# fma_issue_ctrl_flat

### config.mk
export PLATFORM = sky130hd
export DESIGN_NAME = fma_issue_ctrl_flat
export DESIGN_NICKNAME = d
export VERILOG_FILES = /design/src/rtl/fma_issue_ctrl_pkg.sv /design/src/rtl/fma_issue_ctrl_if.sv /design/src/rtl/fma_rr_arb2.sv /design/src/rtl/fma_unpack.sv /design/src/rtl/fma_issue_ctrl.sv /design/src/flat_wrapper.sv
export SDC_FILE = /design/constraint.sdc
export NUM_CORES = 1
export LEC_CHECK = 0
export CORE_AREA = 2 2 141 143
export DETAILED_ROUTE_END_ITERATION = 8
export DIE_AREA = 0 0 143 145
export GPL_TIMING_DRIVEN = 0
export PLACE_DENSITY = 0.73
export SLEW_MARGIN = 10
export SYNTH_ARGS = -nofsm -noshare
export SYNTH_HDL_FRONTEND = slang
export SYNTH_SLANG_ARGS = --single-unit
### constraint.sdc
create_clock -name clk -period 3.33 [get_ports clk]
set_clock_uncertainty 0.2 [all_clocks]
set_input_delay 0.666 -clock clk [delete_from_list [all_inputs] [get_ports clk]]
set_output_delay 0.666 -clock clk [all_outputs]
set_load 0.02 [all_outputs]
### src/rtl/fma_issue_ctrl_pkg.sv
// Shared constants and FSM encoding for the FMA issue controller.
// Operand geometry mirrors the single-precision core defaults.
package fma_issue_ctrl_pkg;
    localparam int FMA_WIDTH     = 32;
    localparam int FMA_EXP_WIDTH = 8;
    localparam int FMA_SIG_WIDTH = 23;
    localparam int FMA_LATENCY   = 4;

    // TAIL is the second, non-issuing cycle a subnormal triple owns the core port
    typedef enum logic [1:0] {
        IDLE  = 2'd0,
        ISSUE = 2'd1,
        HOLD  = 2'd2,
        TAIL  = 2'd3
    } state_t;
endpackage

### src/rtl/fma_issue_ctrl_if.sv
// Requester, core-launch and result-return signals of the FMA issue controller.
// slave is the controller side; master is the requester/core side.
interface fma_issue_ctrl_if #(
    parameter int WIDTH = 32
);
    logic             req0_valid;
    logic             req1_valid;
    logic             req0_ready;
    logic             req1_ready;
    logic [WIDTH-1:0] req0_a;
    logic [WIDTH-1:0] req0_b;
    logic [WIDTH-1:0] req0_c;
    logic [WIDTH-1:0] req1_a;
    logic [WIDTH-1:0] req1_b;
    logic [WIDTH-1:0] req1_c;
    logic             fma_issue;
    logic [WIDTH-1:0] fma_a;
    logic [WIDTH-1:0] fma_b;
    logic [WIDTH-1:0] fma_c;
    logic [2:0]       fma_sub;
    logic [WIDTH-1:0] fma_res;
    logic             res_valid;
    logic             res_id;
    logic [WIDTH-1:0] res_data;

    modport slave (
        input  req0_valid, req1_valid,
        input  req0_a, req0_b, req0_c, req1_a, req1_b, req1_c,
        input  fma_res,
        output req0_ready, req1_ready,
        output fma_issue, fma_a, fma_b, fma_c, fma_sub,
        output res_valid, res_id, res_data
    );

    modport master (
        output req0_valid, req1_valid,
        output req0_a, req0_b, req0_c, req1_a, req1_b, req1_c,
        output fma_res,
        input  req0_ready, req1_ready,
        input  fma_issue, fma_a, fma_b, fma_c, fma_sub,
        input  res_valid, res_id, res_data
    );
endinterface

### src/rtl/fma_rr_arb2.sv
// Two-way round-robin arbiter: a lone requester wins outright, contention is
// resolved by rr_ptr, which then points at the loser of each handshake.
module fma_rr_arb2 (
    input  logic       clk,
    input  logic       rst_n,
    input  logic       en,
    input  logic [1:0] valid,
    output logic [1:0] grant
);
    logic rr_ptr_reg;

    always_comb begin
        grant = 2'b00;
        if (en) begin
            if (valid == 2'b11) begin
                grant = rr_ptr_reg ? 2'b10 : 2'b01;
            end else begin
                grant = valid;
            end
        end
    end

    always_ff @(posedge clk or negedge rst_n) begin
        if (!rst_n) begin
            rr_ptr_reg <= 1'b0;
        end else if (|grant) begin
            rr_ptr_reg <= grant[0];
        end
    end
endmodule

### src/rtl/fma_unpack.sv
// Splits a floating-point operand into exponent and significand (hidden bit
// restored) and flags subnormals: zero exponent with a nonzero fraction.
module fma_unpack #(
    parameter int WIDTH     = 32,
    parameter int EXP_WIDTH = 8,
    parameter int SIG_WIDTH = 23
) (
    input  logic [WIDTH-1:0]     operand,
    output logic [EXP_WIDTH-1:0] exp,
    output logic [SIG_WIDTH:0]   sig,
    output logic                 sub
);
    logic unused_sign;

    assign exp         = operand[SIG_WIDTH +: EXP_WIDTH];
    assign sig         = {|exp, operand[SIG_WIDTH-1:0]};
    assign sub         = (exp == '0) && (operand[SIG_WIDTH-1:0] != '0);
    assign unused_sign = operand[WIDTH-1];
endmodule

### src/rtl/fma_issue_ctrl.sv
// Arbitrates two operand-triple requesters onto a fixed-latency FMA core,
// stretching subnormal triples to two port cycles and routing results back by tag.
module fma_issue_ctrl
    import fma_issue_ctrl_pkg::*;
#(
    parameter int WIDTH     = FMA_WIDTH,
    parameter int EXP_WIDTH = FMA_EXP_WIDTH,
    parameter int SIG_WIDTH = FMA_SIG_WIDTH,
    parameter int LATENCY   = FMA_LATENCY
) (
    input  logic            clk,
    input  logic            rst_n,
    fma_issue_ctrl_if.slave bus
);
    state_t               state_reg;
    state_t               state_next;
    logic                 arb_en;
    logic                 issue;
    logic                 handshake;
    logic [1:0]           valid;
    logic [1:0]           grant;
    logic [WIDTH-1:0]     opnd [3];
    logic [EXP_WIDTH-1:0] unp_exp [3];
    logic [SIG_WIDTH:0]   unp_sig [3];
    logic [2:0]           sub_flag;
    logic [2:0]           sub_vec;
    logic                 unused_fields;
    logic [WIDTH-1:0]     a_reg;
    logic [WIDTH-1:0]     b_reg;
    logic [WIDTH-1:0]     c_reg;
    logic [2:0]           sub_reg;
    logic                 tag_reg;
    logic [LATENCY-1:0]   pipe_valid_reg;
    logic [LATENCY-1:0]   pipe_id_reg;

    // Readies are forced low during reset even though they are combinational
    assign arb_en    = rst_n && ((state_reg == IDLE) || (state_reg == ISSUE));
    assign valid     = {bus.req1_valid, bus.req0_valid};
    assign handshake = |grant;

    fma_rr_arb2 u_arb (
        .clk   (clk),
        .rst_n (rst_n),
        .en    (arb_en),
        .valid (valid),
        .grant (grant)
    );

    assign bus.req0_ready = grant[0];
    assign bus.req1_ready = grant[1];

    assign opnd[0] = grant[1] ? bus.req1_a : bus.req0_a;
    assign opnd[1] = grant[1] ? bus.req1_b : bus.req0_b;
    assign opnd[2] = grant[1] ? bus.req1_c : bus.req0_c;

    genvar gi;
    generate
        for (gi = 0; gi < 3; gi++) begin : g_unpack
            fma_unpack #(
                .WIDTH     (WIDTH),
                .EXP_WIDTH (EXP_WIDTH),
                .SIG_WIDTH (SIG_WIDTH)
            ) u_unpack (
                .operand (opnd[gi]),
                .exp     (unp_exp[gi]),
                .sig     (unp_sig[gi]),
                .sub     (sub_flag[gi])
            );
        end
    endgenerate

    // Only the subnormal flags matter here; exponent/significand are for the core
    assign unused_fields = ^{unp_exp[0], unp_exp[1], unp_exp[2],
                             unp_sig[0], unp_sig[1], unp_sig[2]};
    assign sub_vec = {sub_flag[0], sub_flag[1], sub_flag[2]};

    always_comb begin
        state_next = IDLE;
        issue      = 1'b0;
        case (state_reg)
            IDLE: begin
                if (handshake) state_next = (|sub_vec) ? HOLD : ISSUE;
            end
            ISSUE: begin
                issue = 1'b1;
                if (handshake) state_next = (|sub_vec) ? HOLD : ISSUE;
            end
            HOLD: begin
                issue      = 1'b1;
                state_next = TAIL;
            end
            TAIL: begin
                state_next = IDLE;
            end
            default: begin
                state_next = IDLE;
            end
        endcase
    end

    always_ff @(posedge clk or negedge rst_n) begin
        if (!rst_n) begin
            state_reg <= IDLE;
            a_reg     <= '0;
            b_reg     <= '0;
            c_reg     <= '0;
            sub_reg   <= '0;
            tag_reg   <= 1'b0;
        end else begin
            state_reg <= state_next;
            if (handshake) begin
                a_reg   <= opnd[0];
                b_reg   <= opnd[1];
                c_reg   <= opnd[2];
                sub_reg <= sub_vec;
                tag_reg <= grant[1];
            end
        end
    end

    assign bus.fma_issue = issue;
    assign bus.fma_a     = a_reg;
    assign bus.fma_b     = b_reg;
    assign bus.fma_c     = c_reg;
    assign bus.fma_sub   = sub_reg;

    // Tag shadow of the core pipeline; reset drops every in-flight tag
    always_ff @(posedge clk or negedge rst_n) begin
        if (!rst_n) begin
            pipe_valid_reg <= '0;
            pipe_id_reg    <= '0;
        end else begin
            pipe_valid_reg[0] <= issue;
            pipe_id_reg[0]    <= tag_reg;
            for (int i = 1; i < LATENCY; i++) begin
                pipe_valid_reg[i] <= pipe_valid_reg[i-1];
                pipe_id_reg[i]    <= pipe_id_reg[i-1];
            end
        end
    end

    assign bus.res_valid = pipe_valid_reg[LATENCY-1];
    assign bus.res_id    = pipe_id_reg[LATENCY-1];
    assign bus.res_data  = bus.fma_res;
endmodule

### src/flat_wrapper.sv
// flat-port wrapper written by rule: the top's interface ports become plain ports
module fma_issue_ctrl_flat import fma_issue_ctrl_pkg::*;
#(
    parameter int WIDTH     = FMA_WIDTH,
    parameter int EXP_WIDTH = FMA_EXP_WIDTH,
    parameter int SIG_WIDTH = FMA_SIG_WIDTH,
    parameter int LATENCY   = FMA_LATENCY
)
  (clk, rst_n, bus_req0_valid, bus_req1_valid, bus_req0_a, bus_req0_b, bus_req0_c, bus_req1_a, bus_req1_b, bus_req1_c, bus_fma_res, bus_req0_ready, bus_req1_ready, bus_fma_issue, bus_fma_a, bus_fma_b, bus_fma_c, bus_fma_sub, bus_res_valid, bus_res_id, bus_res_data);
  fma_issue_ctrl_if #(.WIDTH(WIDTH)) bus_i ();
  input  logic clk;
  input  logic rst_n;
  input wire logic [$bits(bus_i.req0_valid)-1:0] bus_req0_valid;
  input wire logic [$bits(bus_i.req1_valid)-1:0] bus_req1_valid;
  input wire logic [$bits(bus_i.req0_a)-1:0] bus_req0_a;
  input wire logic [$bits(bus_i.req0_b)-1:0] bus_req0_b;
  input wire logic [$bits(bus_i.req0_c)-1:0] bus_req0_c;
  input wire logic [$bits(bus_i.req1_a)-1:0] bus_req1_a;
  input wire logic [$bits(bus_i.req1_b)-1:0] bus_req1_b;
  input wire logic [$bits(bus_i.req1_c)-1:0] bus_req1_c;
  input wire logic [$bits(bus_i.fma_res)-1:0] bus_fma_res;
  output wire logic [$bits(bus_i.req0_ready)-1:0] bus_req0_ready;
  output wire logic [$bits(bus_i.req1_ready)-1:0] bus_req1_ready;
  output wire logic [$bits(bus_i.fma_issue)-1:0] bus_fma_issue;
  output wire logic [$bits(bus_i.fma_a)-1:0] bus_fma_a;
  output wire logic [$bits(bus_i.fma_b)-1:0] bus_fma_b;
  output wire logic [$bits(bus_i.fma_c)-1:0] bus_fma_c;
  output wire logic [$bits(bus_i.fma_sub)-1:0] bus_fma_sub;
  output wire logic [$bits(bus_i.res_valid)-1:0] bus_res_valid;
  output wire logic [$bits(bus_i.res_id)-1:0] bus_res_id;
  output wire logic [$bits(bus_i.res_data)-1:0] bus_res_data;
  assign bus_i.req0_valid = bus_req0_valid;
  assign bus_i.req1_valid = bus_req1_valid;
  assign bus_i.req0_a = bus_req0_a;
  assign bus_i.req0_b = bus_req0_b;
  assign bus_i.req0_c = bus_req0_c;
  assign bus_i.req1_a = bus_req1_a;
  assign bus_i.req1_b = bus_req1_b;
  assign bus_i.req1_c = bus_req1_c;
  assign bus_i.fma_res = bus_fma_res;
  assign bus_req0_ready = bus_i.req0_ready;
  assign bus_req1_ready = bus_i.req1_ready;
  assign bus_fma_issue = bus_i.fma_issue;
  assign bus_fma_a = bus_i.fma_a;
  assign bus_fma_b = bus_i.fma_b;
  assign bus_fma_c = bus_i.fma_c;
  assign bus_fma_sub = bus_i.fma_sub;
  assign bus_res_valid = bus_i.res_valid;
  assign bus_res_id = bus_i.res_id;
  assign bus_res_data = bus_i.res_data;
  fma_issue_ctrl #(.WIDTH(WIDTH), .EXP_WIDTH(EXP_WIDTH), .SIG_WIDTH(SIG_WIDTH), .LATENCY(LATENCY)) u_core (.clk(clk), .rst_n(rst_n), .bus(bus_i));
endmodule
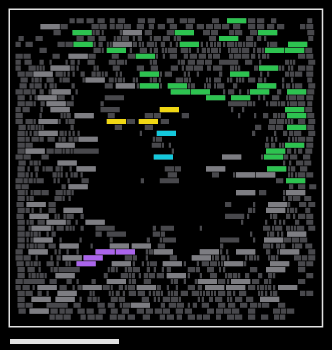
**Above:** fma_issue_ctrl_flat (where the registers sit).
Scale bar: 50 um. Other sequential cells in the stronger gray, the rest of the logic in the fainter gray.
Purple shows u_core.pipe_id_reg, flops 4. Green shows u_core.bus.fma_a, flops 32. Cyan shows u_core.state_reg, flops 2. Yellow shows u_core.bus.fma_sub, flops 3.
Another 70 sequential cells are not colored.

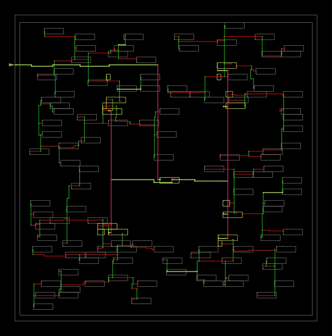
**Above:** fma_issue_ctrl_flat (the clock network).
CTS Buf Count: 9
seq_cells: 111
clk latency late pin: 0.35 ns

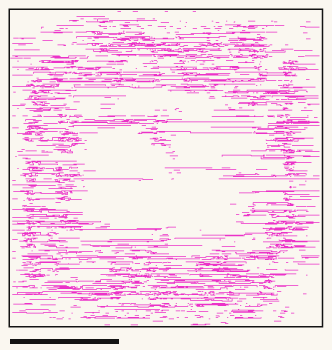
**Above:** fma_issue_ctrl_flat (the metal 1 layer).
Scale bar: 50 um.
The longest straight run is 51.1 um. The wires run mostly horizontal.

-- cells by family after synthesis --
group           count (synthesis)  share of synthesized area (%)
flops                         111                          50.82
compound gates                106                          12.41
mux                             3                         0.6181
buf+inv                        77                          7.647
fa+ha+maj                       2                         0.4578
simple gates                  364                          28.04
-- placed cells by master, fill, tap and decap left out, types with 6 or more instances in the layout --
| master | n |
|---|---|
| clkdlybuf4s50_1 | 329 |
| nand4_1 | 6 |
| buf_4 | 33 |
| dfrtp_1 | 111 |
| clkbuf_16 | 9 |
| buf_2 | 7 |
| nor4_1 | 39 |
| clkbuf_1 | 31 |
| a31oi_1 | 96 |
| nor3_1 | 6 |
| nand2_1 | 204 |
| nor2_1 | 100 |
-- worst reg2reg max path, cell delays in order, from the launching register on --
cell and delay (ns):
dfrtp_1 0.43, inv_1 0.09, ha_1 0.18, o21a_2 0.25
nand3_4 0.17, clkbuf_1 0.69, buf_1 0.49, nor2_1 0.09
a31oi_1 0.17
-- through the flow --
stage,power (uW),utilization [%]
CTS,6571,49.57
detailed placement,5476,47.58
global route,6861,49.57
floorplan,3692,-
global placement,5435,47.43
finish,6516,49.57
==> qor.yml <==
run:
  max_cap_viol_count: 0
place:
  numPortBuffers: 331
synthesis:
  yosys_cells: 663
  ys_ff: 111
  syn_avg_cell_area_um2: 8.243
final_layout:
  area_growth_pct: 74.20
  stdcell_count: 1278
critical_path:
  startpoint_type: "input port"
grt:
  grt_pass1_vias: 6333
  met2_usage_pct: 36.89
  top_usage_layer: "met2"
outcome:
  status: "finished clean"
pwr:
  seq-power_uw: 2240
  pg_clk_uw: 1040
clocking:
  cts_sinks: 111
  cts_tree: "built"

# fifo_wr_arbiter

**fifo_wr_arbiter: the metal 1 layer**

Scale bar: 20 um.
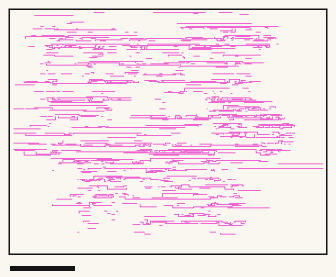
**fifo_wr_arbiter: the clock network**

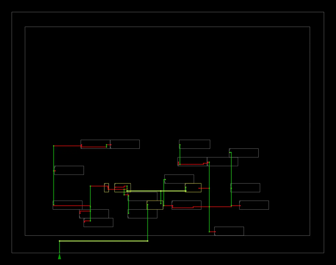
[config.mk]
export PLATFORM = sky130hd
export DESIGN_NAME = fifo_wr_arbiter
export DESIGN_NICKNAME = d
export VERILOG_FILES = /design/src/rtl/fifo_arb_pkg.sv /design/src/rtl/rr_arbiter_n.sv /design/src/rtl/fifo_wr_arbiter.sv
export SDC_FILE = /design/constraint.sdc
export NUM_CORES = 1
export LEC_CHECK = 0
export ABC_AREA = 1
export CORE_ASPECT_RATIO = 0.75
export CORE_MARGIN = 4
export CORE_UTILIZATION = 28
export CTS_CLUSTER_SIZE = 40
export DETAILED_ROUTE_END_ITERATION = 6
export GPL_ROUTABILITY_DRIVEN = 0
export SYNTH_ARGS = -nofsm -noshare
export SYNTH_HDL_FRONTEND = slang
export SYNTH_SLANG_ARGS = --single-unit
[constraint.sdc]
create_clock -name CLK_WR -period 3.59 [get_ports CLK_WR]
set_input_delay 0.718 -clock CLK_WR [delete_from_list [all_inputs] [get_ports CLK_WR]]
set_output_delay 0.718 -clock CLK_WR [all_outputs]
set_load 0.005 [all_outputs]
[src/rtl/fifo_arb_pkg.sv]
`default_nettype none
// ============================================================================
//  Module   : fifo_arb_pkg
//  Purpose  : Shared types, limits and the round-robin pick helper for the
//             FIFO write-port arbiter.
//  Revision : 1.0 - initial release
// ============================================================================
package fifo_arb_pkg;

  // Two-state arbiter: arbitrate (IDLE) or stream beats for one owner (XFER)
  typedef enum logic [0:0] {
    IDLE = 1'b0,
    XFER = 1'b1
  } arb_state_t;

  // Largest requester count the pick helper is written for
  localparam int C_MAX_REQ = 8;

  // Default limits and the minimum counter widths needed to hold them
  localparam int C_BURST_MAX       = 64;
  localparam int C_TIMEOUT         = 15;
  localparam int C_CNT_WIDTH_MIN   = $clog2(C_BURST_MAX + 1);
  localparam int C_TO_WIDTH_MIN    = $clog2(C_TIMEOUT + 1);

  // Index of the first set request bit scanning ptr+1, ptr+2, ... modulo n.
  // Returns 0 when no bit is set; callers gate on their own any flag.
  function automatic int rr_pick(input logic [C_MAX_REQ-1:0] req,
                                 input int ptr,
                                 input int n);
    int   idx;
    logic found;
    rr_pick = 0;
    found   = 1'b0;
    for (int k = 1; k <= C_MAX_REQ; k++) begin
      if (k <= n) begin
        idx = (ptr + k) % n;
        if (!found && req[idx[2:0]]) begin
          rr_pick = idx;
          found   = 1'b1;
        end
      end
    end
  endfunction

endpackage
`default_nettype wire

[src/rtl/rr_arbiter_n.sv]
`default_nettype none
// ============================================================================
//  Module   : rr_arbiter_n
//  Purpose  : Combinational round-robin picker. Given a request vector and
//             the index of the last served requester, returns the winner as
//             one-hot and as an index, plus an any-request flag.
//  Revision : 1.0 - initial release
// ============================================================================
module rr_arbiter_n
  import fifo_arb_pkg::*;
#(
  parameter int N_REQ    = 4,
  parameter int ID_WIDTH = 2
) (
  input  logic [N_REQ-1:0]    req,
  input  logic [ID_WIDTH-1:0] ptr,
  output logic [N_REQ-1:0]    win_onehot,
  output logic [ID_WIDTH-1:0] win_idx,
  output logic                win_any
);

  logic [C_MAX_REQ-1:0] w_req_pad;

  // Pad the request vector to the helper width and pick the next winner
  always_comb begin
    w_req_pad              = '0;
    w_req_pad[N_REQ-1:0]   = req;
    win_idx                = ID_WIDTH'(rr_pick(w_req_pad, int'(ptr), N_REQ));
    win_any                = |req;
    win_onehot             = '0;
    if (win_any) begin
      win_onehot[win_idx]  = 1'b1;
    end
  end

endmodule
`default_nettype wire

[src/rtl/fifo_wr_arbiter.sv]
`default_nettype none
// ============================================================================
//  Module   : fifo_wr_arbiter
//  Purpose  : Packet-locked round-robin arbiter sharing one FIFO write port
//             among N_REQ producers. An owner keeps the port until its LAST
//             beat, the burst cap, or an idle timeout (which pulses ABORT).
//  Revision : 1.0 - initial release
// ============================================================================
module fifo_wr_arbiter
  import fifo_arb_pkg::*;
#(
  parameter int N_REQ      = 4,
  parameter int DATA_WIDTH = 16,
  parameter int ID_WIDTH   = 2,
  parameter int BURST_MAX  = 64,
  parameter int CNT_WIDTH  = 7,
  parameter int TIMEOUT    = 15,
  parameter int TO_WIDTH   = 4
) (
  input  logic                        CLK_WR,
  input  logic                        RST_WR,
  input  logic [N_REQ-1:0]            REQ,
  input  logic [N_REQ-1:0]            LAST,
  input  logic [N_REQ*DATA_WIDTH-1:0] DATA_IN,
  output logic [N_REQ-1:0]            GNT,
  input  logic                        FIFO_FULL,
  output logic                        FIFO_WR_EN,
  output logic [DATA_WIDTH-1:0]       FIFO_WR_DATA,
  output logic [ID_WIDTH-1:0]         OWNER_ID,
  output logic                        BUSY,
  output logic                        ABORT
);

  localparam logic [CNT_WIDTH-1:0] C_BEAT_LAST = CNT_WIDTH'(BURST_MAX - 1);
  localparam logic [TO_WIDTH-1:0]  C_TO_LAST   = TO_WIDTH'(TIMEOUT - 1);
  localparam logic [ID_WIDTH-1:0]  C_PTR_RST   = ID_WIDTH'(N_REQ - 1);

  arb_state_t              r_state,    w_state_nxt;
  logic [ID_WIDTH-1:0]     r_owner,    w_owner_nxt;
  logic [ID_WIDTH-1:0]     r_ptr,      w_ptr_nxt;
  logic [CNT_WIDTH-1:0]    r_beat_cnt, w_beat_nxt;
  logic [TO_WIDTH-1:0]     r_to_cnt,   w_to_nxt;
  logic                    r_abort,    w_abort_nxt;

  logic [N_REQ-1:0]        w_win_onehot;
  logic [ID_WIDTH-1:0]     w_win_idx;
  logic                    w_win_any;
  logic                    w_start;
  logic                    w_own_req;
  logic                    w_own_last;
  logic                    w_acc;
  logic [DATA_WIDTH-1:0]   w_slice [N_REQ];

  rr_arbiter_n #(
    .N_REQ    (N_REQ),
    .ID_WIDTH (ID_WIDTH)
  ) u_rr (
    .req        (REQ),
    .ptr        (r_ptr),
    .win_onehot (w_win_onehot),
    .win_idx    (w_win_idx),
    .win_any    (w_win_any)
  );

  // Split the flat data bus into one word per requester
  for (genvar i = 0; i < N_REQ; i++) begin : g_slice
    assign w_slice[i] = DATA_IN[i*DATA_WIDTH +: DATA_WIDTH];
  end

  // The winner must be a live requester before a grant is taken
  assign w_start      = w_win_any && ((w_win_onehot & REQ) != '0);
  assign w_own_req    = REQ[r_owner];
  assign w_own_last   = LAST[r_owner];
  assign FIFO_WR_DATA = w_slice[r_owner];
  assign OWNER_ID     = r_owner;
  assign BUSY         = (r_state == XFER);
  assign ABORT        = r_abort;

  // Next-state, counter updates and the zero-latency beat handshake
  always_comb begin
    w_state_nxt = r_state;
    w_owner_nxt = r_owner;
    w_ptr_nxt   = r_ptr;
    w_beat_nxt  = r_beat_cnt;
    w_to_nxt    = r_to_cnt;
    w_abort_nxt = 1'b0;
    w_acc       = 1'b0;
    GNT         = '0;
    FIFO_WR_EN  = 1'b0;
    case (r_state)
      IDLE: begin
        if (w_start) begin
          w_state_nxt = XFER;
          w_owner_nxt = w_win_idx;
          w_beat_nxt  = '0;
          w_to_nxt    = '0;
        end
      end
      XFER: begin
        w_acc        = w_own_req && !FIFO_FULL;
        FIFO_WR_EN   = w_acc;
        GNT[r_owner] = w_acc;
        // Backpressure (owner requesting, FIFO full) leaves to_cnt alone
        if (w_acc) begin
          w_to_nxt = '0;
          if (r_beat_cnt != '1) begin
            w_beat_nxt = r_beat_cnt + 1'b1;
          end
        end else if (!w_own_req && (r_to_cnt != '1)) begin
          w_to_nxt = r_to_cnt + 1'b1;
        end
        // LAST and the burst cap share one release path; ptr moves past owner
        if (w_acc && (w_own_last || (r_beat_cnt == C_BEAT_LAST))) begin
          w_state_nxt = IDLE;
          w_ptr_nxt   = r_owner;
        end else if (!w_own_req && (r_to_cnt == C_TO_LAST)) begin
          w_state_nxt = IDLE;
          w_ptr_nxt   = r_owner;
          w_abort_nxt = 1'b1;
        end
      end
      default: begin
        w_state_nxt = IDLE;
      end
    endcase
  end

  // State and counter registers; reset drops any ownership at once
  always_ff @(posedge CLK_WR or negedge RST_WR) begin
    if (!RST_WR) begin
      r_state    <= IDLE;
      r_owner    <= '0;
      r_ptr      <= C_PTR_RST;
      r_beat_cnt <= '0;
      r_to_cnt   <= '0;
      r_abort    <= 1'b0;
    end else begin
      r_state    <= w_state_nxt;
      r_owner    <= w_owner_nxt;
      r_ptr      <= w_ptr_nxt;
      r_beat_cnt <= w_beat_nxt;
      r_to_cnt   <= w_to_nxt;
      r_abort    <= w_abort_nxt;
    end
  end

endmodule
`default_nettype wire

==> qor.yml <==
outcome:
  status: "finished clean"
pwr:
  vdd_drop_max_mv: 0.3783
  power_leader: "combinational cells"
  switchingPower_uw: 835.4
clocking:
  htreeDepth: 1
final_layout:
  area_growth_pct: 64.74
sta:
  rsz0062_at_grt: "no"
  period_used_pct: 91.29
run:
  max_cap_viol_count: 0
grt:
  gr-usage-all-layers_pct: 14.40
  grt_pass1_wl_um: 8680
route:
  wl_um: 5904
  postRouteAntennaNets: 0
  wire_per_inst_um: 14.06
  drc: 0
  drt-pass1-iter-count: 5
synthesis:
  ys_sh_xor_pct: 2.069
  synth_area_um2: 1693
  topCombFamilyByArea: "simple AND/OR/NAND/NOR gates"
  ys_ff: 17
place:
  dp_hpwl_um: 4808
critical_path:
  crit_fanout: 5
floorplanning:
  coreArea_um2: 5826
worst_hold_path:
  hold_class: "flop to flop"
About 'the metal 1 layer' of fifo_wr_arbiter:
The wires run mostly horizontal. The layer carries 2910 um of wire.

About 'the clock network' of fifo_wr_arbiter:
seq_cells: 17
CTS Buf Count: 3
Clk. pwr: 145 uW

## through the flow
step	instance area [um2]	power [uW]
final	2789	1781
after detailed placement	2744	1636
after CTS	2789	1789
after global routing	2789	1941
after floorplan	1693	1133
after global placement	2744	1644
## worst max-delay path, stage by stage
cell	delay, ns
clkdlybuf4s50_1	0.54
nand2_1	0.09
nand2_2	0.11
nor2_8	0.06
nor2_4	0.16
nand2_1	0.15
nor3_1	0.19
clkdlybuf4s50_1	0.54
## cell usage after synthesis (2+ instances only)
cell type  count
nor3_1         4
buf_2          3
nor2_8         2
nor2_1         8
nand4_1        6
clkbuf_1       3
nand3_1       19
nand2_4        3
dfrtp_1       15
a22oi_1       31
nor2_4         2
ha_1           3
nand2_2        9
nand2_1       90
o21ai_2        6
nand3b_1       3
xor2_1         3
inv_4          2
dfstp_2        2
or2_2          2
inv_1         18
## layout make-up
cell class / instances / area share [%]
multi-input cells: 199 / 40.42
repair buffers: 101 / 36.07
flip-flops and latches: 17 / 15.34
well taps: 78 / 3.499
inverters: 21 / 3.051
clock buffers: 4 / 1.615
## flip-flops by register name, indices dropped and copies added (netlist names)
register    count
r_to_cnt        4
r_beat_cnt      7
BUSY            1
ABORT           1
r_ptr           2
OWNER_ID        2

# echo_indication_tx

## src/rtl/echo_pkg.sv

```systemverilog
`default_nettype none
// ============================================================================
// Module   : echo_pkg
// Brief    : Shared constants, header layout and FSM encoding for echo_indication_tx
// Revision : 1.0
// ============================================================================
package echo_pkg;

    localparam logic [15:0] c_METHOD_ID_DFLT = 16'h0001;
    localparam logic [15:0] c_HDR_LEN        = 16'd2;
    localparam int          c_HDR_ID_LSB     = 16;
    localparam int          c_HDR_LEN_LSB    = 0;

    typedef enum logic [1:0] {
        IDLE = 2'd0,
        HDR  = 2'd1,
        PAY  = 2'd2
    } state_t;

    // Portal header: method number in the upper half, word count (incl. header) in the lower half
    function automatic logic [31:0] f_header(input logic [15:0] i_method_id);
        logic [31:0] w_hdr;
        w_hdr = '0;
        w_hdr[c_HDR_ID_LSB  +: 16] = i_method_id;
        w_hdr[c_HDR_LEN_LSB +: 16] = c_HDR_LEN;
        return w_hdr;
    endfunction

endpackage
`default_nettype wire

```

## src/rtl/sync_fifo.sv

```systemverilog
`default_nettype none
// ============================================================================
// Module   : sync_fifo
// Brief    : Single-clock FIFO with extra-MSB pointers; head is show-ahead
// Revision : 1.0
// ============================================================================
module sync_fifo #(
    parameter int WIDTH = 32,
    parameter int DEPTH = 4
) (
    input  logic                     clk,
    input  logic                     rst_n,
    input  logic                     i_push,
    input  logic                     i_pop,
    input  logic [WIDTH-1:0]         i_din,
    output logic                     o_full,
    output logic                     o_empty,
    output logic [WIDTH-1:0]         o_head,
    output logic [$clog2(DEPTH):0]   o_level
);

    localparam int c_AW = $clog2(DEPTH);

    logic [c_AW:0]      r_wr_ptr;
    logic [c_AW:0]      r_rd_ptr;
    logic [WIDTH-1:0]   r_mem [DEPTH];
    logic               w_push;
    logic               w_pop;

    assign o_full  = (r_wr_ptr[c_AW] != r_rd_ptr[c_AW]) &&
                     (r_wr_ptr[c_AW-1:0] == r_rd_ptr[c_AW-1:0]);
    assign o_empty = (r_wr_ptr == r_rd_ptr);
    assign o_level = r_wr_ptr - r_rd_ptr;
    assign o_head  = r_mem[r_rd_ptr[c_AW-1:0]];

    assign w_push  = i_push & ~o_full;
    assign w_pop   = i_pop  & ~o_empty;

    always_ff @(posedge clk or negedge rst_n) begin
        if (!rst_n) begin
            r_wr_ptr <= '0;
            r_rd_ptr <= '0;
        end else begin
            if (w_push) r_wr_ptr <= r_wr_ptr + 1'b1;
            if (w_pop)  r_rd_ptr <= r_rd_ptr + 1'b1;
        end
    end

    // Storage needs no reset: pointers alone define which entries are live
    always_ff @(posedge clk) begin
        if (w_push) r_mem[r_wr_ptr[c_AW-1:0]] <= i_din;
    end

endmodule
`default_nettype wire

```

## src/rtl/echo_indication_tx.sv

```systemverilog
`default_nettype none
// ============================================================================
// Module   : echo_indication_tx
// Brief    : Buffers echo(v) indications and streams each as a header+payload portal message
// Revision : 1.0
// ============================================================================
module echo_indication_tx
    import echo_pkg::*;
#(
    parameter int          DEPTH      = 4,
    parameter logic [15:0] METHOD_ID  = c_METHOD_ID_DFLT,
    parameter logic [15:0] STOP_COUNT = 16'd1
) (
    input  logic        CLK,
    input  logic        nRST,
    input  logic        echo__ENA,
    input  logic [31:0] echo_v,
    output logic        echo__RDY,
    output logic        msg_valid,
    output logic [31:0] msg_data,
    output logic        msg_last,
    input  logic        msg_ready,
    output logic [15:0] msg_count,
    output logic        stop_main_program,
    output logic        proto_err
);

    localparam int            c_AW      = $clog2(DEPTH);
    localparam logic [c_AW:0] c_LVL_ONE = {{c_AW{1'b0}}, 1'b1};
    localparam logic [31:0]   c_HEADER  = f_header(METHOD_ID);

    logic           w_full;
    logic           w_empty;
    logic [31:0]    w_head;
    logic [c_AW:0]  w_level;
    logic           w_push;
    logic           w_pop;
    logic           w_more;
    logic           w_pay_hs;
    logic [15:0]    w_count_inc;

    state_t         r_state;
    state_t         w_state_nxt;
    logic           r_valid;
    logic           w_valid_nxt;
    logic [31:0]    r_data;
    logic [31:0]    w_data_nxt;
    logic           r_last;
    logic           w_last_nxt;
    logic [15:0]    r_count;
    logic           r_stop;
    logic           r_err;

    sync_fifo #(
        .WIDTH (32),
        .DEPTH (DEPTH)
    ) u_fifo (
        .clk     (CLK),
        .rst_n   (nRST),
        .i_push  (w_push),
        .i_pop   (w_pop),
        .i_din   (echo_v),
        .o_full  (w_full),
        .o_empty (w_empty),
        .o_head  (w_head),
        .o_level (w_level)
    );

    assign echo__RDY   = ~w_full;
    assign w_push      = echo__ENA & ~w_full;
    // A push landing on the payload pop edge still counts as "more", avoiding a bubble
    assign w_more      = (w_level != c_LVL_ONE) | w_push;
    assign w_pay_hs    = (r_state == PAY) & msg_ready;
    assign w_count_inc = r_count + 16'd1;

    always_comb begin
        w_state_nxt = r_state;
        w_valid_nxt = r_valid;
        w_data_nxt  = r_data;
        w_last_nxt  = r_last;
        w_pop       = 1'b0;
        case (r_state)
            IDLE: begin
                w_valid_nxt = 1'b0;
                if (!w_empty) begin
                    w_state_nxt = HDR;
                    w_valid_nxt = 1'b1;
                    w_data_nxt  = c_HEADER;
                    w_last_nxt  = 1'b0;
                end
            end
            HDR: begin
                if (msg_ready) begin
                    w_state_nxt = PAY;
                    w_data_nxt  = w_head;
                    w_last_nxt  = 1'b1;
                end
            end
            PAY: begin
                if (msg_ready) begin
                    w_pop      = 1'b1;
                    w_last_nxt = 1'b0;
                    if (w_more) begin
                        w_state_nxt = HDR;
                        w_data_nxt  = c_HEADER;
                    end else begin
                        w_state_nxt = IDLE;
                        w_valid_nxt = 1'b0;
                    end
                end
            end
            default: begin
                w_state_nxt = IDLE;
                w_valid_nxt = 1'b0;
                w_last_nxt  = 1'b0;
            end
        endcase
    end

    always_ff @(posedge CLK or negedge nRST) begin
        if (!nRST) begin
            r_state <= IDLE;
            r_valid <= 1'b0;
            r_data  <= '0;
            r_last  <= 1'b0;
        end else begin
            r_state <= w_state_nxt;
            r_valid <= w_valid_nxt;
            r_data  <= w_data_nxt;
            r_last  <= w_last_nxt;
        end
    end

    always_ff @(posedge CLK or negedge nRST) begin
        if (!nRST) begin
            r_count <= '0;
            r_stop  <= 1'b0;
            r_err   <= 1'b0;
        end else begin
            if (w_pay_hs) begin
                r_count <= w_count_inc;
                if ((STOP_COUNT != 16'd0) && (w_count_inc == STOP_COUNT))
                    r_stop <= 1'b1;
            end
            if (echo__ENA & w_full)
                r_err <= 1'b1;
        end
    end

    assign msg_valid         = r_valid;
    assign msg_data          = r_data;
    assign msg_last          = r_last;
    assign msg_count         = r_count;
    assign stop_main_program = r_stop;
    assign proto_err         = r_err;

endmodule
`default_nettype wire

```

## config.mk

```make
export PLATFORM = sky130hd
export DESIGN_NAME = echo_indication_tx
export DESIGN_NICKNAME = d
export VERILOG_FILES = /design/src/rtl/echo_pkg.sv /design/src/rtl/sync_fifo.sv /design/src/rtl/echo_indication_tx.sv
export SDC_FILE = /design/constraint.sdc
export NUM_CORES = 1
export LEC_CHECK = 0
export ABC_AREA = 1
export CORE_MARGIN = 2
export CORE_UTILIZATION = 50
export DETAILED_ROUTE_END_ITERATION = 8
export MAX_ROUTING_LAYER = met4
export PLACE_DENSITY = 0.81
export SYNTH_ARGS = -nofsm -noshare
export SYNTH_HDL_FRONTEND = slang
export SYNTH_SLANG_ARGS = --single-unit
```

## constraint.sdc

```tcl
create_clock -name CLK -period 3.31 [get_ports CLK]
set_input_delay 0.331 -clock CLK [delete_from_list [all_inputs] [get_ports CLK]]
set_output_delay 0.331 -clock CLK [all_outputs]
set_load 0.1 [all_outputs]
```

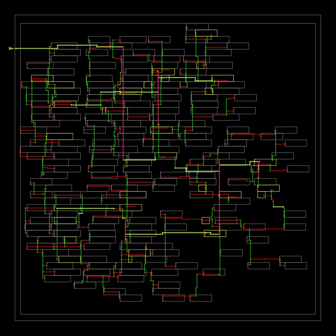
**Above:** echo_indication_tx (the clock network).
Post-Route Skew: 0.007965 ns
clk latency late pin: 0.43 ns

==> flip-flops by register name, indices dropped and copies added, names as in the netlist <==
name / flops
msg_count: 16
msg_data: 32
msg_last: 1
msg_valid: 1
proto_err: 1
r_state: 1
stop_main_program: 1
u_fifo.r_mem: 128
u_fifo.r_rd_ptr: 3
u_fifo.r_wr_ptr: 3
==> what timing repair did <==
item | in CTS | in global routing
hold buffers | 1 | 0
resized | 0 | 0
endpoints found under the hold margin | 28 | 0
==> logic make-up after synthesis <==
| logic type | count (synthesis) | share of synthesized area (%) |
|---|---|---|
| simple gates | 293 | 15.78 |
| flops | 187 | 68.46 |
| compound gates | 116 | 9.177 |
| buf+inv | 71 | 3.864 |
| fa+ha+maj | 10 | 1.707 |
| xor+xnor | 9 | 1.014 |
==> stage by stage <==
step	total power (uW)	setup WS, ns	cell area (um2)	utilization (%)
floorplan	6948	-0.3147	7774	-
global placement	8031	0.6594	8870	58.35
detailed placement	8123	0.5747	8870	58.35
CTS	10200	0.5965	9487	62.40
global route	10700	0.4056	9487	62.40
finish	10180	0.5999	9487	62.40
==> qor.yml <==
route:
  drt-pass1-iter-count: 4
  vias: 5508
  postRouteAntennaNets: 0
  wl_um: 16830
place:
  gp_congestion: 0.8089
pwr:
  power_leader: "combinational cells"
critical_path:
  crit_fanout: 35
  cpMaxStageDelayCell: "o211ai_4"
  cp-startpoint: "msg_last$_DFFE_PN0P_"
floorplanning:
  coreArea_um2: 15200
grt:
  grt_start_max_net_pins: 66
  antenna_found_initial: 0
  top_usage_layer: "met2"
synthesis:
  yosysChipArea_um2: 7771
  yosysTopAreaCellShare_pct: 49.46
  ys_warn_count: 0
  flop_cell: "edfxtp_1"
  synth_nets: 732
final_layout:
  seq-cell-share_pct: 56.09
  nNonClkBuffers: 101
  layout_top_cell: "nand2_1"
outcome:
  status: "finished clean"
sta:
  setup_viol: 0
clocking:
  clockRootBuffer: "clkbuf_16"

# pipelined_addsub

**pipelined_addsub: the clock network**

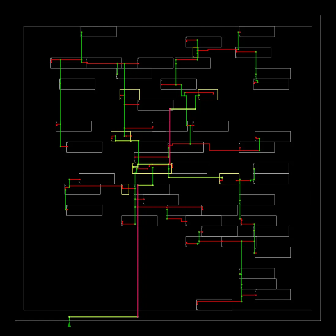
### src/rtl/pipelined_addsub.sv
// Pipelined add/subtract unit: BLOCK-bit carry-lookahead groups rippled together, with a
// register after every PIPE_GROUPS groups and a single valid/ready enable for the whole pipe.
module pipelined_addsub #(
    parameter int unsigned WIDTH       = 16,
    parameter int unsigned BLOCK       = 4,
    parameter int unsigned PIPE_GROUPS = 2
) (
    input  logic             clk,
    input  logic             rst_n,
    input  logic             in_valid,
    output logic             in_ready,
    input  logic [WIDTH-1:0] a,
    input  logic [WIDTH-1:0] b,
    input  logic [1:0]       op,
    input  logic             carry_in,
    output logic             out_valid,
    input  logic             out_ready,
    output logic [WIDTH-1:0] result,
    output logic             flag_c,
    output logic             flag_z,
    output logic             flag_n,
    output logic             flag_v
);
    localparam int unsigned SW = BLOCK * PIPE_GROUPS;
    localparam int unsigned S  = WIDTH / SW;

    if (WIDTH == 0 || BLOCK == 0 || PIPE_GROUPS == 0 || (WIDTH % BLOCK) != 0 ||
        ((WIDTH / BLOCK) % PIPE_GROUPS) != 0) begin : g_param_check
        $fatal(1, "pipelined_addsub: WIDTH must be a multiple of BLOCK*PIPE_GROUPS");
    end

    // Each carry is a flat sum of products over g/p/cin, not a ripple through c[i].
    function automatic logic [BLOCK:0] cla_group(input logic [BLOCK-1:0] x,
                                                 input logic [BLOCK-1:0] y,
                                                 input logic             cin);
        logic [BLOCK-1:0] g;
        logic [BLOCK-1:0] p;
        logic [BLOCK:0]   c;
        logic             acc;
        g    = x & y;
        p    = x ^ y;
        c    = '0;
        c[0] = cin;
        acc  = 1'b0;
        for (int i = 0; i < int'(BLOCK); i++) begin
            c[i+1] = g[i];
            acc    = p[i];
            for (int j = i - 1; j >= 0; j--) begin
                c[i+1] = c[i+1] | (acc & g[j]);
                acc    = acc & p[j];
            end
            c[i+1] = c[i+1] | (acc & cin);
        end
        return {c[BLOCK], p ^ c[BLOCK-1:0]};
    endfunction

    logic en;

    for (genvar k = 0; k < S; k++) begin : g_stage
        localparam int unsigned LO = k * SW;
        localparam int unsigned HI = LO + SW;

        // a_in/b_in carry only operand bits from LO upward; r_out holds result bits below HI.
        logic [WIDTH-LO-1:0] a_in;
        logic [WIDTH-LO-1:0] b_in;
        logic                c_in;
        logic                v_in;
        logic [SW-1:0]       sum;
        logic [BLOCK:0]      grp;
        logic                carry;
        logic [HI-1:0]       r_out;
        logic                vld_q;
        logic                c_q;
        logic [HI-1:0]       r_q;

        if (k == 0) begin : g_src
            assign a_in  = a;
            assign b_in  = op[0] ? ~b : b;
            assign c_in  = op[1] ? carry_in : op[0];
            assign v_in  = in_valid;
            assign r_out = sum;
        end else begin : g_src
            assign a_in  = g_stage[k-1].g_fwd.a_q;
            assign b_in  = g_stage[k-1].g_fwd.b_q;
            assign c_in  = g_stage[k-1].c_q;
            assign v_in  = g_stage[k-1].vld_q;
            assign r_out = {sum, g_stage[k-1].r_q};
        end

        always_comb begin
            grp   = '0;
            sum   = '0;
            carry = c_in;
            for (int unsigned gi = 0; gi < PIPE_GROUPS; gi++) begin
                grp = cla_group(a_in[gi*BLOCK +: BLOCK], b_in[gi*BLOCK +: BLOCK], carry);
                sum[gi*BLOCK +: BLOCK] = grp[BLOCK-1:0];
                carry = grp[BLOCK];
            end
        end

        always_ff @(posedge clk or negedge rst_n) begin
            if (!rst_n) begin
                vld_q <= 1'b0;
                c_q   <= 1'b0;
                r_q   <= '0;
            end else if (en) begin
                vld_q <= v_in;
                c_q   <= carry;
                r_q   <= r_out;
            end
        end

        if (k < S - 1) begin : g_fwd
            logic [WIDTH-HI-1:0] a_q;
            logic [WIDTH-HI-1:0] b_q;
            always_ff @(posedge clk or negedge rst_n) begin
                if (!rst_n) begin
                    a_q <= '0;
                    b_q <= '0;
                end else if (en) begin
                    a_q <= a_in[WIDTH-LO-1:SW];
                    b_q <= b_in[WIDTH-LO-1:SW];
                end
            end
        end else begin : g_out
            logic z_q;
            logic n_q;
            logic v_q;
            always_ff @(posedge clk or negedge rst_n) begin
                if (!rst_n) begin
                    z_q <= 1'b0;
                    n_q <= 1'b0;
                    v_q <= 1'b0;
                end else if (en) begin
                    z_q <= ~|r_out;
                    n_q <= r_out[HI-1];
                    v_q <= (a_in[SW-1] == b_in[SW-1]) & (r_out[HI-1] != a_in[SW-1]);
                end
            end
        end
    end

    // The whole pipe advances together; bubbles are held in place during a stall.
    assign en        = ~g_stage[S-1].vld_q | out_ready;
    assign in_ready  = en;
    assign out_valid = g_stage[S-1].vld_q;
    assign result    = g_stage[S-1].r_q;
    assign flag_c    = g_stage[S-1].c_q;
    assign flag_z    = g_stage[S-1].g_out.z_q;
    assign flag_n    = g_stage[S-1].g_out.n_q;
    assign flag_v    = g_stage[S-1].g_out.v_q;

endmodule

### config.mk
export PLATFORM = sky130hd
export DESIGN_NAME = pipelined_addsub
export DESIGN_NICKNAME = d
export VERILOG_FILES = /design/src/rtl/pipelined_addsub.sv
export SDC_FILE = /design/constraint.sdc
export NUM_CORES = 1
export LEC_CHECK = 0
export CAP_MARGIN = 20
export CORE_MARGIN = 2
export CORE_UTILIZATION = 45
export DETAILED_ROUTE_END_ITERATION = 8
export GPL_TIMING_DRIVEN = 0
export PLACE_DENSITY = 0.76
export SYNTH_ARGS = -nofsm -noshare
export SYNTH_HDL_FRONTEND = slang
export SYNTH_SLANG_ARGS = --single-unit
### constraint.sdc
create_clock -name clk -period 2.45 [get_ports clk]
set_input_delay 0.245 -clock clk [delete_from_list [all_inputs] [get_ports clk]]
set_output_delay 0.245 -clock clk [all_outputs]
set_load 0.02 [all_outputs]
==> qor.yml <==
synthesis:
  synth_cell_types: 40
  ys_seq_share_pct: 45.39
  synth-async-reset-ratio_pct: 100.0
  syn_avg_cell_area_um2: 9.499
  ys_sh_xor_pct: 8.979
floorplanning:
  coreArea_um2: 5473
  taps: 72
  rows: 27
final_layout:
  inv_count: 9
  bufAreaShareNonClock_pct: 20.29
  combAreaFraction_pct: 39.66
worst_hold_path:
  hold_class: "input port to async pin"
grt:
  grt_pass1_wl_um: 9873
critical_path:
  critPathMaxStageDelay_ns: 0.49
  reg2reg_from: "g_stage[0].g_fwd.a_q[2]$_DFFE_PN0P_"
  crit_end: "flag_z$_DFFE_PN0P_"
  critPathBufInv: 0
  crit_chain: "ha_4 -> a21o_1 -> a21oi_4 -> nand2_2 -> fa_2 -> nor4b_4 -> and4_1 -> o211ai_1 -> o31ai_2"
clocking:
  path_clk_slew_ns: 0.08
  cts_tree: "built"
  htreeDepth: 2
route:
  postRouteAntennaNets: 0
  drt_iter0_drc: 80
  wire_per_inst_um: 14.00
  wl_um: 5755
  dr_wl_met2_um: 2899
sta:
  slew_viol_final: 0
  rsz0062_at_grt: "yes"
run:
  warnings: 27
place:
  gp_congestion: 0.8125
pwr:
  pwr-share-seq_pct: 38.9
  vdd_drop_max_mv: 0.4704
outcome:
  status: "finished clean"
Notes on 'the clock network' of pipelined_addsub above:
Post-Route Skew: 0.01192 ns
seq_cells: 46

-- power groups by stage --
| stage | logic (uW) | clock network (uW) | registers [uW] |
|---|---|---|---|
| after floorplan | 586 | 0 | 1260 |
| after global placement | 1190 | 0 | 1120 |
| after detailed placement | 1230 | 0 | 1130 |
| after CTS | 1270 | 481 | 1120 |
| after global routing | 1410 | 516 | 1150 |
| final | 1290 | 472 | 1120 |
-- stage by stage --
step | worst slack (ns) | setup TNS (ns) | total power (uW) | cell area, um2
6_report | 0.02092 | 0 | 2883 | 3411
4_1_cts | 0.005610 | 0 | 2871 | 3381
5_1_grt | -0.05084 | -0.05084 | 3079 | 3411
2_1_floorplan | 0.07146 | 0 | 1842 | 2536
3_3_place_gp | -0.2028 | -5.516 | 2316 | 3217
3_5_place_dp | -0.2283 | -0.5836 | 2358 | 3232
-- what timing repair did --
action / 4_1_cts / 5_1_grt
gates resized: 5 / 6
pin swaps: 1 / 3
hold endpoints to repair: 4 / 0
endpoints found under the setup margin: 1 / 4
buffers inserted: 1 / 2
hold buffers: 1 / 0

# ecc_scrubber

[config.mk]
export PLATFORM = sky130hd
export DESIGN_NAME = ecc_scrubber
export DESIGN_NICKNAME = d
export VERILOG_FILES = /design/src/rtl/ecc_scrubber.sv
export SDC_FILE = /design/constraint.sdc
export NUM_CORES = 1
export LEC_CHECK = 0
export CORE_ASPECT_RATIO = 0.8
export CORE_MARGIN = 1
export CORE_UTILIZATION = 50
export DETAILED_ROUTE_END_ITERATION = 10
export PLACE_DENSITY = 0.78
export SYNTH_ARGS = -nofsm -noshare
export SYNTH_HDL_FRONTEND = slang
export SYNTH_SLANG_ARGS = --single-unit
[constraint.sdc]
create_clock -name clk_i -period 9.5 [get_ports clk_i]
set_input_delay 2.375 -clock clk_i [delete_from_list [all_inputs] [get_ports clk_i]]
set_output_delay 2.375 -clock clk_i [all_outputs]
set_load 0.03 [all_outputs]
[src/rtl/ecc_scrubber.sv]
`default_nettype none
// ============================================================================
// Module      : ecc_scrubber
// Description : Background scrubber for one SECDED (39,32) SRAM bank; reads,
//               corrects and writes back one word per trigger, core first.
// Revision    : 1.0 - initial release
// ============================================================================
module ecc_scrubber #(
    parameter  int BANK_SIZE  = 256,
    localparam int ADDR_WIDTH = $clog2(BANK_SIZE)
) (
    input  logic                  clk_i,
    input  logic                  rst_ni,
    input  logic                  scrub_trigger_i,
    input  logic                  intc_req_i,
    input  logic                  intc_we_i,
    input  logic [ADDR_WIDTH-1:0] intc_addr_i,
    output logic                  scrub_req_o,
    output logic                  scrub_we_o,
    output logic [ADDR_WIDTH-1:0] scrub_addr_o,
    output logic [38:0]           scrub_wdata_o,
    input  logic [38:0]           scrub_rdata_i,
    output logic                  scrub_fix_o,
    output logic                  scrub_uncorrectable_o
);

    localparam logic [1:0] S_IDLE   = 2'd0;
    localparam logic [1:0] S_READ   = 2'd1;
    localparam logic [1:0] S_DECODE = 2'd2;
    localparam logic [1:0] S_WRITE  = 2'd3;

    // Hsiao columns: the first 32 weight-3 7-bit values in ascending order.
    localparam logic [6:0] c_H_COL [32] = '{
        7'h07, 7'h0B, 7'h0D, 7'h0E, 7'h13, 7'h15, 7'h16, 7'h19,
        7'h1A, 7'h1C, 7'h23, 7'h25, 7'h26, 7'h29, 7'h2A, 7'h2C,
        7'h31, 7'h32, 7'h34, 7'h38, 7'h43, 7'h45, 7'h46, 7'h49,
        7'h4A, 7'h4C, 7'h51, 7'h52, 7'h54, 7'h58, 7'h61, 7'h62
    };

    logic [1:0]            r_state;
    logic [ADDR_WIDTH-1:0] r_addr;
    logic                  r_pending;
    logic [38:0]           r_wdata;

    logic [6:0]            w_calc;
    logic [6:0]            w_syn;
    logic [6:0]            w_chk_new;
    logic [31:0]           w_data_fix;
    logic                  w_hit;
    logic                  w_single;
    logic                  w_double;
    logic                  w_stale;
    logic [ADDR_WIDTH-1:0] w_addr_next;

    always_comb begin
        w_calc     = '0;
        w_data_fix = scrub_rdata_i[31:0];
        w_hit      = 1'b0;
        w_chk_new  = '0;
        for (int i = 0; i < 32; i++) begin
            if (scrub_rdata_i[i]) w_calc = w_calc ^ c_H_COL[i];
        end
        w_syn = w_calc ^ scrub_rdata_i[38:32];
        for (int i = 0; i < 32; i++) begin
            if (w_syn == c_H_COL[i]) begin
                w_data_fix[i] = ~scrub_rdata_i[i];
                w_hit         = 1'b1;
            end
        end
        for (int i = 0; i < 32; i++) begin
            if (w_data_fix[i]) w_chk_new = w_chk_new ^ c_H_COL[i];
        end
        // A lone check-bit flip is correctable too; other odd syndromes are not.
        w_single = w_hit || ((w_syn != '0) && ((w_syn & (w_syn - 7'd1)) == '0));
        w_double = (w_syn != '0) && !w_single;
    end

    assign w_stale     = intc_req_i & intc_we_i & (intc_addr_i == r_addr);
    assign w_addr_next = (r_addr == ADDR_WIDTH'(BANK_SIZE - 1)) ? '0 : r_addr + ADDR_WIDTH'(1);

    assign scrub_req_o           = (r_state == S_READ) || (r_state == S_WRITE);
    assign scrub_we_o            = (r_state == S_WRITE);
    assign scrub_addr_o          = r_addr;
    assign scrub_wdata_o         = scrub_we_o ? r_wdata : '0;
    assign scrub_fix_o           = (r_state == S_DECODE) && w_single;
    assign scrub_uncorrectable_o = (r_state == S_DECODE) && w_double;

    always_ff @(posedge clk_i) begin
        if (!rst_ni) begin
            r_state   <= S_IDLE;
            r_addr    <= '0;
            r_pending <= 1'b0;
            r_wdata   <= '0;
        end else begin
            if (r_state != S_IDLE && scrub_trigger_i) r_pending <= 1'b1;
            case (r_state)
                S_IDLE: begin
                    if (scrub_trigger_i || r_pending) begin
                        r_state   <= S_READ;
                        r_pending <= 1'b0;
                    end
                end
                S_READ: begin
                    if (!intc_req_i) r_state <= S_DECODE;
                end
                S_DECODE: begin
                    // A core write to this word makes the corrected copy stale.
                    if (w_single && !w_stale) begin
                        r_wdata <= {w_chk_new, w_data_fix};
                        r_state <= S_WRITE;
                    end else begin
                        r_addr  <= w_addr_next;
                        r_state <= S_IDLE;
                    end
                end
                S_WRITE: begin
                    if (w_stale || !intc_req_i) begin
                        r_addr  <= w_addr_next;
                        r_state <= S_IDLE;
                    end
                end
                default: r_state <= S_IDLE;
            endcase
        end
    end

endmodule
`default_nettype wire
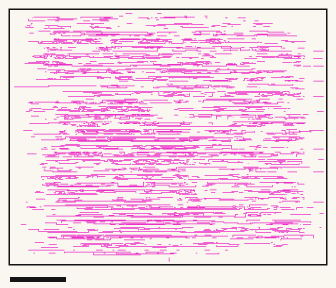
**Above:** ecc_scrubber (the metal 1 layer).
Scale bar: 20 um.
The longest straight run is 55.2 um. The layer holds 47% of the routed length.

==> qor.yml <==
outcome:
  status: "finished clean"
final_layout:
  stdcell_count: 765
  nNetsFinal: 681
  area_growth_pct: 25.07
  layout_top_cell: "xnor2_1"
  drive_above_1_share_pct: 8.108
synthesis:
  yosysChipArea_um2: 5001
  top_cells_by_count: "xnor2_1 (107), nor2_1 (51), dfxtp_1 (50)"
  synth-adder-area-share_pct: 0.2502
  ys_ff: 50
  syn_avg_cell_area_um2: 9.126
grt:
  met2_usage_pct: 46.54
  gr-usage-all-layers_pct: 29.12
  grt_use_met1_pct: 42.03
  grt_start_max_net_pins: 73
critical_path:
  crit_arrival_ns: 6.62
  required_ns: 7.13
  startpoint_type: "input port"
route:
  routed-wl-met3_um: 945
  postRouteAntennaNets: 0
  wl_um: 14930
  drt_iter0_drc: 426
  drt-met1-wl_um: 6951
  wire_per_inst_um: 19.51
clocking:
  path_clk_slew_ns: 0.07
  cts_sinks: 50
  cts_resized: 0
sta:
  setup_viol: 0
  finalSetupTns_ns: 0
  period_used_pct: 94.72
  clock.fmax_mhz: 111.1
place:
  gp_congestion: 0.9643
pwr:
  vdd_drop_max_mv: 0.2200
  p_total_uw: 1799
floorplanning:
  io_pins: 103
  fp-utilization_pct: 51.61
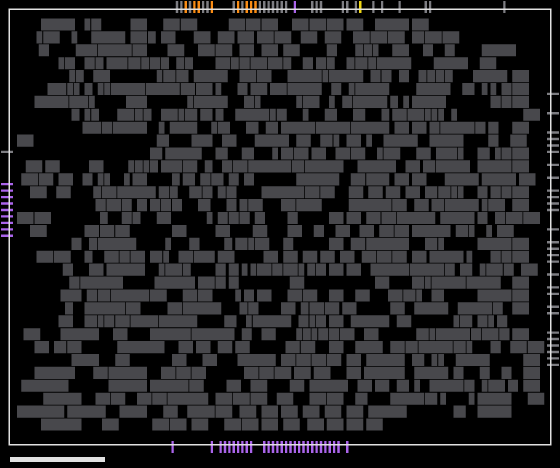
**Above:** ecc_scrubber (pin map).
Scale bar: 20 um. Pins as bars across the die edge, other pins in gray.
Yellow shows scrub_trigger_i, pins 1, direction input, edge top. Purple shows scrub_rdata_i, pins 39, direction input, edge 29 bottom, 9 left, 1 top. Orange shows intc_addr_i, pins 8, direction input, edge top.
All pins by edge: 36 top, 29 bottom, 28 right, 10 left.
overall die width: 113.8 um
IO buf count: 102
Die Y: 91.45 um

-- layout make-up --
cell class,instances,area (um2)
sequential,50,1001
tap,136,170.2
clock buffer,6,138.9
inverter,6,22.52
clock inverter,2,17.52
timing repair buffer,112,1096
fill,825,3435
multi-input combinational,453,3809
-- worst paths after layout --
| path | from | end | slack, ns | cells past startpoint |
|---|---|---|---|---|
| worst min-delay path | r_wdata[37]$_SDFFE_PN0P_ | r_wdata[37]$_SDFFE_PN0P_ | 0.48 | 2 |
| worst max register to register | r_state[0]$_SDFFE_PN0P_ | scrub_addr_o[7]$_SDFFE_PN0P_ | 6.96 | 4 |
| worst max-delay path | scrub_rdata_i[19] | scrub_uncorrectable_o | 0.50 | 11 |
| worst min register to register | r_wdata[37]$_SDFFE_PN0P_ | r_wdata[37]$_SDFFE_PN0P_ | 0.48 | 2 |
-- where the power goes --
group	switching (uW)	internal, uW
logic	776	520
clock network	79.6	106
registers	46.8	271
-- worst reg2reg max path, cell delays in order (launching register included) --
cell	delay (ns)
dfxtp_1	1.06
inv_1	0.26
a211oi_2	0.70
nor3_1	0.12
o221a_2	0.30

# piso_shift_tx

**piso_shift_tx: signal metal coverage by tile**

Scale bar: 20 um. 11 x 13 tiles, from dark blue (low) to red (high), scaled to the fullest tile. Values are wire area over tile area, all layers added.
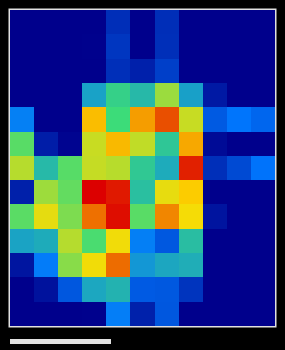
**piso_shift_tx: the metal 1 layer**

Scale bar: 20 um.
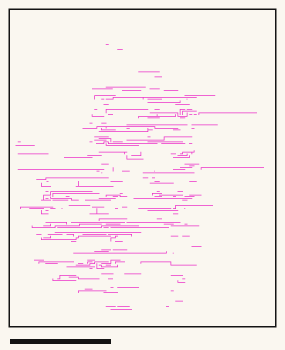
File: src/rtl/piso_shift_tx.sv
// Parallel-in serial-out transmitter: accepts a WIDTH-bit word over a valid/ready
// handshake and emits it one bit per cycle, LSB-first or MSB-first per the latched sel.
module piso_shift_tx #(
    parameter int WIDTH = 8
) (
    input  logic             Clk,
    input  logic             Rst_n,
    input  logic [WIDTH-1:0] din,
    input  logic             sel,
    input  logic             load_valid,
    output logic             load_ready,
    output logic             sout,
    output logic             sout_valid,
    output logic             busy,
    output logic             done
);

    localparam int CW = (WIDTH > 1) ? $clog2(WIDTH) : 1;
    localparam logic [CW-1:0] LAST = CW'(WIDTH - 1);

    typedef enum logic [1:0] {
        IDLE  = 2'd0,
        SHIFT = 2'd1,
        DONE  = 2'd2
    } state_t;

    state_t          state, state_nxt;
    logic [WIDTH-1:0] sreg;
    logic [CW-1:0]    cnt;
    logic             sel_q;
    logic             hs;

    assign hs = load_valid && load_ready;

    always_ff @(posedge Clk) begin
        if (!Rst_n) begin
            state <= IDLE;
            sreg  <= '0;
            cnt   <= '0;
            sel_q <= 1'b0;
        end else begin
            state <= state_nxt;
            if (hs) begin
                sreg  <= din;
                sel_q <= sel;
                cnt   <= '0;
            end else if (state == SHIFT) begin
                // sel_q=1 drains from bit 0, so move toward the LSB
                sreg <= sel_q ? {1'b0, sreg[WIDTH-1:1]} : {sreg[WIDTH-2:0], 1'b0};
                // hold at the last index so the counter never wraps
                if (cnt != LAST)
                    cnt <= cnt + 1'b1;
            end
        end
    end

    always_comb begin
        state_nxt  = state;
        load_ready = 1'b0;
        sout       = 1'b0;
        sout_valid = 1'b0;
        busy       = 1'b0;
        done       = 1'b0;
        case (state)
            IDLE: begin
                load_ready = 1'b1;
                if (load_valid)
                    state_nxt = SHIFT;
            end
            SHIFT: begin
                sout_valid = 1'b1;
                busy       = 1'b1;
                sout       = sel_q ? sreg[0] : sreg[WIDTH-1];
                if (cnt == LAST)
                    state_nxt = DONE;
            end
            DONE: begin
                load_ready = 1'b1;
                done       = 1'b1;
                state_nxt  = load_valid ? SHIFT : IDLE;
            end
            default: begin
                state_nxt = IDLE;
            end
        endcase
    end

endmodule

File: config.mk
export PLATFORM = sky130hd
export DESIGN_NAME = piso_shift_tx
export DESIGN_NICKNAME = d
export VERILOG_FILES = /design/src/rtl/piso_shift_tx.sv
export SDC_FILE = /design/constraint.sdc
export NUM_CORES = 1
export LEC_CHECK = 0
export CORE_ASPECT_RATIO = 1.2
export CORE_UTILIZATION = 24
export DETAILED_ROUTE_END_ITERATION = 7
export SYNTH_ARGS = -nofsm -noshare
export SYNTH_HDL_FRONTEND = slang
export SYNTH_SLANG_ARGS = --single-unit
File: constraint.sdc
create_clock -name Clk -period 1.45 [get_ports Clk]
set_input_delay 0.29 -clock Clk [delete_from_list [all_inputs] [get_ports Clk]]
set_output_delay 0.29 -clock Clk [all_outputs]
set_load 0.01 [all_outputs]
==> qor.yml <==
outcome:
  status: "finished clean"
floorplanning:
  taps: 34
  fp.dieH_um: 62.76
synthesis:
  syn_inst: 84
  yosysMostFrequentCell: "nand2_1"
  syn_avg_cell_area_um2: 8.788
  yosys_cells: 84
  top_cells_by_count: "nand2_1 (17), dfxtp_1 (14), mux2_2 (7)"
route:
  drc: 0
critical_path:
  criticalPathCategory: "flop to output pin"
  crit_end: "sout_valid"
  reg2reg_depth: 5
  r2r_setup_slack_ns: 0.11
  critPathMaxStageDelay_ns: 0.32
place:
  gp_congestion: 0.7790
sta:
  period_minus_slack_ns: 1.377
  setup_slack_ns: 0.07348
  timing.hold.ws_ns: 0.4875
  period_used_pct: 94.93
pwr:
  vdd_drop_max_mv: 0.4707
  p_int_uw: 614.0
  pwr-share-seq_pct: 51.8
grt:
  grt_start_max_net_pins: 14
final_layout:
  fill_cells: 315
  final-comb-area_um2: 411.6
  layout_top_cell: "nand2_1"
  seq-cell-share_pct: 29.56
  lay_top_cells: "nand2_1 (17), dfxtp_1 (11), clkdlybuf4s50_1 (11)"
clocking:
  cts_tree: "built"
  cts_hold_buf: 0
About 'signal metal coverage by tile' of piso_shift_tx:
41% of the tiles are nearly empty. The emptiest ninth of the die: upper left. The densest ninth of the die: center. The fullest tile reaches 0.30. The mean over all tiles is 0.077.
Routed wire per std cell: 12.04 um
Routed WL: 1637 um
detailed-route via count: 649

About 'the metal 1 layer' of piso_shift_tx:
The layer holds 47% of the routed length. The wires run mostly horizontal.

## logic make-up (layout without fill, tap and decap cells)
logic type | after synthesis | after routing | synth area share, %
and+or+nand+nor | 27 | 27 | 18.47
AOI/OAI and AO/OA | 23 | 23 | 18.14
DFF | 14 | 14 | 37.97
buffers and inverters | 9 | 27 | 8.811
muxes | 8 | 8 | 12.03
adders and majority gates | 2 | 2 | 3.389
xor gates and xnor gates | 1 | 1 | 1.187
## power groups by stage
stage | logic, uW | clock network [uW] | registers (uW)
6_report | 190 | 215 | 435
5_1_grt | 212 | 245 | 439
3_5_place_dp | 192 | 0 | 442
4_1_cts | 190 | 223 | 435
2_1_floorplan | 128 | 0 | 436
3_3_place_gp | 187 | 0 | 440
## metal layers
| layer | track usage, % | up-vias | share of wire, % |
|---|---|---|---|
| met1 | 14.52 | 309 | 47 |
| li1 | - | 325 | - |
| met2 | 18.99 | 13 | 49 |
| met3 | 2.920 | 2 | 3.7 |
| met5 | 0 | - | 0 |
| met4 | 3.618 | 0 | 0.61 |
## state kept, by name (all words and copies together) (netlist names)
signal  cells
state       2
sreg        8
sel_q       1
cnt         3

# aes_block_serializer_flat

**aes_block_serializer_flat: zoomed window**

Scale bar: 20 um. Region (42, 114) to (92, 164) um. Cells in gray, sequential cells in the stronger gray; small squares are vias.
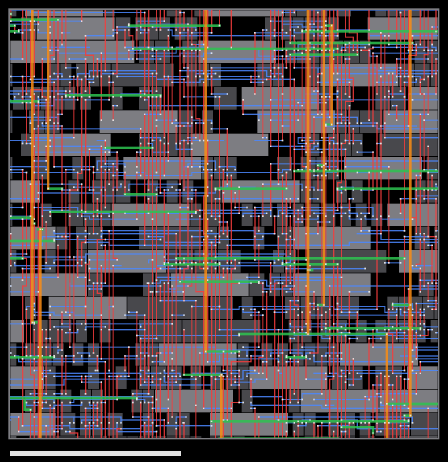
**aes_block_serializer_flat: the clock network**

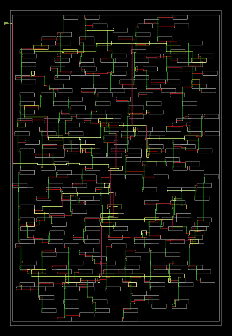
**aes_block_serializer_flat: pin map**

Scale bar: 50 um. Pins as bars across the die edge, other pins in gray.
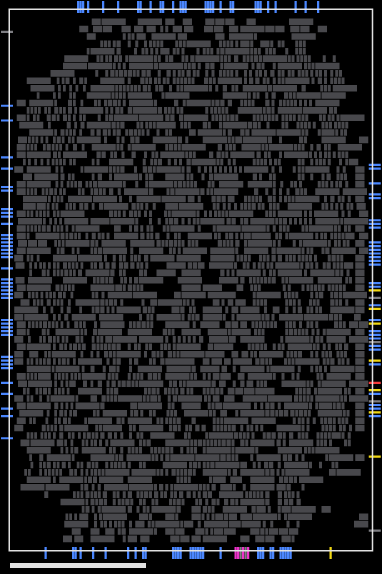
$ cat src/rtl/aes_block_serializer_if.sv
// Handshake bundle between the AES core (block side) and the byte-link transmitter.
// The serializer takes the slave view; whatever drives blocks and sinks bytes takes the master view.
interface aes_block_serializer_if #(
    parameter int BLOCK_W = 128,
    parameter int BYTE_W  = 8
);
    logic [BLOCK_W-1:0] data_in;
    logic               in_valid;
    logic               in_ready;
    logic [BYTE_W-1:0]  out_data;
    logic               out_valid;
    logic               out_ready;
    logic               out_last;
    logic               busy;
    logic [3:0]         byte_cnt;

    modport slave (
        input  data_in, in_valid, out_ready,
        output in_ready, out_data, out_valid, out_last, busy, byte_cnt
    );

    modport master (
        output data_in, in_valid, out_ready,
        input  in_ready, out_data, out_valid, out_last, busy, byte_cnt
    );
endinterface

$ cat src/rtl/aes_block_serializer.sv
// Turns 128-bit AES blocks into a gap-free byte stream. A one-block pending
// buffer lets the next block arrive while the current one is still draining.
module aes_block_serializer #(
    parameter int BLOCK_W   = 128,
    parameter int BYTE_W    = 8,
    parameter bit MSB_FIRST = 1'b1
) (
    input  logic                  clk,
    input  logic                  rst_n,
    aes_block_serializer_if.slave bus
);
    localparam int         NBYTES   = BLOCK_W / BYTE_W;
    localparam logic [3:0] LAST_IDX = 4'(NBYTES - 1);

    typedef enum logic [0:0] {ST_IDLE = 1'b0, ST_SHIFT = 1'b1} state_e;

    state_e             state_r, state_s;
    logic [BLOCK_W-1:0] sr_r, sr_s;
    logic [BLOCK_W-1:0] pr_r, pr_s;
    logic               pend_r, pend_s;
    logic [3:0]         cnt_r, cnt_s;

    logic               accept_s;
    logic               byte_hs_s;
    logic               last_hs_s;
    logic [BLOCK_W-1:0] sr_shift_s;

    // Handshake qualifiers; in_ready depends only on the pending flag.
    assign accept_s   = bus.in_valid && !pend_r;
    assign byte_hs_s  = (state_r == ST_SHIFT) && bus.out_ready;
    assign last_hs_s  = byte_hs_s && (cnt_r == LAST_IDX);
    assign sr_shift_s = MSB_FIRST ? (sr_r << BYTE_W) : (sr_r >> BYTE_W);

    // Next-state logic for the IDLE/SHIFT controller and its datapath registers.
    always_comb begin
        state_s = state_r;
        sr_s    = sr_r;
        pr_s    = pr_r;
        pend_s  = pend_r;
        cnt_s   = cnt_r;
        case (state_r)
            ST_IDLE: begin
                if (accept_s) begin
                    sr_s    = bus.data_in;
                    cnt_s   = 4'd0;
                    state_s = ST_SHIFT;
                end else begin
                    state_s = ST_IDLE;
                end
            end
            ST_SHIFT: begin
                if (last_hs_s) begin
                    // Refill from the pending buffer first, then from a same-cycle offer, so no bubble appears.
                    if (pend_r) begin
                        sr_s   = pr_r;
                        pend_s = 1'b0;
                        cnt_s  = 4'd0;
                    end else if (accept_s) begin
                        sr_s  = bus.data_in;
                        cnt_s = 4'd0;
                    end else begin
                        sr_s    = sr_shift_s;
                        cnt_s   = 4'd0;
                        state_s = ST_IDLE;
                    end
                end else begin
                    if (byte_hs_s) begin
                        sr_s  = sr_shift_s;
                        cnt_s = cnt_r + 4'd1;
                    end else begin
                        sr_s = sr_r;
                    end
                    if (accept_s) begin
                        pr_s   = bus.data_in;
                        pend_s = 1'b1;
                    end else begin
                        pend_s = pend_r;
                    end
                end
            end
            default: begin
                state_s = ST_IDLE;
                pend_s  = 1'b0;
                cnt_s   = 4'd0;
            end
        endcase
    end

    // State and storage registers; reset discards both blocks and the byte count.
    always_ff @(posedge clk or negedge rst_n) begin
        if (!rst_n) begin
            state_r <= ST_IDLE;
            sr_r    <= '0;
            pr_r    <= '0;
            pend_r  <= 1'b0;
            cnt_r   <= 4'd0;
        end else begin
            state_r <= state_s;
            sr_r    <= sr_s;
            pr_r    <= pr_s;
            pend_r  <= pend_s;
            cnt_r   <= cnt_s;
        end
    end

    assign bus.in_ready  = !pend_r;
    assign bus.out_valid = (state_r == ST_SHIFT);
    assign bus.out_last  = (state_r == ST_SHIFT) && (cnt_r == LAST_IDX);
    assign bus.out_data  = MSB_FIRST ? sr_r[BLOCK_W-1 -: BYTE_W] : sr_r[BYTE_W-1:0];
    assign bus.busy      = (state_r == ST_SHIFT) || pend_r;
    assign bus.byte_cnt  = cnt_r;
endmodule

$ cat src/flat_wrapper.sv
// flat-port wrapper written by rule: the top's interface ports become plain ports
module aes_block_serializer_flat 
#(
    parameter int BLOCK_W   = 128,
    parameter int BYTE_W    = 8,
    parameter bit MSB_FIRST = 1'b1
)
  (clk, rst_n, bus_data_in, bus_in_valid, bus_out_ready, bus_in_ready, bus_out_data, bus_out_valid, bus_out_last, bus_busy, bus_byte_cnt);
  aes_block_serializer_if #(.BLOCK_W(BLOCK_W), .BYTE_W(BYTE_W)) bus_i ();
  input  logic clk;
  input  logic rst_n;
  input wire logic [$bits(bus_i.data_in)-1:0] bus_data_in;
  input wire logic [$bits(bus_i.in_valid)-1:0] bus_in_valid;
  input wire logic [$bits(bus_i.out_ready)-1:0] bus_out_ready;
  output wire logic [$bits(bus_i.in_ready)-1:0] bus_in_ready;
  output wire logic [$bits(bus_i.out_data)-1:0] bus_out_data;
  output wire logic [$bits(bus_i.out_valid)-1:0] bus_out_valid;
  output wire logic [$bits(bus_i.out_last)-1:0] bus_out_last;
  output wire logic [$bits(bus_i.busy)-1:0] bus_busy;
  output wire logic [$bits(bus_i.byte_cnt)-1:0] bus_byte_cnt;
  assign bus_i.data_in = bus_data_in;
  assign bus_i.in_valid = bus_in_valid;
  assign bus_i.out_ready = bus_out_ready;
  assign bus_in_ready = bus_i.in_ready;
  assign bus_out_data = bus_i.out_data;
  assign bus_out_valid = bus_i.out_valid;
  assign bus_out_last = bus_i.out_last;
  assign bus_busy = bus_i.busy;
  assign bus_byte_cnt = bus_i.byte_cnt;
  aes_block_serializer #(.BLOCK_W(BLOCK_W), .BYTE_W(BYTE_W), .MSB_FIRST(MSB_FIRST)) u_core (.clk(clk), .rst_n(rst_n), .bus(bus_i));
endmodule
$ cat config.mk
export PLATFORM = sky130hd
export DESIGN_NAME = aes_block_serializer_flat
export DESIGN_NICKNAME = d
export VERILOG_FILES = /design/src/rtl/aes_block_serializer_if.sv /design/src/rtl/aes_block_serializer.sv /design/src/flat_wrapper.sv
export SDC_FILE = /design/constraint.sdc
export NUM_CORES = 1
export LEC_CHECK = 0
export ABC_AREA = 1
export CAP_MARGIN = 15
export CORE_ASPECT_RATIO = 1.5
export CORE_UTILIZATION = 58
export DETAILED_ROUTE_END_ITERATION = 8
export PLACE_DENSITY_LB_ADDON = 0.3
export SYNTH_ARGS = -nofsm -noshare
export SYNTH_HDL_FRONTEND = slang
export SYNTH_SLANG_ARGS = --single-unit
$ cat constraint.sdc
create_clock -name clk -period 2.1 [get_ports clk]
set_input_delay 0.315 -clock clk [delete_from_list [all_inputs] [get_ports clk]]
set_output_delay 0.315 -clock clk [all_outputs]
set_load 0.05 [all_outputs]
==> qor.yml <==
sta:
  slew_viol_final: 0
  setup_slack_ns: 0.07258
  rsz0062_at_grt: "no"
clocking:
  clk_path_buf_depth: 3
  path_clk_slew_ns: 0.06
  clockRootBuffer: "clkbuf_16"
  cts_buffers: 27
grt:
  grt_use_met1_pct: 41.10
  grt_pass1_wl_um: 71890
  grt_pass1_vias: 15008
outcome:
  status: "finished clean"
critical_path:
  cp_top_family: "flip-flops"
final_layout:
  ff_latch_area_um2: 6564
  bufAreaShareNonClock_pct: 13.26
  antenna_cells: 0
  combAreaFraction_pct: 41.72
  layout_top_cell: "nand2_1"
floorplanning:
  taps: 328
synthesis:
  edf_count: 0
  syn_inst: 2338
  synth_nets: 2471
  ys_warn_count: 0
  top_cells_by_area: "dfrtp_1 (44%), nand2_1 (29%), nand3_1 (9.2%)"
pwr:
  pg_clk_uw: 4700
  p_total_uw: 18110
  switchingPower_uw: 6325
route:
  postRouteAntennaNets: 0
run:
  max_cap_viol_count: 0
## Picture notes: 'zoomed window' of aes_block_serializer_flat
Red shows metal 2. Orange shows metal 4. Green shows metal 3. Blue shows metal 1.
Most frequent: nand2_1 (106), nor2_1 (48), nand3_1 (40). 253 logic cells have their middle in the window. Sequential cells in the window: 32. Netlist names of flops here include u_core.sr_r (24), u_core.pr_r (8).

## Picture notes: 'the clock network' of aes_block_serializer_flat
seq_cells: 262
CTS sink cnt: 262

## Picture notes: 'pin map' of aes_block_serializer_flat
Red shows bus_out_valid, pins 1, direction output, edge right. Yellow shows bus_out_data, pins 8, direction output, edge 7 right, 1 bottom. Blue shows bus_data_in, pins 128, direction input, edge 38 left, 31 bottom, 30 top, 29 right. Magenta shows bus_byte_cnt, pins 4, direction output, edge bottom.
All pins by edge: 41 right, 39 left, 38 bottom, 30 top.

## path summary, 6_finish.rpt
check / endpoint / cells after the start / slack, ns / startpoint
hold reg to reg: u_core.pr_r[59]$_DFFE_PN0P_ / 2 / 0.47 / u_core.pr_r[59]$_DFFE_PN0P_
setup / recovery: bus_out_last / 5 / 0.07 / u_core.bus.byte_cnt[0]$_DFFE_PN0P_
hold / removal: u_core.pend_r$_DFFE_PN0P_ / 5 / 0.22 / bus_in_valid
setup reg to reg: u_core.pr_r[88]$_DFFE_PN0P_ / 9 / 0.24 / u_core.bus.byte_cnt[0]$_DFFE_PN0P_
max in group asynchronous: u_core.sr_r[80]$_DFFE_PN0P_ / 3 / 1.03 / rst_n
min in group asynchronous: u_core.pr_r[5]$_DFFE_PN0P_ / 2 / 0.36 / rst_n
## cell families after synthesis
group / synth area share (%)
adders and majority gates: 0.08355
xor gates and xnor gates: 0.05850
buffers and inverters: 6.568
AOI/OAI and AO/OA: 2.682
DFF: 43.79
and+or+nand+nor: 46.82
## repair_timing
item                                    CTS  global route
hold endpoints to repair                 63             0
hold buffers                              1             0
endpoints found under the setup margin    2             4
gates resized                             5             4

# layer_1_sequencer

**layer_1_sequencer: the metal 1 layer**

Scale bar: 50 um.
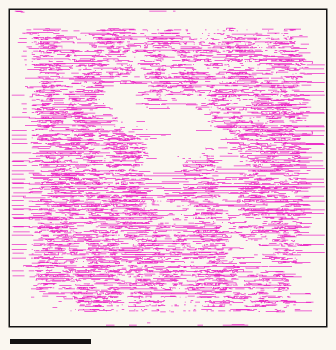
[src/rtl/layer_1_sequencer.sv]
// rtl/layer_1_sequencer.sv - group/pixel sequencer for the 5-lane layer-1 MAC datapath
// Optional LAYER1_SEQ_SKIP_ZERO_EN: suppress weight reads and accumulates for zero pixels.
module layer_1_sequencer #(
  parameter int N_INPUTS  = 256,
  parameter int N_NEURONS = 20,
  parameter int LANES     = 5,
  localparam int GROUPS   = N_NEURONS / LANES,
  localparam int PIX_W    = $clog2(N_INPUTS),
  localparam int GRP_W    = (GROUPS > 1) ? $clog2(GROUPS) : 1
) (
  input  logic                i_clk,
  input  logic                i_reset,
  input  logic                i_start,
  input  logic                i_abort,
  input  logic [N_INPUTS-1:0] i_image_bits,
  output logic                o_busy,
  output logic                o_done,
  output logic                o_weight_rd_en,
  output logic [GRP_W-1:0]    o_weight_group,
  output logic [PIX_W-1:0]    o_weight_pixel,
  output logic                o_mac_accumulate,
  output logic                o_mac_mask,
  output logic                o_mac_load,
  output logic                o_mac_clear,
  input  logic                i_mac_done,
  output logic                o_result_valid,
  output logic [GRP_W-1:0]    o_result_group,
  input  logic                i_result_ready
);

  localparam logic [2:0] S_IDLE   = 3'd0;
  localparam logic [2:0] S_CLEAR  = 3'd1;
  localparam logic [2:0] S_RUN    = 3'd2;
  localparam logic [2:0] S_FLUSH  = 3'd3;
  localparam logic [2:0] S_OUTPUT = 3'd4;
  localparam logic [2:0] S_DONE   = 3'd5;

  localparam logic [PIX_W:0]   CNT_END   = (PIX_W + 1)'(N_INPUTS);
  localparam logic [GRP_W-1:0] GRP_LAST  = GRP_W'(GROUPS - 1);

  logic [2:0]          r_state;
  logic [PIX_W:0]      r_cnt;
  logic [GRP_W-1:0]    r_group;
  logic [N_INPUTS-1:0] r_image;
  logic                r_acc;
  logic                r_mask;
  logic                r_abort_clr;

  logic w_in_range;
  logic w_pix_bit;
  logic w_rd_en;

  // The image register rotates one pixel per read so the current pixel is
  // always the MSB; after N_INPUTS rotations it is back in place for the next group.
  assign w_pix_bit  = r_image[N_INPUTS-1];
  assign w_in_range = (r_state == S_RUN) && (r_cnt < CNT_END);

`ifdef LAYER1_SEQ_SKIP_ZERO_EN
  assign w_rd_en = w_in_range && w_pix_bit;
`else
  assign w_rd_en = w_in_range;
`endif

  always_ff @(posedge i_clk or negedge i_reset) begin
    if (!i_reset) begin
      r_state     <= S_IDLE;
      r_cnt       <= '0;
      r_group     <= '0;
      r_image     <= '0;
      r_acc       <= 1'b0;
      r_mask      <= 1'b0;
      r_abort_clr <= 1'b0;
    end else begin
      r_abort_clr <= 1'b0;
      r_acc       <= 1'b0;
      r_mask      <= 1'b0;
      if (i_abort && (r_state != S_IDLE)) begin
        r_state     <= S_IDLE;
        r_cnt       <= '0;
        r_group     <= '0;
        r_abort_clr <= 1'b1;
      end else begin
        case (r_state)
          S_IDLE: begin
            if (i_start && !i_abort) begin
              r_image <= i_image_bits;
              r_group <= '0;
              r_state <= S_CLEAR;
            end
          end
          S_CLEAR: begin
            r_cnt   <= '0;
            r_state <= S_RUN;
          end
          S_RUN: begin
            r_acc  <= w_rd_en;
            r_mask <= w_in_range && w_pix_bit;
            if (w_in_range) begin
              r_image <= {r_image[N_INPUTS-2:0], r_image[N_INPUTS-1]};
              r_cnt   <= r_cnt + 1'b1;
            end else begin
              r_state <= S_FLUSH;
            end
          end
          S_FLUSH: begin
            if (i_mac_done) r_state <= S_OUTPUT;
          end
          S_OUTPUT: begin
            if (i_result_ready) begin
              if (r_group == GRP_LAST) begin
                r_state <= S_DONE;
              end else begin
                r_group <= r_group + 1'b1;
                r_state <= S_CLEAR;
              end
            end
          end
          S_DONE:  r_state <= S_IDLE;
          default: r_state <= S_IDLE;
        endcase
      end
    end
  end

  assign o_busy           = (r_state == S_CLEAR) || (r_state == S_RUN) ||
                            (r_state == S_FLUSH) || (r_state == S_OUTPUT);
  assign o_done           = (r_state == S_DONE);
  assign o_weight_rd_en   = w_rd_en;
  assign o_weight_group   = r_group;
  assign o_weight_pixel   = (r_state == S_RUN) ? r_cnt[PIX_W-1:0] : '0;
  assign o_mac_accumulate = r_acc;
  assign o_mac_mask       = r_mask;
  assign o_mac_load       = (r_state == S_RUN);
  assign o_mac_clear      = (r_state == S_CLEAR) || r_abort_clr;
  assign o_result_valid   = (r_state == S_OUTPUT);
  assign o_result_group   = r_group;

endmodule

[config.mk]
export PLATFORM = sky130hd
export DESIGN_NAME = layer_1_sequencer
export DESIGN_NICKNAME = d
export VERILOG_FILES = /design/src/rtl/layer_1_sequencer.sv
export SDC_FILE = /design/constraint.sdc
export NUM_CORES = 1
export LEC_CHECK = 0
export ABC_AREA = 1
export CORE_MARGIN = 8
export CORE_UTILIZATION = 44
export DETAILED_ROUTE_END_ITERATION = 10
export GPL_TIMING_DRIVEN = 0
export PLACE_DENSITY = 0.73
export SYNTH_ARGS = -nofsm -noshare
export SYNTH_HDL_FRONTEND = slang
export SYNTH_SLANG_ARGS = --single-unit
[constraint.sdc]
create_clock -name i_clk -period 1.42 [get_ports i_clk]
set_input_delay 0.213 -clock i_clk [delete_from_list [all_inputs] [get_ports i_clk]]
set_output_delay 0.213 -clock i_clk [all_outputs]
set_load 0.01 [all_outputs]
==> qor.yml <==
sta:
  setup_viol: 286
  setup_slack_ns: -0.6305
final_layout:
  seq-cell-share_pct: 29.83
  nNonClkBuffers: 519
  final_util_pct: 72.44
  area_growth_pct: 61.35
pwr:
  p_int_uw: 27440
place:
  dp_hpwl_um: 30030
  dpl_cell_area_um2: 17670
clocking:
  postCtsSetupBuffers: 24
synthesis:
  synth_area_um2: 14200
  synth_cell_types: 18
  synth-adder-area-share_pct: 0.1762
outcome:
  violations: "setup timing"
  status: "complete, but fails checks"
critical_path:
  criticalPathCategory: "flop to output pin"
  startpoint_type: "flop"
route:
  drt-pass1-iter-count: 7
  postRouteAntennaNets: 0
Notes on 'the metal 1 layer' of layer_1_sequencer above:
The layer carries 20.6 mm of wire. The wires run mostly horizontal. The layer holds 41% of the routed length.
detailed-route via count: 15416
Routed WL: 50810 um
met1 usage: 30.52%

-- power by group through the flow --
stage / Sequential [uW] / Combinational [uW] / Clock [uW]
floorplan: 12600 / 11700 / 0
global placement: 12900 / 15800 / 0
detailed placement: 13000 / 16200 / 0
CTS: 13000 / 19600 / 7950
global route: 14300 / 28000 / 8290
finish: 13900 / 25700 / 7890
-- worst max-delay path by stage --
stage	startpoint	endpoint
finish	r_state[0]$_DFFE_PN0P_	o_weight_pixel[2]
global route	r_state[2]$_DFFE_PN0P_	o_weight_pixel[2]
CTS	r_state[2]$_DFFE_PN0P_	o_weight_pixel[2]
detailed placement	i_abort	r_image[116]$_DFFE_PN0P_
global placement	i_reset	r_image[118]$_DFFE_PN0P_
floorplan	r_state[2]$_DFFE_PN0P_	r_image[0]$_DFFE_PN0P_
-- sequential cells by signal (all words and copies together) (netlist names) --
register,cells
r_image,256
r_cnt,9
r_state,3
o_result_group,2
o_mac_accumulate,1
o_mac_mask,1
r_abort_clr,1
-- critical path, cell delays in order (launching register included) --
cell and delay [ns]:
dfrtp_1 0.41, inv_2 0.11, nand3_2 0.09, buf_6 0.14
buf_8 0.13, buf_12 0.14, nor2_4 0.12, buf_6 0.12

# sad

==> src/rtl/sad.sv <==
// Sum-of-absolute-differences engine: 128 blocks of 256 byte pairs,
// one 32-bit result per block written to the result SRAM.
module sad (
  input  logic        Clk,
  input  logic        Rst,
  input  logic        Go,
  output logic [14:0] A_Addr,
  input  logic [7:0]  A_Data,
  output logic [14:0] B_Addr,
  input  logic [7:0]  B_Data,
  output logic [6:0]  C_Addr,
  output logic        I_RW,
  output logic        I_En,
  output logic        O_RW,
  output logic        O_En,
  output logic        Done,
  output logic [31:0] SAD_Out
);

  typedef enum logic [2:0] {
    S_IDLE,
    S_READ,
    S_DRAIN,
    S_WRITE,
    S_DONE
  } state_t;

  state_t      r_state;
  logic [14:0] r_addr;
  logic [6:0]  r_c_addr;
  logic        r_i_en;
  logic        r_o_en;
  logic        r_o_rw;
  logic        r_done;
  logic        r_valid;
  logic [31:0] r_sum;

  logic [8:0]  w_diff;
  logic [8:0]  w_neg;
  logic [7:0]  w_mag;
  logic [31:0] w_acc;

  // 9-bit signed difference, magnitude always fits in 8 bits
  assign w_diff = {1'b0, A_Data} - {1'b0, B_Data};
  assign w_neg  = -w_diff;
  assign w_mag  = w_diff[8] ? w_neg[7:0] : w_diff[7:0];
  assign w_acc  = r_sum + {24'd0, w_mag};

  always_ff @(posedge Clk) begin
    if (!Rst) begin
      r_state  <= S_IDLE;
      r_addr   <= '0;
      r_c_addr <= '0;
      r_i_en   <= 1'b0;
      r_o_en   <= 1'b0;
      r_o_rw   <= 1'b1;
      r_done   <= 1'b0;
      r_valid  <= 1'b0;
      r_sum    <= '0;
    end else begin
      unique case (r_state)
        S_IDLE, S_DONE: begin
          if (Go) begin
            r_state <= S_READ;
            r_addr  <= '0;
            r_i_en  <= 1'b1;
            r_done  <= 1'b0;
            r_valid <= 1'b0;
            r_sum   <= '0;
          end
        end
        S_READ: begin
          r_valid <= 1'b1;
          if (r_valid) r_sum <= w_acc;
          if (r_addr[7:0] == 8'hFF) begin
            r_state <= S_DRAIN;
            r_i_en  <= 1'b0;
          end else begin
            r_addr <= r_addr + 15'd1;
          end
        end
        S_DRAIN: begin
          r_sum    <= w_acc;
          r_state  <= S_WRITE;
          r_o_en   <= 1'b1;
          r_o_rw   <= 1'b0;
          r_c_addr <= r_addr[14:8];
        end
        S_WRITE: begin
          r_o_en <= 1'b0;
          r_o_rw <= 1'b1;
          if (r_addr[14:8] == 7'd127) begin
            r_state <= S_DONE;
            r_done  <= 1'b1;
          end else begin
            r_state <= S_READ;
            r_addr  <= {r_addr[14:8] + 7'd1, 8'd0};
            r_i_en  <= 1'b1;
            r_valid <= 1'b0;
            r_sum   <= '0;
          end
        end
        default: r_state <= S_IDLE;
      endcase
    end
  end

  assign A_Addr  = r_addr;
  assign B_Addr  = r_addr;
  assign C_Addr  = r_c_addr;
  assign I_RW    = 1'b1;
  assign I_En    = r_i_en;
  assign O_RW    = r_o_rw;
  assign O_En    = r_o_en;
  assign Done    = r_done;
  assign SAD_Out = r_sum;

endmodule

==> config.mk <==
export PLATFORM = sky130hd
export DESIGN_NAME = sad
export DESIGN_NICKNAME = d
export VERILOG_FILES = /design/src/rtl/sad.sv
export SDC_FILE = /design/constraint.sdc
export NUM_CORES = 1
export LEC_CHECK = 0
export ABC_AREA = 0
export CORE_MARGIN = 4
export CORE_UTILIZATION = 30
export CTS_CLUSTER_DIAMETER = 40
export CTS_CLUSTER_SIZE = 28
export DETAILED_ROUTE_END_ITERATION = 16
export PLACE_DENSITY_LB_ADDON = 0.12
export SLEW_MARGIN = 0
export SYNTH_ARGS = -nofsm -noshare
export SYNTH_HDL_FRONTEND = slang
export SYNTH_SLANG_ARGS = --single-unit
==> constraint.sdc <==
create_clock -name Clk -period 7.9 [get_ports Clk]
set_input_delay 1.975 -clock Clk [delete_from_list [all_inputs] [get_ports Clk]]
set_output_delay 1.975 -clock Clk [all_outputs]
set_load 0.02 [all_outputs]
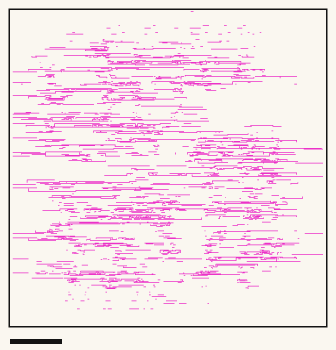
**Above:** sad (the metal 1 layer).
Scale bar: 20 um.
The longest straight run is 50.6 um. 547 nets have wire on it.
detailed-route via count: 3699
met1 usage: 19.49%

==> qor.yml <==
clocking:
  htreeDepth: 3
  cts_sinks: 62
  cts_resized: 0
run:
  max_cap_viol_count: 0
sta:
  rsz0062_at_grt: "no"
  timing.hold.ws_ns: 0.4710
grt:
  grt_pass1_vias: 3460
  antenna_found_initial: 0
floorplanning:
  die-area_um2: 14990
final_layout:
  fill_cells: 1355
  nNetsFinal: 596
place:
  dp_hpwl_um: 7486
  gp_congestion: 0.7607
route:
  drc: 0
  drt_iter0_drc: 254
synthesis:
  synth-adder-area-share_pct: 7.707
  flop_cell: "dfxtp_1"
  yosysMostFrequentCell: "dfxtp_1"
  synth_cell_types: 59
  synth_nets: 528
  ys_seq_share_pct: 31.59
  top_cells_by_count: "dfxtp_1 (62), nand2_1 (51), nor2_1 (33)"
critical_path:
  cp-startpoint: "B_Data[0]"
  reg2reg_to: "SAD_Out[27]$_SDFFE_PN0P_"
  critPathBufInv: 2
  crit_chain: "clkdlybuf4s50_1 -> ha_1 -> inv_1 -> fa_1 -> a211oi_1 -> o21ai_1 -> a21o_1 -> a21o_1 -> a31oi_1 -> xnor2_1 -> ha_1 -> nand2_1 -> nor2_1 -> a21boi_1 -> o22ai_2 -> or4_1 -> a21oi_1"
  critPathMaxStageDelay_ns: 0.57
  required_ns: 8.14
worst_hold_path:
  whs_path_depth: 2
outcome:
  status: "finished clean"
pwr:
  leakagePower_uw: 0.001864
[state kept, by name, indices dropped and copies added (netlist names)]
signal and flops:
r_valid 1, O_En 1, SAD_Out 32, O_RW 1
I_En 1, A_Addr 15, Done 1, C_Addr 7
r_state 3
[area by class of cell]
type | instances | area (um2) | share of cell area [%]
Sequential cell | 62 | 1241 | 24.08
Timing Repair Buffer | 93 | 925.9 | 17.97
Clock inverter | 6 | 68.82 | 1.335
Inverter | 19 | 71.32 | 1.384
Multi-Input combinational cell | 369 | 2392 | 46.42
Clock buffer | 10 | 239.0 | 4.637
Tap cell | 172 | 215.2 | 4.176
[power by group]
group / total, uW / leakage [uW] / internal, uW / switching [uW]
combinational: 173 / 0.00121 / 74.3 / 98.7
clock: 411 / 0.000149 / 255 / 155
sequential: 322 / 0.000500 / 317 / 4.98
[routing by layer]
metal | part of all wire, % | vias to the layer above | track usage (%)
met3 | 5.8 | 9 | 3.871
met2 | 44 | 90 | 20.71
li1 | - | 1872 | -
met1 | 50 | 1728 | 19.49
met4 | 1.1 | 0 | 4.199
met5 | 0 | - | 0

# instr_encoder

**instr_encoder: the metal 1 layer**

Scale bar: 20 um.
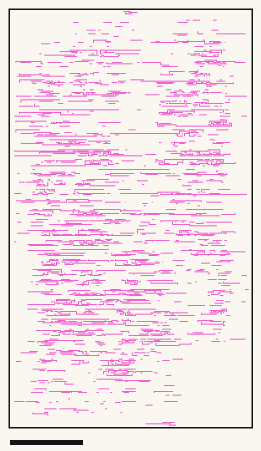
<file path="src/rtl/instr_encoder.sv">
// RV32I instruction encoder: packs decoded fields into a 32-bit word and streams
// accepted words into instruction memory through a stallable write port.
module instr_encoder #(
    parameter int ADDR_W    = 10,
    parameter int BASE_ADDR = 0
) (
    input  logic              clk,
    input  logic              rst_n,
    input  logic              clr,
    input  logic              req_valid,
    output logic              req_ready,
    input  logic [2:0]        fmt,
    input  logic [6:0]        opcode,
    input  logic [4:0]        rd,
    input  logic [4:0]        rs1,
    input  logic [4:0]        rs2,
    input  logic [2:0]        funct3,
    input  logic [6:0]        funct7,
    input  logic [31:0]       imm,
    output logic              mem_we,
    output logic [ADDR_W-1:0] mem_addr,
    output logic [31:0]       mem_wdata,
    input  logic              mem_ready,
    output logic              err,
    output logic [1:0]        err_code,
    output logic [15:0]       word_count,
    output logic              wrapped
);

    localparam logic [ADDR_W-1:0] L_BASE = ADDR_W'(BASE_ADDR);

    localparam logic [2:0] FMT_R = 3'd0;
    localparam logic [2:0] FMT_I = 3'd1;
    localparam logic [2:0] FMT_S = 3'd2;
    localparam logic [2:0] FMT_B = 3'd3;
    localparam logic [2:0] FMT_U = 3'd4;
    localparam logic [2:0] FMT_J = 3'd5;

    localparam logic [1:0] ERR_NONE  = 2'b00;
    localparam logic [1:0] ERR_RANGE = 2'b01;
    localparam logic [1:0] ERR_ALIGN = 2'b10;
    localparam logic [1:0] ERR_FMT   = 2'b11;

    typedef enum logic {
        S_IDLE,
        S_WRITE
    } state_t;

    state_t             r_state;
    state_t             w_nextState;
    logic [ADDR_W-1:0]  r_addr;
    logic [31:0]        r_wdata;
    logic               r_err;
    logic [1:0]         r_errCode;
    logic [15:0]        r_count;
    logic               r_wrapped;

    logic [31:0]        w_word;
    logic [1:0]         w_code;
    logic               w_fits12;
    logic               w_fits13;
    logic               w_fits21;
    logic               w_accept;
    logic               w_done;

    // An immediate fits N signed bits when every bit above N-1 copies the sign bit.
    assign w_fits12 = (&imm[31:11]) | ~(|imm[31:11]);
    assign w_fits13 = (&imm[31:12]) | ~(|imm[31:12]);
    assign w_fits21 = (&imm[31:20]) | ~(|imm[31:20]);

    always_comb begin
        w_word = 32'h0;
        w_code = ERR_NONE;
        case (fmt)
            FMT_R: begin
                w_word = {funct7, rs2, rs1, funct3, rd, opcode};
            end
            FMT_I: begin
                w_word = {imm[11:0], rs1, funct3, rd, opcode};
                if (!w_fits12) w_code = ERR_RANGE;
            end
            FMT_S: begin
                w_word = {imm[11:5], rs2, rs1, funct3, imm[4:0], opcode};
                if (!w_fits12) w_code = ERR_RANGE;
            end
            FMT_B: begin
                w_word = {imm[12], imm[10:5], rs2, rs1, funct3, imm[4:1], imm[11], opcode};
                if (imm[0])         w_code = ERR_ALIGN;
                else if (!w_fits13) w_code = ERR_RANGE;
            end
            FMT_U: begin
                w_word = {imm[31:12], rd, opcode};
                if (imm[11:0] != 12'h0) w_code = ERR_ALIGN;
            end
            FMT_J: begin
                w_word = {imm[20], imm[10:1], imm[11], imm[19:12], rd, opcode};
                if (imm[0])         w_code = ERR_ALIGN;
                else if (!w_fits21) w_code = ERR_RANGE;
            end
            default: begin
                w_code = ERR_FMT;
            end
        endcase
    end

    assign req_ready = rst_n & ~clr & (r_state == S_IDLE);
    assign w_accept  = req_valid & req_ready;
    assign w_done    = (r_state == S_WRITE) & mem_ready & ~clr;

    always_ff @(posedge clk) begin
        if (!rst_n) r_state <= S_IDLE;
        else        r_state <= w_nextState;
    end

    always_comb begin
        w_nextState = r_state;
        if (clr) begin
            w_nextState = S_IDLE;
        end else begin
            case (r_state)
                S_IDLE:  if (w_accept && (w_code == ERR_NONE)) w_nextState = S_WRITE;
                S_WRITE: if (mem_ready) w_nextState = S_IDLE;
                default: w_nextState = S_IDLE;
            endcase
        end
    end

    // Rejected requests only touch the error registers; address and count move on completion.
    always_ff @(posedge clk) begin
        if (!rst_n) begin
            r_addr    <= L_BASE;
            r_wdata   <= 32'h0;
            r_err     <= 1'b0;
            r_errCode <= ERR_NONE;
            r_count   <= 16'h0;
            r_wrapped <= 1'b0;
        end else begin
            r_err <= 1'b0;
            if (clr) begin
                r_addr    <= L_BASE;
                r_count   <= 16'h0;
                r_wrapped <= 1'b0;
            end else begin
                if (w_accept) begin
                    if (w_code != ERR_NONE) begin
                        r_err     <= 1'b1;
                        r_errCode <= w_code;
                    end else begin
                        r_wdata <= w_word;
                    end
                end
                if (w_done) begin
                    r_addr <= r_addr + ADDR_W'(4);
                    if (&r_addr[ADDR_W-1:2]) r_wrapped <= 1'b1;
                    if (r_count != 16'hFFFF) r_count <= r_count + 16'd1;
                end
            end
        end
    end

    assign mem_we     = (r_state == S_WRITE);
    assign mem_addr   = r_addr;
    assign mem_wdata  = r_wdata;
    assign err        = r_err;
    assign err_code   = r_errCode;
    assign word_count = r_count;
    assign wrapped    = r_wrapped;

endmodule

</file>
<file path="config.mk">
export PLATFORM = sky130hd
export DESIGN_NAME = instr_encoder
export DESIGN_NICKNAME = d
export VERILOG_FILES = /design/src/rtl/instr_encoder.sv
export SDC_FILE = /design/constraint.sdc
export NUM_CORES = 1
export LEC_CHECK = 0
export CAP_MARGIN = 15
export CORE_ASPECT_RATIO = 1.75
export CORE_UTILIZATION = 44
export DETAILED_ROUTE_END_ITERATION = 12
export HOLD_SLACK_MARGIN = 0.03
export MAX_ROUTING_LAYER = met4
export PLACE_DENSITY = 0.85
export SLEW_MARGIN = 20
export SYNTH_ARGS = -nofsm -noshare
export SYNTH_HDL_FRONTEND = slang
export SYNTH_SLANG_ARGS = --single-unit
</file>
<file path="constraint.sdc">
create_clock -name clk -period 4.5 [get_ports clk]
set_input_delay 0.9 -clock clk [delete_from_list [all_inputs] [get_ports clk]]
set_output_delay 0.9 -clock clk [all_outputs]
set_load 0.05 [all_outputs]
</file>
==> qor.yml <==
critical_path:
  crit_cells: 7
  crit_end: "mem_wdata[18]$_SDFFE_PN0P_"
  criticalPathCategory: "input port to flop"
  crit_fanout: 26
  end_kind: "flop"
  required_ns: 4.68
  reg2reg_to: "mem_wdata[20]$_SDFFE_PN0P_"
route:
  vias: 3436
  via_per_inst: 5.689
  wl_um: 9536
sta:
  clock_skew_ns: 0.003202
  period_used_pct: 75.62
  rsz0062_at_grt: "no"
  setup_viol: 0
clocking:
  clk_path_buf_depth: 2
synthesis:
  yosysTopAreaCellShare_pct: 38.87
  synth-async-reset-ratio_pct: 0
  flop_cell: "dfxtp_1"
  top_cells_by_area: "dfxtp_1 (39%), nand2_1 (5.9%), mux2i_1 (5.4%)"
  top_cells_by_count: "dfxtp_1 (61), nand2_1 (49), nor2_1 (33)"
  syn_avg_cell_area_um2: 8.056
  mux_area_share_pct: 5.775
  ys_sh_xor_pct: 4.739
floorplanning:
  coreArea_um2: 6907
  io_pins: 136
  fp.dieW_um: 65.88
pwr:
  powerDensity_nw_per_um2: 301.9
place:
  dp.cells: 588
final_layout:
  final_util_pct: 69.95
outcome:
  status: "finished clean"
Notes on 'the metal 1 layer' of instr_encoder above:
500 nets have wire on it. The layer carries 3390 um of wire. The wires run mostly horizontal.

[cell type report]
class                      count  area [um2]
sequential                    61        1221
tap                           84       105.1
inverter                       7       26.28
clock buffer                  11       252.7
multi-input combinational    295        1765
timing repair buffer         141        1401
clock inverter                 5       58.81
fill                         572        2076
[kinds of logic (layout without fill, tap and decap cells)]
family | Yosys count | after routing
AND/OR/NAND/NOR | 148 | 148
other | 1 | 2
AND-OR/OR-AND | 108 | 108
XOR/XNOR | 17 | 17
adder cells (fa/ha/maj) | 2 | 2
flip-flops | 61 | 61
multiplexers | 18 | 18
buffers and inverters | 35 | 164
[worst min-delay path: stages, from the launching register on]
cell	delay, ns
dfxtp_1	0.30
nand2_1	0.05
o21ai_0	0.06
[layer usage]
metal | track usage (%) | vias up | share of wire, %
met1 | 25.75 | 1594 | 36
li1 | - | 1671 | -
met5 | - | - | 0
met4 | 15.22 | 0 | 4.4
met3 | 4.800 | 29 | 4.9
met2 | 49.05 | 142 | 55
[report_power, final]
part	switching (uW)	internal [uW]	total, uW
logic	116	102	218
clock network	232	458	689
registers	3.99	547	551
[state kept, by name, summed over array words and instances, names as in the netlist]
signal and count:
mem_wdata 32, err_code 2, mem_we 1, wrapped 1, word_count 16, mem_addr 8
err 1

# instr_queue_splitter

==> config.mk <==
export PLATFORM = sky130hd
export DESIGN_NAME = instr_queue_splitter
export DESIGN_NICKNAME = d
export VERILOG_FILES = /design/src/rtl/instr_pkg.sv /design/src/rtl/instr_field_split.sv /design/src/rtl/instr_queue_splitter.sv
export SDC_FILE = /design/constraint.sdc
export NUM_CORES = 1
export LEC_CHECK = 0
export ABC_AREA = 1
export CAP_MARGIN = 15
export CORE_MARGIN = 2
export CORE_UTILIZATION = 53
export DETAILED_ROUTE_END_ITERATION = 16
export PLACE_DENSITY = 0.88
export SETUP_SLACK_MARGIN = 0.05
export SYNTH_ARGS = -nofsm -noshare
export SYNTH_HDL_FRONTEND = slang
export SYNTH_SLANG_ARGS = --single-unit
==> constraint.sdc <==
create_clock -name clk -period 4.45 [get_ports clk]
set_input_delay 0.445 -clock clk [delete_from_list [all_inputs] [get_ports clk]]
set_output_delay 0.445 -clock clk [all_outputs]
set_load 0.03 [all_outputs]
==> src/rtl/instr_pkg.sv <==
`default_nettype none
// ============================================================================
// instr_pkg: MIPS field widths, split-field struct and the splitting function
// Revision: 1.0
// ============================================================================
package instr_pkg;

  localparam int OP_W    = 6;
  localparam int REG_W   = 5;
  localparam int SHAMT_W = 5;
  localparam int FUNC_W  = 6;
  localparam int IMM16_W = 16;
  localparam int IMM26_W = 26;

  typedef struct packed {
    logic [OP_W-1:0]    opcode;
    logic [REG_W-1:0]   rs;
    logic [REG_W-1:0]   rt;
    logic [REG_W-1:0]   rd;
    logic [SHAMT_W-1:0] shamt;
    logic [FUNC_W-1:0]  func;
    logic [IMM16_W-1:0] imm16;
    logic [IMM26_W-1:0] imm26;
  } instr_fields_t;

  // Overlapping R/I/J views of the same word; decode picks the one it needs.
  function automatic instr_fields_t split_instr(input logic [31:0] word);
    instr_fields_t f;
    f.opcode = word[31:26];
    f.rs     = word[25:21];
    f.rt     = word[20:16];
    f.rd     = word[15:11];
    f.shamt  = word[10:6];
    f.func   = word[5:0];
    f.imm16  = word[15:0];
    f.imm26  = word[25:0];
    return f;
  endfunction

endpackage
`default_nettype wire

==> src/rtl/instr_field_split.sv <==
`default_nettype none
// ============================================================================
// instr_field_split: combinational word-to-fields split, zeroed when !valid
// Revision: 1.0
// ============================================================================
module instr_field_split
  import instr_pkg::*;
(
  input  logic [31:0]   instr,
  input  logic          valid,
  output instr_fields_t fields
);

  assign fields = valid ? split_instr(instr) : '0;

endmodule
`default_nettype wire

==> src/rtl/instr_queue_splitter.sv <==
`default_nettype none
// ============================================================================
// instr_queue_splitter: circular fetch->decode queue, head split into fields.
// Optional macro IQ_BYPASS_EN: empty-queue combinational bypass of in_* words.
// Revision: 1.0
// ============================================================================
module instr_queue_splitter
  import instr_pkg::*;
#(
  parameter int DEPTH = 4,
  parameter int PC_W  = 32
) (
  input  logic                       clk,
  input  logic                       reset_n,
  input  logic                       in_valid,
  output logic                       in_ready,
  input  logic [31:0]                in_instr,
  input  logic [PC_W-1:0]            in_pc,
  input  logic                       flush,
  output logic                       out_valid,
  input  logic                       out_ready,
  output logic [OP_W-1:0]            opcode,
  output logic [REG_W-1:0]           rs,
  output logic [REG_W-1:0]           rt,
  output logic [REG_W-1:0]           rd,
  output logic [SHAMT_W-1:0]         shamt,
  output logic [FUNC_W-1:0]          func,
  output logic [IMM16_W-1:0]         imm16,
  output logic [IMM26_W-1:0]         imm26,
  output logic [PC_W-1:0]            out_pc,
  output logic [$clog2(DEPTH+1)-1:0] count
);

  localparam int PTR_W = $clog2(DEPTH);
  localparam int CNT_W = $clog2(DEPTH+1);

  logic [31:0]      r_mem_instr [DEPTH];
  logic [PC_W-1:0]  r_mem_pc    [DEPTH];
  logic [PTR_W-1:0] r_wr_ptr;
  logic [PTR_W-1:0] r_rd_ptr;
  logic [CNT_W-1:0] r_count;

  logic             w_empty;
  logic             w_full;
  logic             w_push;
  logic             w_pop;
  logic [31:0]      w_head_instr;
  logic [PC_W-1:0]  w_head_pc;
  instr_fields_t    w_fields;

  assign w_empty  = (r_count == '0);
  assign w_full   = (r_count == CNT_W'(DEPTH));
  assign in_ready = !w_full;
  assign count    = r_count;

`ifdef IQ_BYPASS_EN
  logic w_bypass;
  assign w_bypass     = w_empty && in_valid && !flush;
  assign out_valid    = !w_empty || w_bypass;
  // A bypassed word taken by decode the same cycle never enters storage.
  assign w_push       = in_valid && in_ready && !(w_bypass && out_ready);
  assign w_pop        = !w_empty && out_ready;
  assign w_head_instr = w_bypass ? in_instr : r_mem_instr[r_rd_ptr];
  assign w_head_pc    = w_bypass ? in_pc    : r_mem_pc[r_rd_ptr];
`else
  assign out_valid    = !w_empty;
  assign w_push       = in_valid && in_ready;
  assign w_pop        = out_valid && out_ready;
  assign w_head_instr = r_mem_instr[r_rd_ptr];
  assign w_head_pc    = r_mem_pc[r_rd_ptr];
`endif

  instr_field_split u_split (
    .instr  (w_head_instr),
    .valid  (out_valid),
    .fields (w_fields)
  );

  assign opcode = w_fields.opcode;
  assign rs     = w_fields.rs;
  assign rt     = w_fields.rt;
  assign rd     = w_fields.rd;
  assign shamt  = w_fields.shamt;
  assign func   = w_fields.func;
  assign imm16  = w_fields.imm16;
  assign imm26  = w_fields.imm26;
  assign out_pc = out_valid ? w_head_pc : '0;

  always_ff @(posedge clk) begin
    if (w_push && !flush) begin
      r_mem_instr[r_wr_ptr] <= in_instr;
      r_mem_pc[r_wr_ptr]    <= in_pc;
    end
  end

  // DEPTH is a power of two, so pointer wrap is plain binary overflow.
  always_ff @(posedge clk or negedge reset_n) begin
    if (!reset_n) begin
      r_wr_ptr <= '0;
      r_rd_ptr <= '0;
      r_count  <= '0;
    end else if (flush) begin
      r_wr_ptr <= '0;
      r_rd_ptr <= '0;
      r_count  <= '0;
    end else begin
      if (w_push) r_wr_ptr <= r_wr_ptr + PTR_W'(1);
      if (w_pop)  r_rd_ptr <= r_rd_ptr + PTR_W'(1);
      case ({w_push, w_pop})
        2'b10:   r_count <= r_count + CNT_W'(1);
        2'b01:   r_count <= r_count - CNT_W'(1);
        default: r_count <= r_count;
      endcase
    end
  end

endmodule
`default_nettype wire

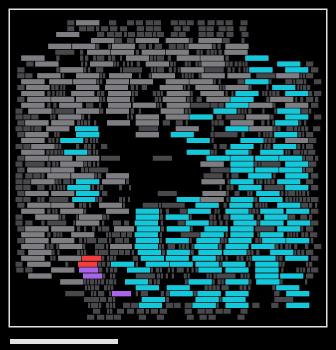
**Above:** instr_queue_splitter (where the registers sit).
Scale bar: 50 um. Other sequential cells in the stronger gray, the rest of the logic in the fainter gray.
Red shows r_wr_ptr, flops 2. Cyan shows r_mem_pc, flops 128. Purple shows count, flops 3.
Sequential Area: 7868 um2
fin util: 66.97%
Seq area share: 59.78%
Sequential Power: 3000 uW

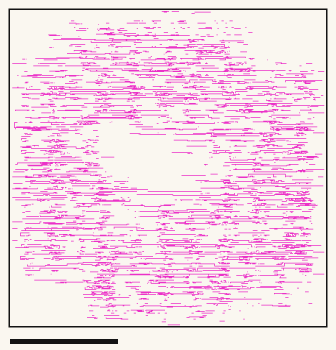
**Above:** instr_queue_splitter (the metal 1 layer).
Scale bar: 50 um.
The layer carries 8830 um of wire. 957 nets have wire on it.

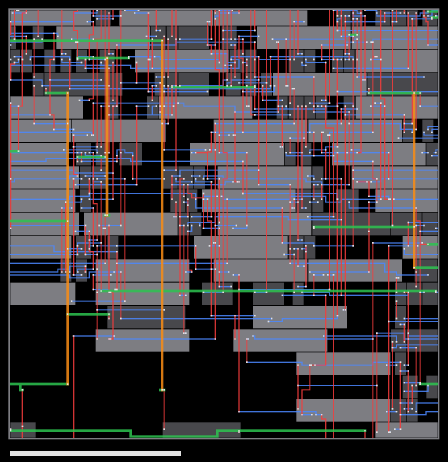
**Above:** instr_queue_splitter (zoomed window).
Scale bar: 20 um. Region (48, 77) to (98, 127) um. Cells in gray, sequential cells in the stronger gray; small squares are vias.
Orange shows metal 4. Red shows metal 2. Blue shows metal 1. Green shows metal 3.
Most frequent: nor2_1 (44), edfxtp_1 (41), o21ai_0 (15). Netlist names of flops here include r_mem_instr (36), r_mem_pc (5). Sequential cells in the window: 41. 127 logic cells have their middle in the window.

==> qor.yml <==
pwr:
  clkPwrFrac_pct: 22.4
  pg_clk_uw: 2000
  switching_share_pct: 39.07
  p_total_uw: 8949
  p_comb_share_pct: 44.2
grt:
  antenna_found_initial: 0
  met2_usage_pct: 39.10
  grt_pass1_vias: 6934
  grt-ovfl-total: 0
synthesis:
  yosysTopAreaCellShare_pct: 71.94
  syn_inst: 863
  ys_seq_share_pct: 73.57
  mux_area_share_pct: 0
  topCombFamilyByArea: "simple AND/OR/NAND/NOR gates"
  synth_area_um2: 10690
  top_cells_by_area: "edfxtp_1 (72%), nor2_1 (9.2%), o21ai_0 (6.0%)"
  syn_avg_cell_area_um2: 12.38
  ys_sh_xor_pct: 0.1639
critical_path:
  cp-startpoint: "r_rd_ptr[0]$_DFFE_PN0P_"
  reg2reg_to: "r_mem_instr[3][0]$_DFFE_PP_"
  cp_top_family: "buffers and inverters"
  r2r_setup_slack_ns: 2.02
clocking:
  cts_hold_buf: 0
  cts_resized: 0
  clockRootBuffer: "clkbuf_16"
  path_clk_slew_ns: 0.06
sta:
  relSlewSlack_pct: 37.34
  setup_slack_ns: 0.7068
  rsz0062_at_grt: "no"
  worst_pin_slew_ns: 0.9398
  setup_viol: 0
  clock_skew_ns: 0.007255
place:
  dp.cells: 1231
  dpl_cell_area_um2: 12390
final_layout:
  antenna_cells: 0
  design_area_um2: 13160
  fill_cells: 1417
floorplanning:
  fp.dieH_um: 146.0
  fp-utilization_pct: 54.37
  rows: 51
  fp.dieW_um: 146.0
worst_hold_path:
  hold_class: "input port to async pin"
route:
  routed-wl-met3_um: 1630
  drt-pass1-iter-count: 5
outcome:
  status: "finished clean"
[cell usage after synthesis]
cell and number:
buf_1 6, buf_2 15, xor2_1 1, nor2_1 263, edfxtp_1 256, nand4_1 3, buf_6 2, clkbuf_1 12
xnor2_1 1, nand2_2 1, fa_1 1, nand3_1 6, inv_2 2, clkbuf_2 1, a21oi_1 67, o21ai_0 128
ha_1 4, inv_1 13, dfrtp_1 7, nand2_1 15, buf_4 56, o21ai_1 3
[final cells by class]
cell class / count / area (um2) / area share [%]
multi-input combinational: 493 / 2207 / 16.77
timing repair buffer: 195 / 1924 / 14.62
inverter: 15 / 57.56 / 0.4373
sequential: 263 / 7868 / 59.78
clock buffer: 33 / 655.6 / 4.981
clock inverter: 13 / 117.6 / 0.8936
tap: 265 / 331.6 / 2.519
[cells by family (layout without fill, tap and decap cells)]
family	count (synthesis)	after routing
buffers and inverters	107	256
AOI/OAI and AO/OA	198	198
DFF	263	263
xor gates and xnor gates	2	2
and+or+nand+nor	288	288
adders and majority gates	5	5
[state kept, by name (all words and copies together), names as in the netlist]
name and count:
count 3, r_mem_instr 128, r_mem_pc 128, r_rd_ptr 2, r_wr_ptr 2

# edf_preempt_ctrl

[config.mk]
export PLATFORM = sky130hd
export DESIGN_NAME = edf_preempt_ctrl
export DESIGN_NICKNAME = d
export VERILOG_FILES = /design/src/rtl/edf_preempt_ctrl.sv
export SDC_FILE = /design/constraint.sdc
export NUM_CORES = 1
export LEC_CHECK = 0
export CORE_MARGIN = 5
export CORE_UTILIZATION = 52
export CTS_BUF_LIST = sky130_fd_sc_hd__clkbuf_16
export CTS_CLUSTER_SIZE = 28
export DETAILED_ROUTE_END_ITERATION = 8
export PLACE_DENSITY = 0.82
export REMOVE_ABC_BUFFERS = 1
export SLEW_MARGIN = 5
export SYNTH_ARGS = -nofsm -noshare
export SYNTH_HDL_FRONTEND = slang
export SYNTH_SLANG_ARGS = --single-unit
export TNS_END_PERCENT = 50
[constraint.sdc]
create_clock -name clk_i -period 4.6 [get_ports clk_i]
set_input_delay 0.46 -clock clk_i [delete_from_list [all_inputs] [get_ports clk_i]]
set_output_delay 0.46 -clock clk_i [all_outputs]
set_load 0.005 [all_outputs]
[src/rtl/edf_preempt_ctrl.sv]
// edf_preempt_ctrl: earliest-deadline-first preemption gate between an interrupt controller and a core.
//   clk_i/rst_ni         clock, asynchronous active-low reset
//   ic_valid_i/id/dl     pending winner from the controller; ic_ack_o/ic_ack_id_o claim pulse back
//   core_irq_o/core_id_o offer to core; core_claim_i takes it, core_complete_i ends the top handler
//   active_dl_o/depth_o  top-of-stack deadline and nesting depth; err_o sticky complete-on-empty
module edf_preempt_ctrl #(
   parameter int NrIrqs     = 4,
   parameter int TsWidth    = 24,
   parameter int StackDepth = 4,
   localparam int IdWidth   = $clog2(NrIrqs),
   localparam int DepWidth  = $clog2(StackDepth) + 1
) (
   input  logic                clk_i,
   input  logic                rst_ni,
   input  logic                ic_valid_i,
   input  logic [IdWidth-1:0]  ic_id_i,
   input  logic [TsWidth-1:0]  ic_dl_i,
   output logic                ic_ack_o,
   output logic [IdWidth-1:0]  ic_ack_id_o,
   output logic                core_irq_o,
   output logic [IdWidth-1:0]  core_id_o,
   input  logic                core_claim_i,
   input  logic                core_complete_i,
   output logic [TsWidth-1:0]  active_dl_o,
   output logic [DepWidth-1:0] depth_o,
   output logic                err_o
);
   typedef enum logic [1:0] {IDLE, OFFER, ACK} state_e;
   state_e state_q, state_d;
   logic [TsWidth-1:0] dl_q [StackDepth];
   logic [TsWidth-1:0] dl_d [StackDepth];
   logic [DepWidth-1:0] depth_q, depth_d, top_idx;
   logic [IdWidth-1:0] offer_id_q, offer_id_d, core_id_q, core_id_d, ack_id_q, ack_id_d;
   logic [TsWidth-1:0] offer_dl_q, offer_dl_d, top_dl, diff;
   logic irq_q, irq_d, ack_q, ack_d, err_q, err_d, eligible, push, pop, load;
   always_comb begin
      top_idx    = depth_q - DepWidth'(1);
      top_dl     = (depth_q == '0) ? '0 : dl_q[top_idx[DepWidth-2:0]];
      // wrap-safe: the sign of the modular difference decides, ties never preempt
      diff       = ic_dl_i - top_dl;
      eligible   = ic_valid_i && (depth_q < DepWidth'(StackDepth)) && ((depth_q == '0) || diff[TsWidth-1]);
      pop        = core_complete_i && (depth_q != '0);
      // a coinciding complete wins over the claim
      push       = (state_q == OFFER) && core_claim_i && !core_complete_i;
      state_d    = (state_q == ACK) ? IDLE : push ? ACK : eligible ? OFFER : IDLE;
      load       = (state_q != ACK) && !push && eligible;
      offer_id_d = load ? ic_id_i : offer_id_q;
      offer_dl_d = load ? ic_dl_i : offer_dl_q;
      depth_d    = push ? depth_q + DepWidth'(1) : pop ? depth_q - DepWidth'(1) : depth_q;
      dl_d       = dl_q;
      if (push) dl_d[depth_q[DepWidth-2:0]] = offer_dl_q;
      err_d      = err_q || (core_complete_i && (depth_q == '0));
      irq_d      = (state_d == OFFER);
      core_id_d  = (state_d == OFFER) ? offer_id_d : '0;
      ack_d      = (state_d == ACK);
      ack_id_d   = (state_d == ACK) ? offer_id_q : '0;
   end
   always_ff @(posedge clk_i or negedge rst_ni) begin
      if (!rst_ni) begin
         state_q    <= IDLE;
         dl_q       <= '{default: '0};
         depth_q    <= '0;
         offer_id_q <= '0;
         offer_dl_q <= '0;
         irq_q      <= 1'b0;
         core_id_q  <= '0;
         ack_q      <= 1'b0;
         ack_id_q   <= '0;
         err_q      <= 1'b0;
      end else begin
         state_q    <= state_d;
         dl_q       <= dl_d;
         depth_q    <= depth_d;
         offer_id_q <= offer_id_d;
         offer_dl_q <= offer_dl_d;
         irq_q      <= irq_d;
         core_id_q  <= core_id_d;
         ack_q      <= ack_d;
         ack_id_q   <= ack_id_d;
         err_q      <= err_d;
      end
   end
   assign ic_ack_o    = ack_q;
   assign ic_ack_id_o = ack_id_q;
   assign core_irq_o  = irq_q;
   assign core_id_o   = core_id_q;
   assign active_dl_o = top_dl;
   assign depth_o     = depth_q;
   assign err_o       = err_q;
endmodule

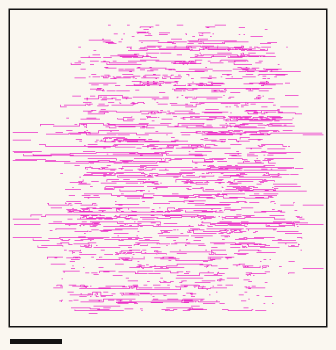
**Above:** edf_preempt_ctrl (the metal 1 layer).
Scale bar: 20 um.
The layer holds 44% of the routed length. The longest straight run is 35.9 um. 592 nets have wire on it. The layer carries 6350 um of wire.

-- through the flow --
stage	std cells	total power, uW	util (%)	cell area [um2]	hold slack [ns]
4_1_cts	766	6361	64.43	8031	0.05654
3_5_place_dp	734	4883	59.46	7412	0.4475
6_report	766	6329	64.53	8044	0.04691
2_1_floorplan	485	3802	-	6439	0.1644
3_3_place_gp	734	4750	59.46	7412	0.4414
5_1_grt	766	6758	64.53	8044	0.1057
-- state kept, by name, indices dropped and copies added (netlist names) --
register,flops
dl_q,96
offer_dl_q,24
depth_o,3
core_id_o,2
ic_ack_id_o,2
offer_id_q,2
state_q,2
core_irq_o,1
err_o,1
ic_ack_o,1
-- worst max-delay path: cells and delay by family, from the launching register on --
| family | cells | cell delay [ns] |
|---|---|---|
| adders and majority gates | 2 | 0.67 |
| buffers and inverters | 3 | 0.69 |
| AOI/OAI and AO/OA | 7 | 1.54 |
| muxes | 2 | 0.57 |
| and+or+nand+nor | 1 | 0.31 |
| DFF | 1 | 0.41 |
-- report_power, final --
part	internal (uW)	total (uW)	switching (uW)
registers	1670	2000	334
clock network	944	1430	483
logic	1620	2900	1280
total	4230	6330	2100
==> qor.yml <==
sta:
  period_used_pct: 93.82
synthesis:
  topCombFamilyByArea: "multiplexers"
  ys_ff: 134
  flop_cell: "dfrtp_1"
  syn_inst: 510
  synth-adder-area-share_pct: 5.153
  ys_sh_simple_pct: 6.527
  yosysTopAreaCellShare_pct: 51.15
floorplanning:
  io_pins: 65
  fp-utilization_pct: 52.59
critical_path:
  reg2reg_depth: 15
  reg2reg_to: "offer_dl_q[1]$_DFFE_PN0N_"
  crit_chain: "inv_1 -> ha_2 -> buf_6 -> mux2_2 -> o21ai_0 -> or2_2 -> ha_1 -> a21o_1 -> a221o_1 -> a22oi_1 -> o211ai_1 -> a211o_1 -> a211oi_4 -> buf_4 -> mux2_2"
  end_kind: "flop"
  reg2reg_from: "depth_o[1]$_DFFE_PN0P_"
  crit_fanout: 32
place:
  dp_hpwl_um: 9410
outcome:
  status: "finished clean"
grt:
  gr-usage-all-layers_pct: 20.85
final_layout:
  design.seq.count: 134
  nNetsFinal: 639
  combAreaFraction_pct: 37.47
worst_hold_path:
  hold_class: "input port to async pin"
clocking:
  path_clk_slew_ns: 0.06
route:
  wl_um: 14340


==> notes/layouts.md <==
Pictures saved along the way, in no particular order.

Pin map.
picture 1
Scale bar: 20 um. Pins as bars across the die edge, other pins in gray.
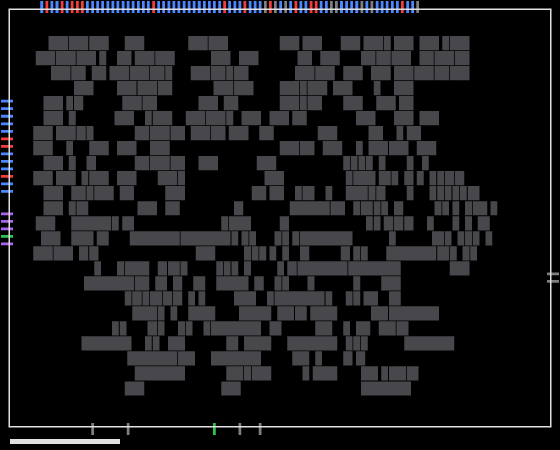
picture 2
Scale bar: 20 um. Pins as bars across the die edge, other pins in gray.
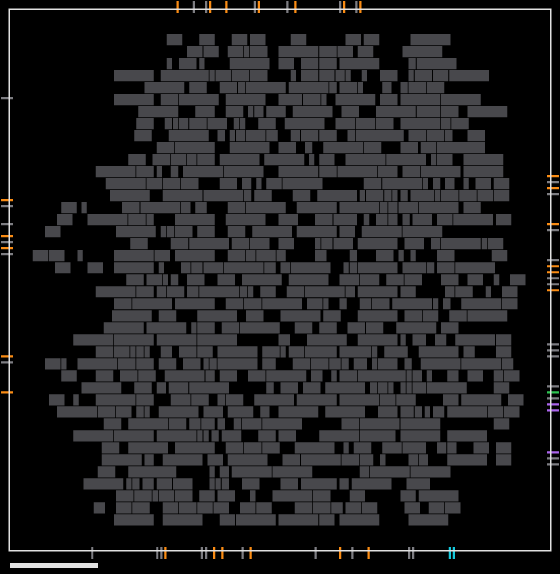
picture 3
Scale bar: 20 um. Pins as bars across the die edge, other pins in gray.
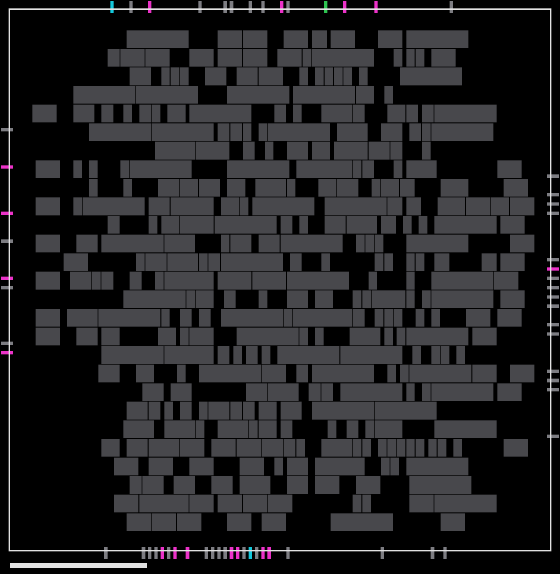
picture 4
Scale bar: 20 um. Pins as bars across the die edge, other pins in gray.
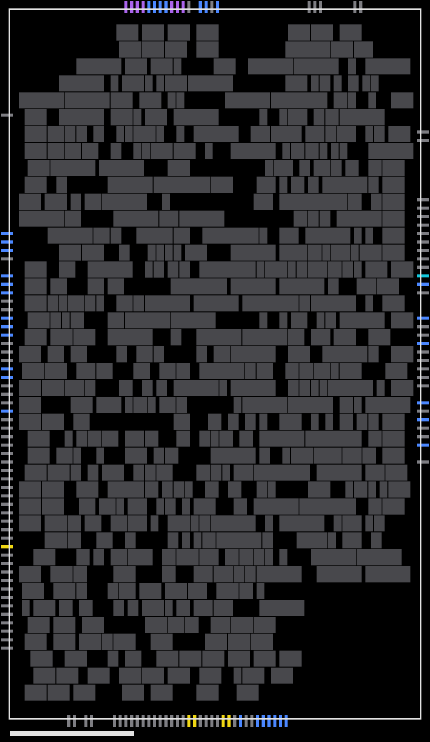
picture 5
Scale bar: 50 um. Pins as bars across the die edge, other pins in gray.
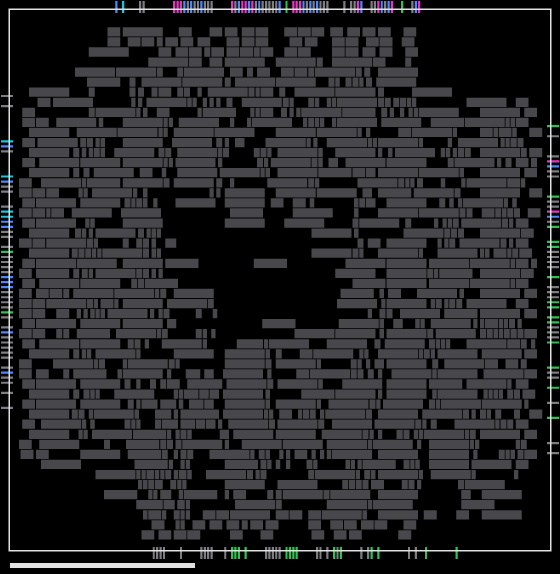
picture 6
Scale bar: 50 um. Pins as bars across the die edge, other pins in gray.
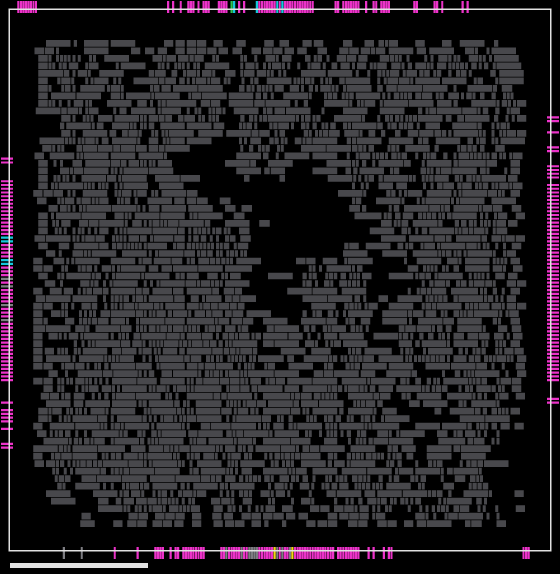
- smallest die: picture 3
For fifo_wr_arbiter, see picture 1.
For pipelined_addsub, see picture 3.
For edf_preempt_ctrl, see picture 2.
For instr_queue_splitter, see picture 5.
For instr_encoder, see picture 4.
For layer_1_sequencer, see picture 6.


==> layout pictures side by side <==
The clock network.
image #1
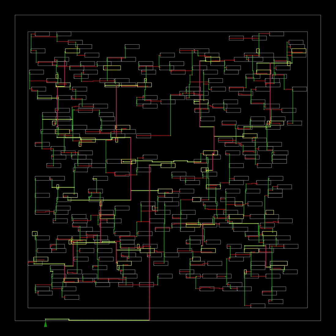
image #2
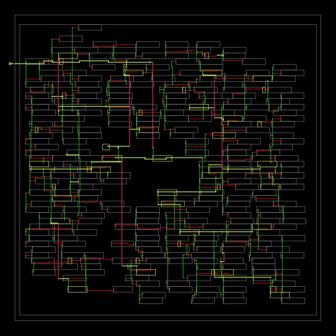
image #3
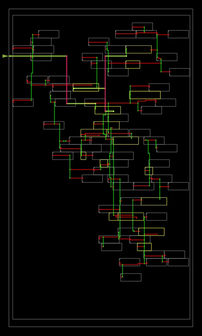
image #4
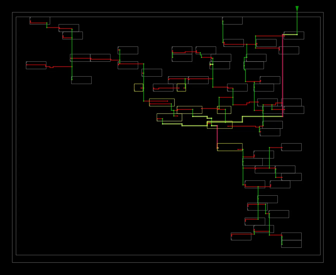
image #5
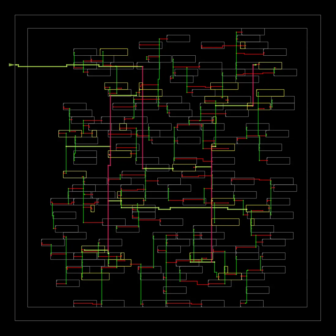
image #6
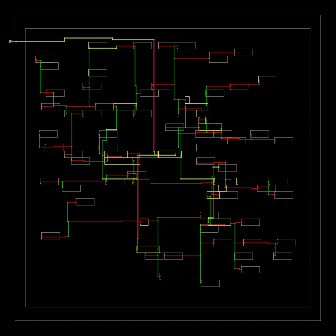
Of these, fewest clock buffers: image #4
Of these, most clock buffers: image #1
| picture | from |
|---|---|
| image #2 | instr_queue_splitter |
| image #4 | ecc_scrubber |
| image #3 | instr_encoder |
| image #1 | layer_1_sequencer |
| image #6 | sad |
| image #5 | edf_preempt_ctrl |

Power figures rest on the tool's default switching activity, not on a simulated workload.
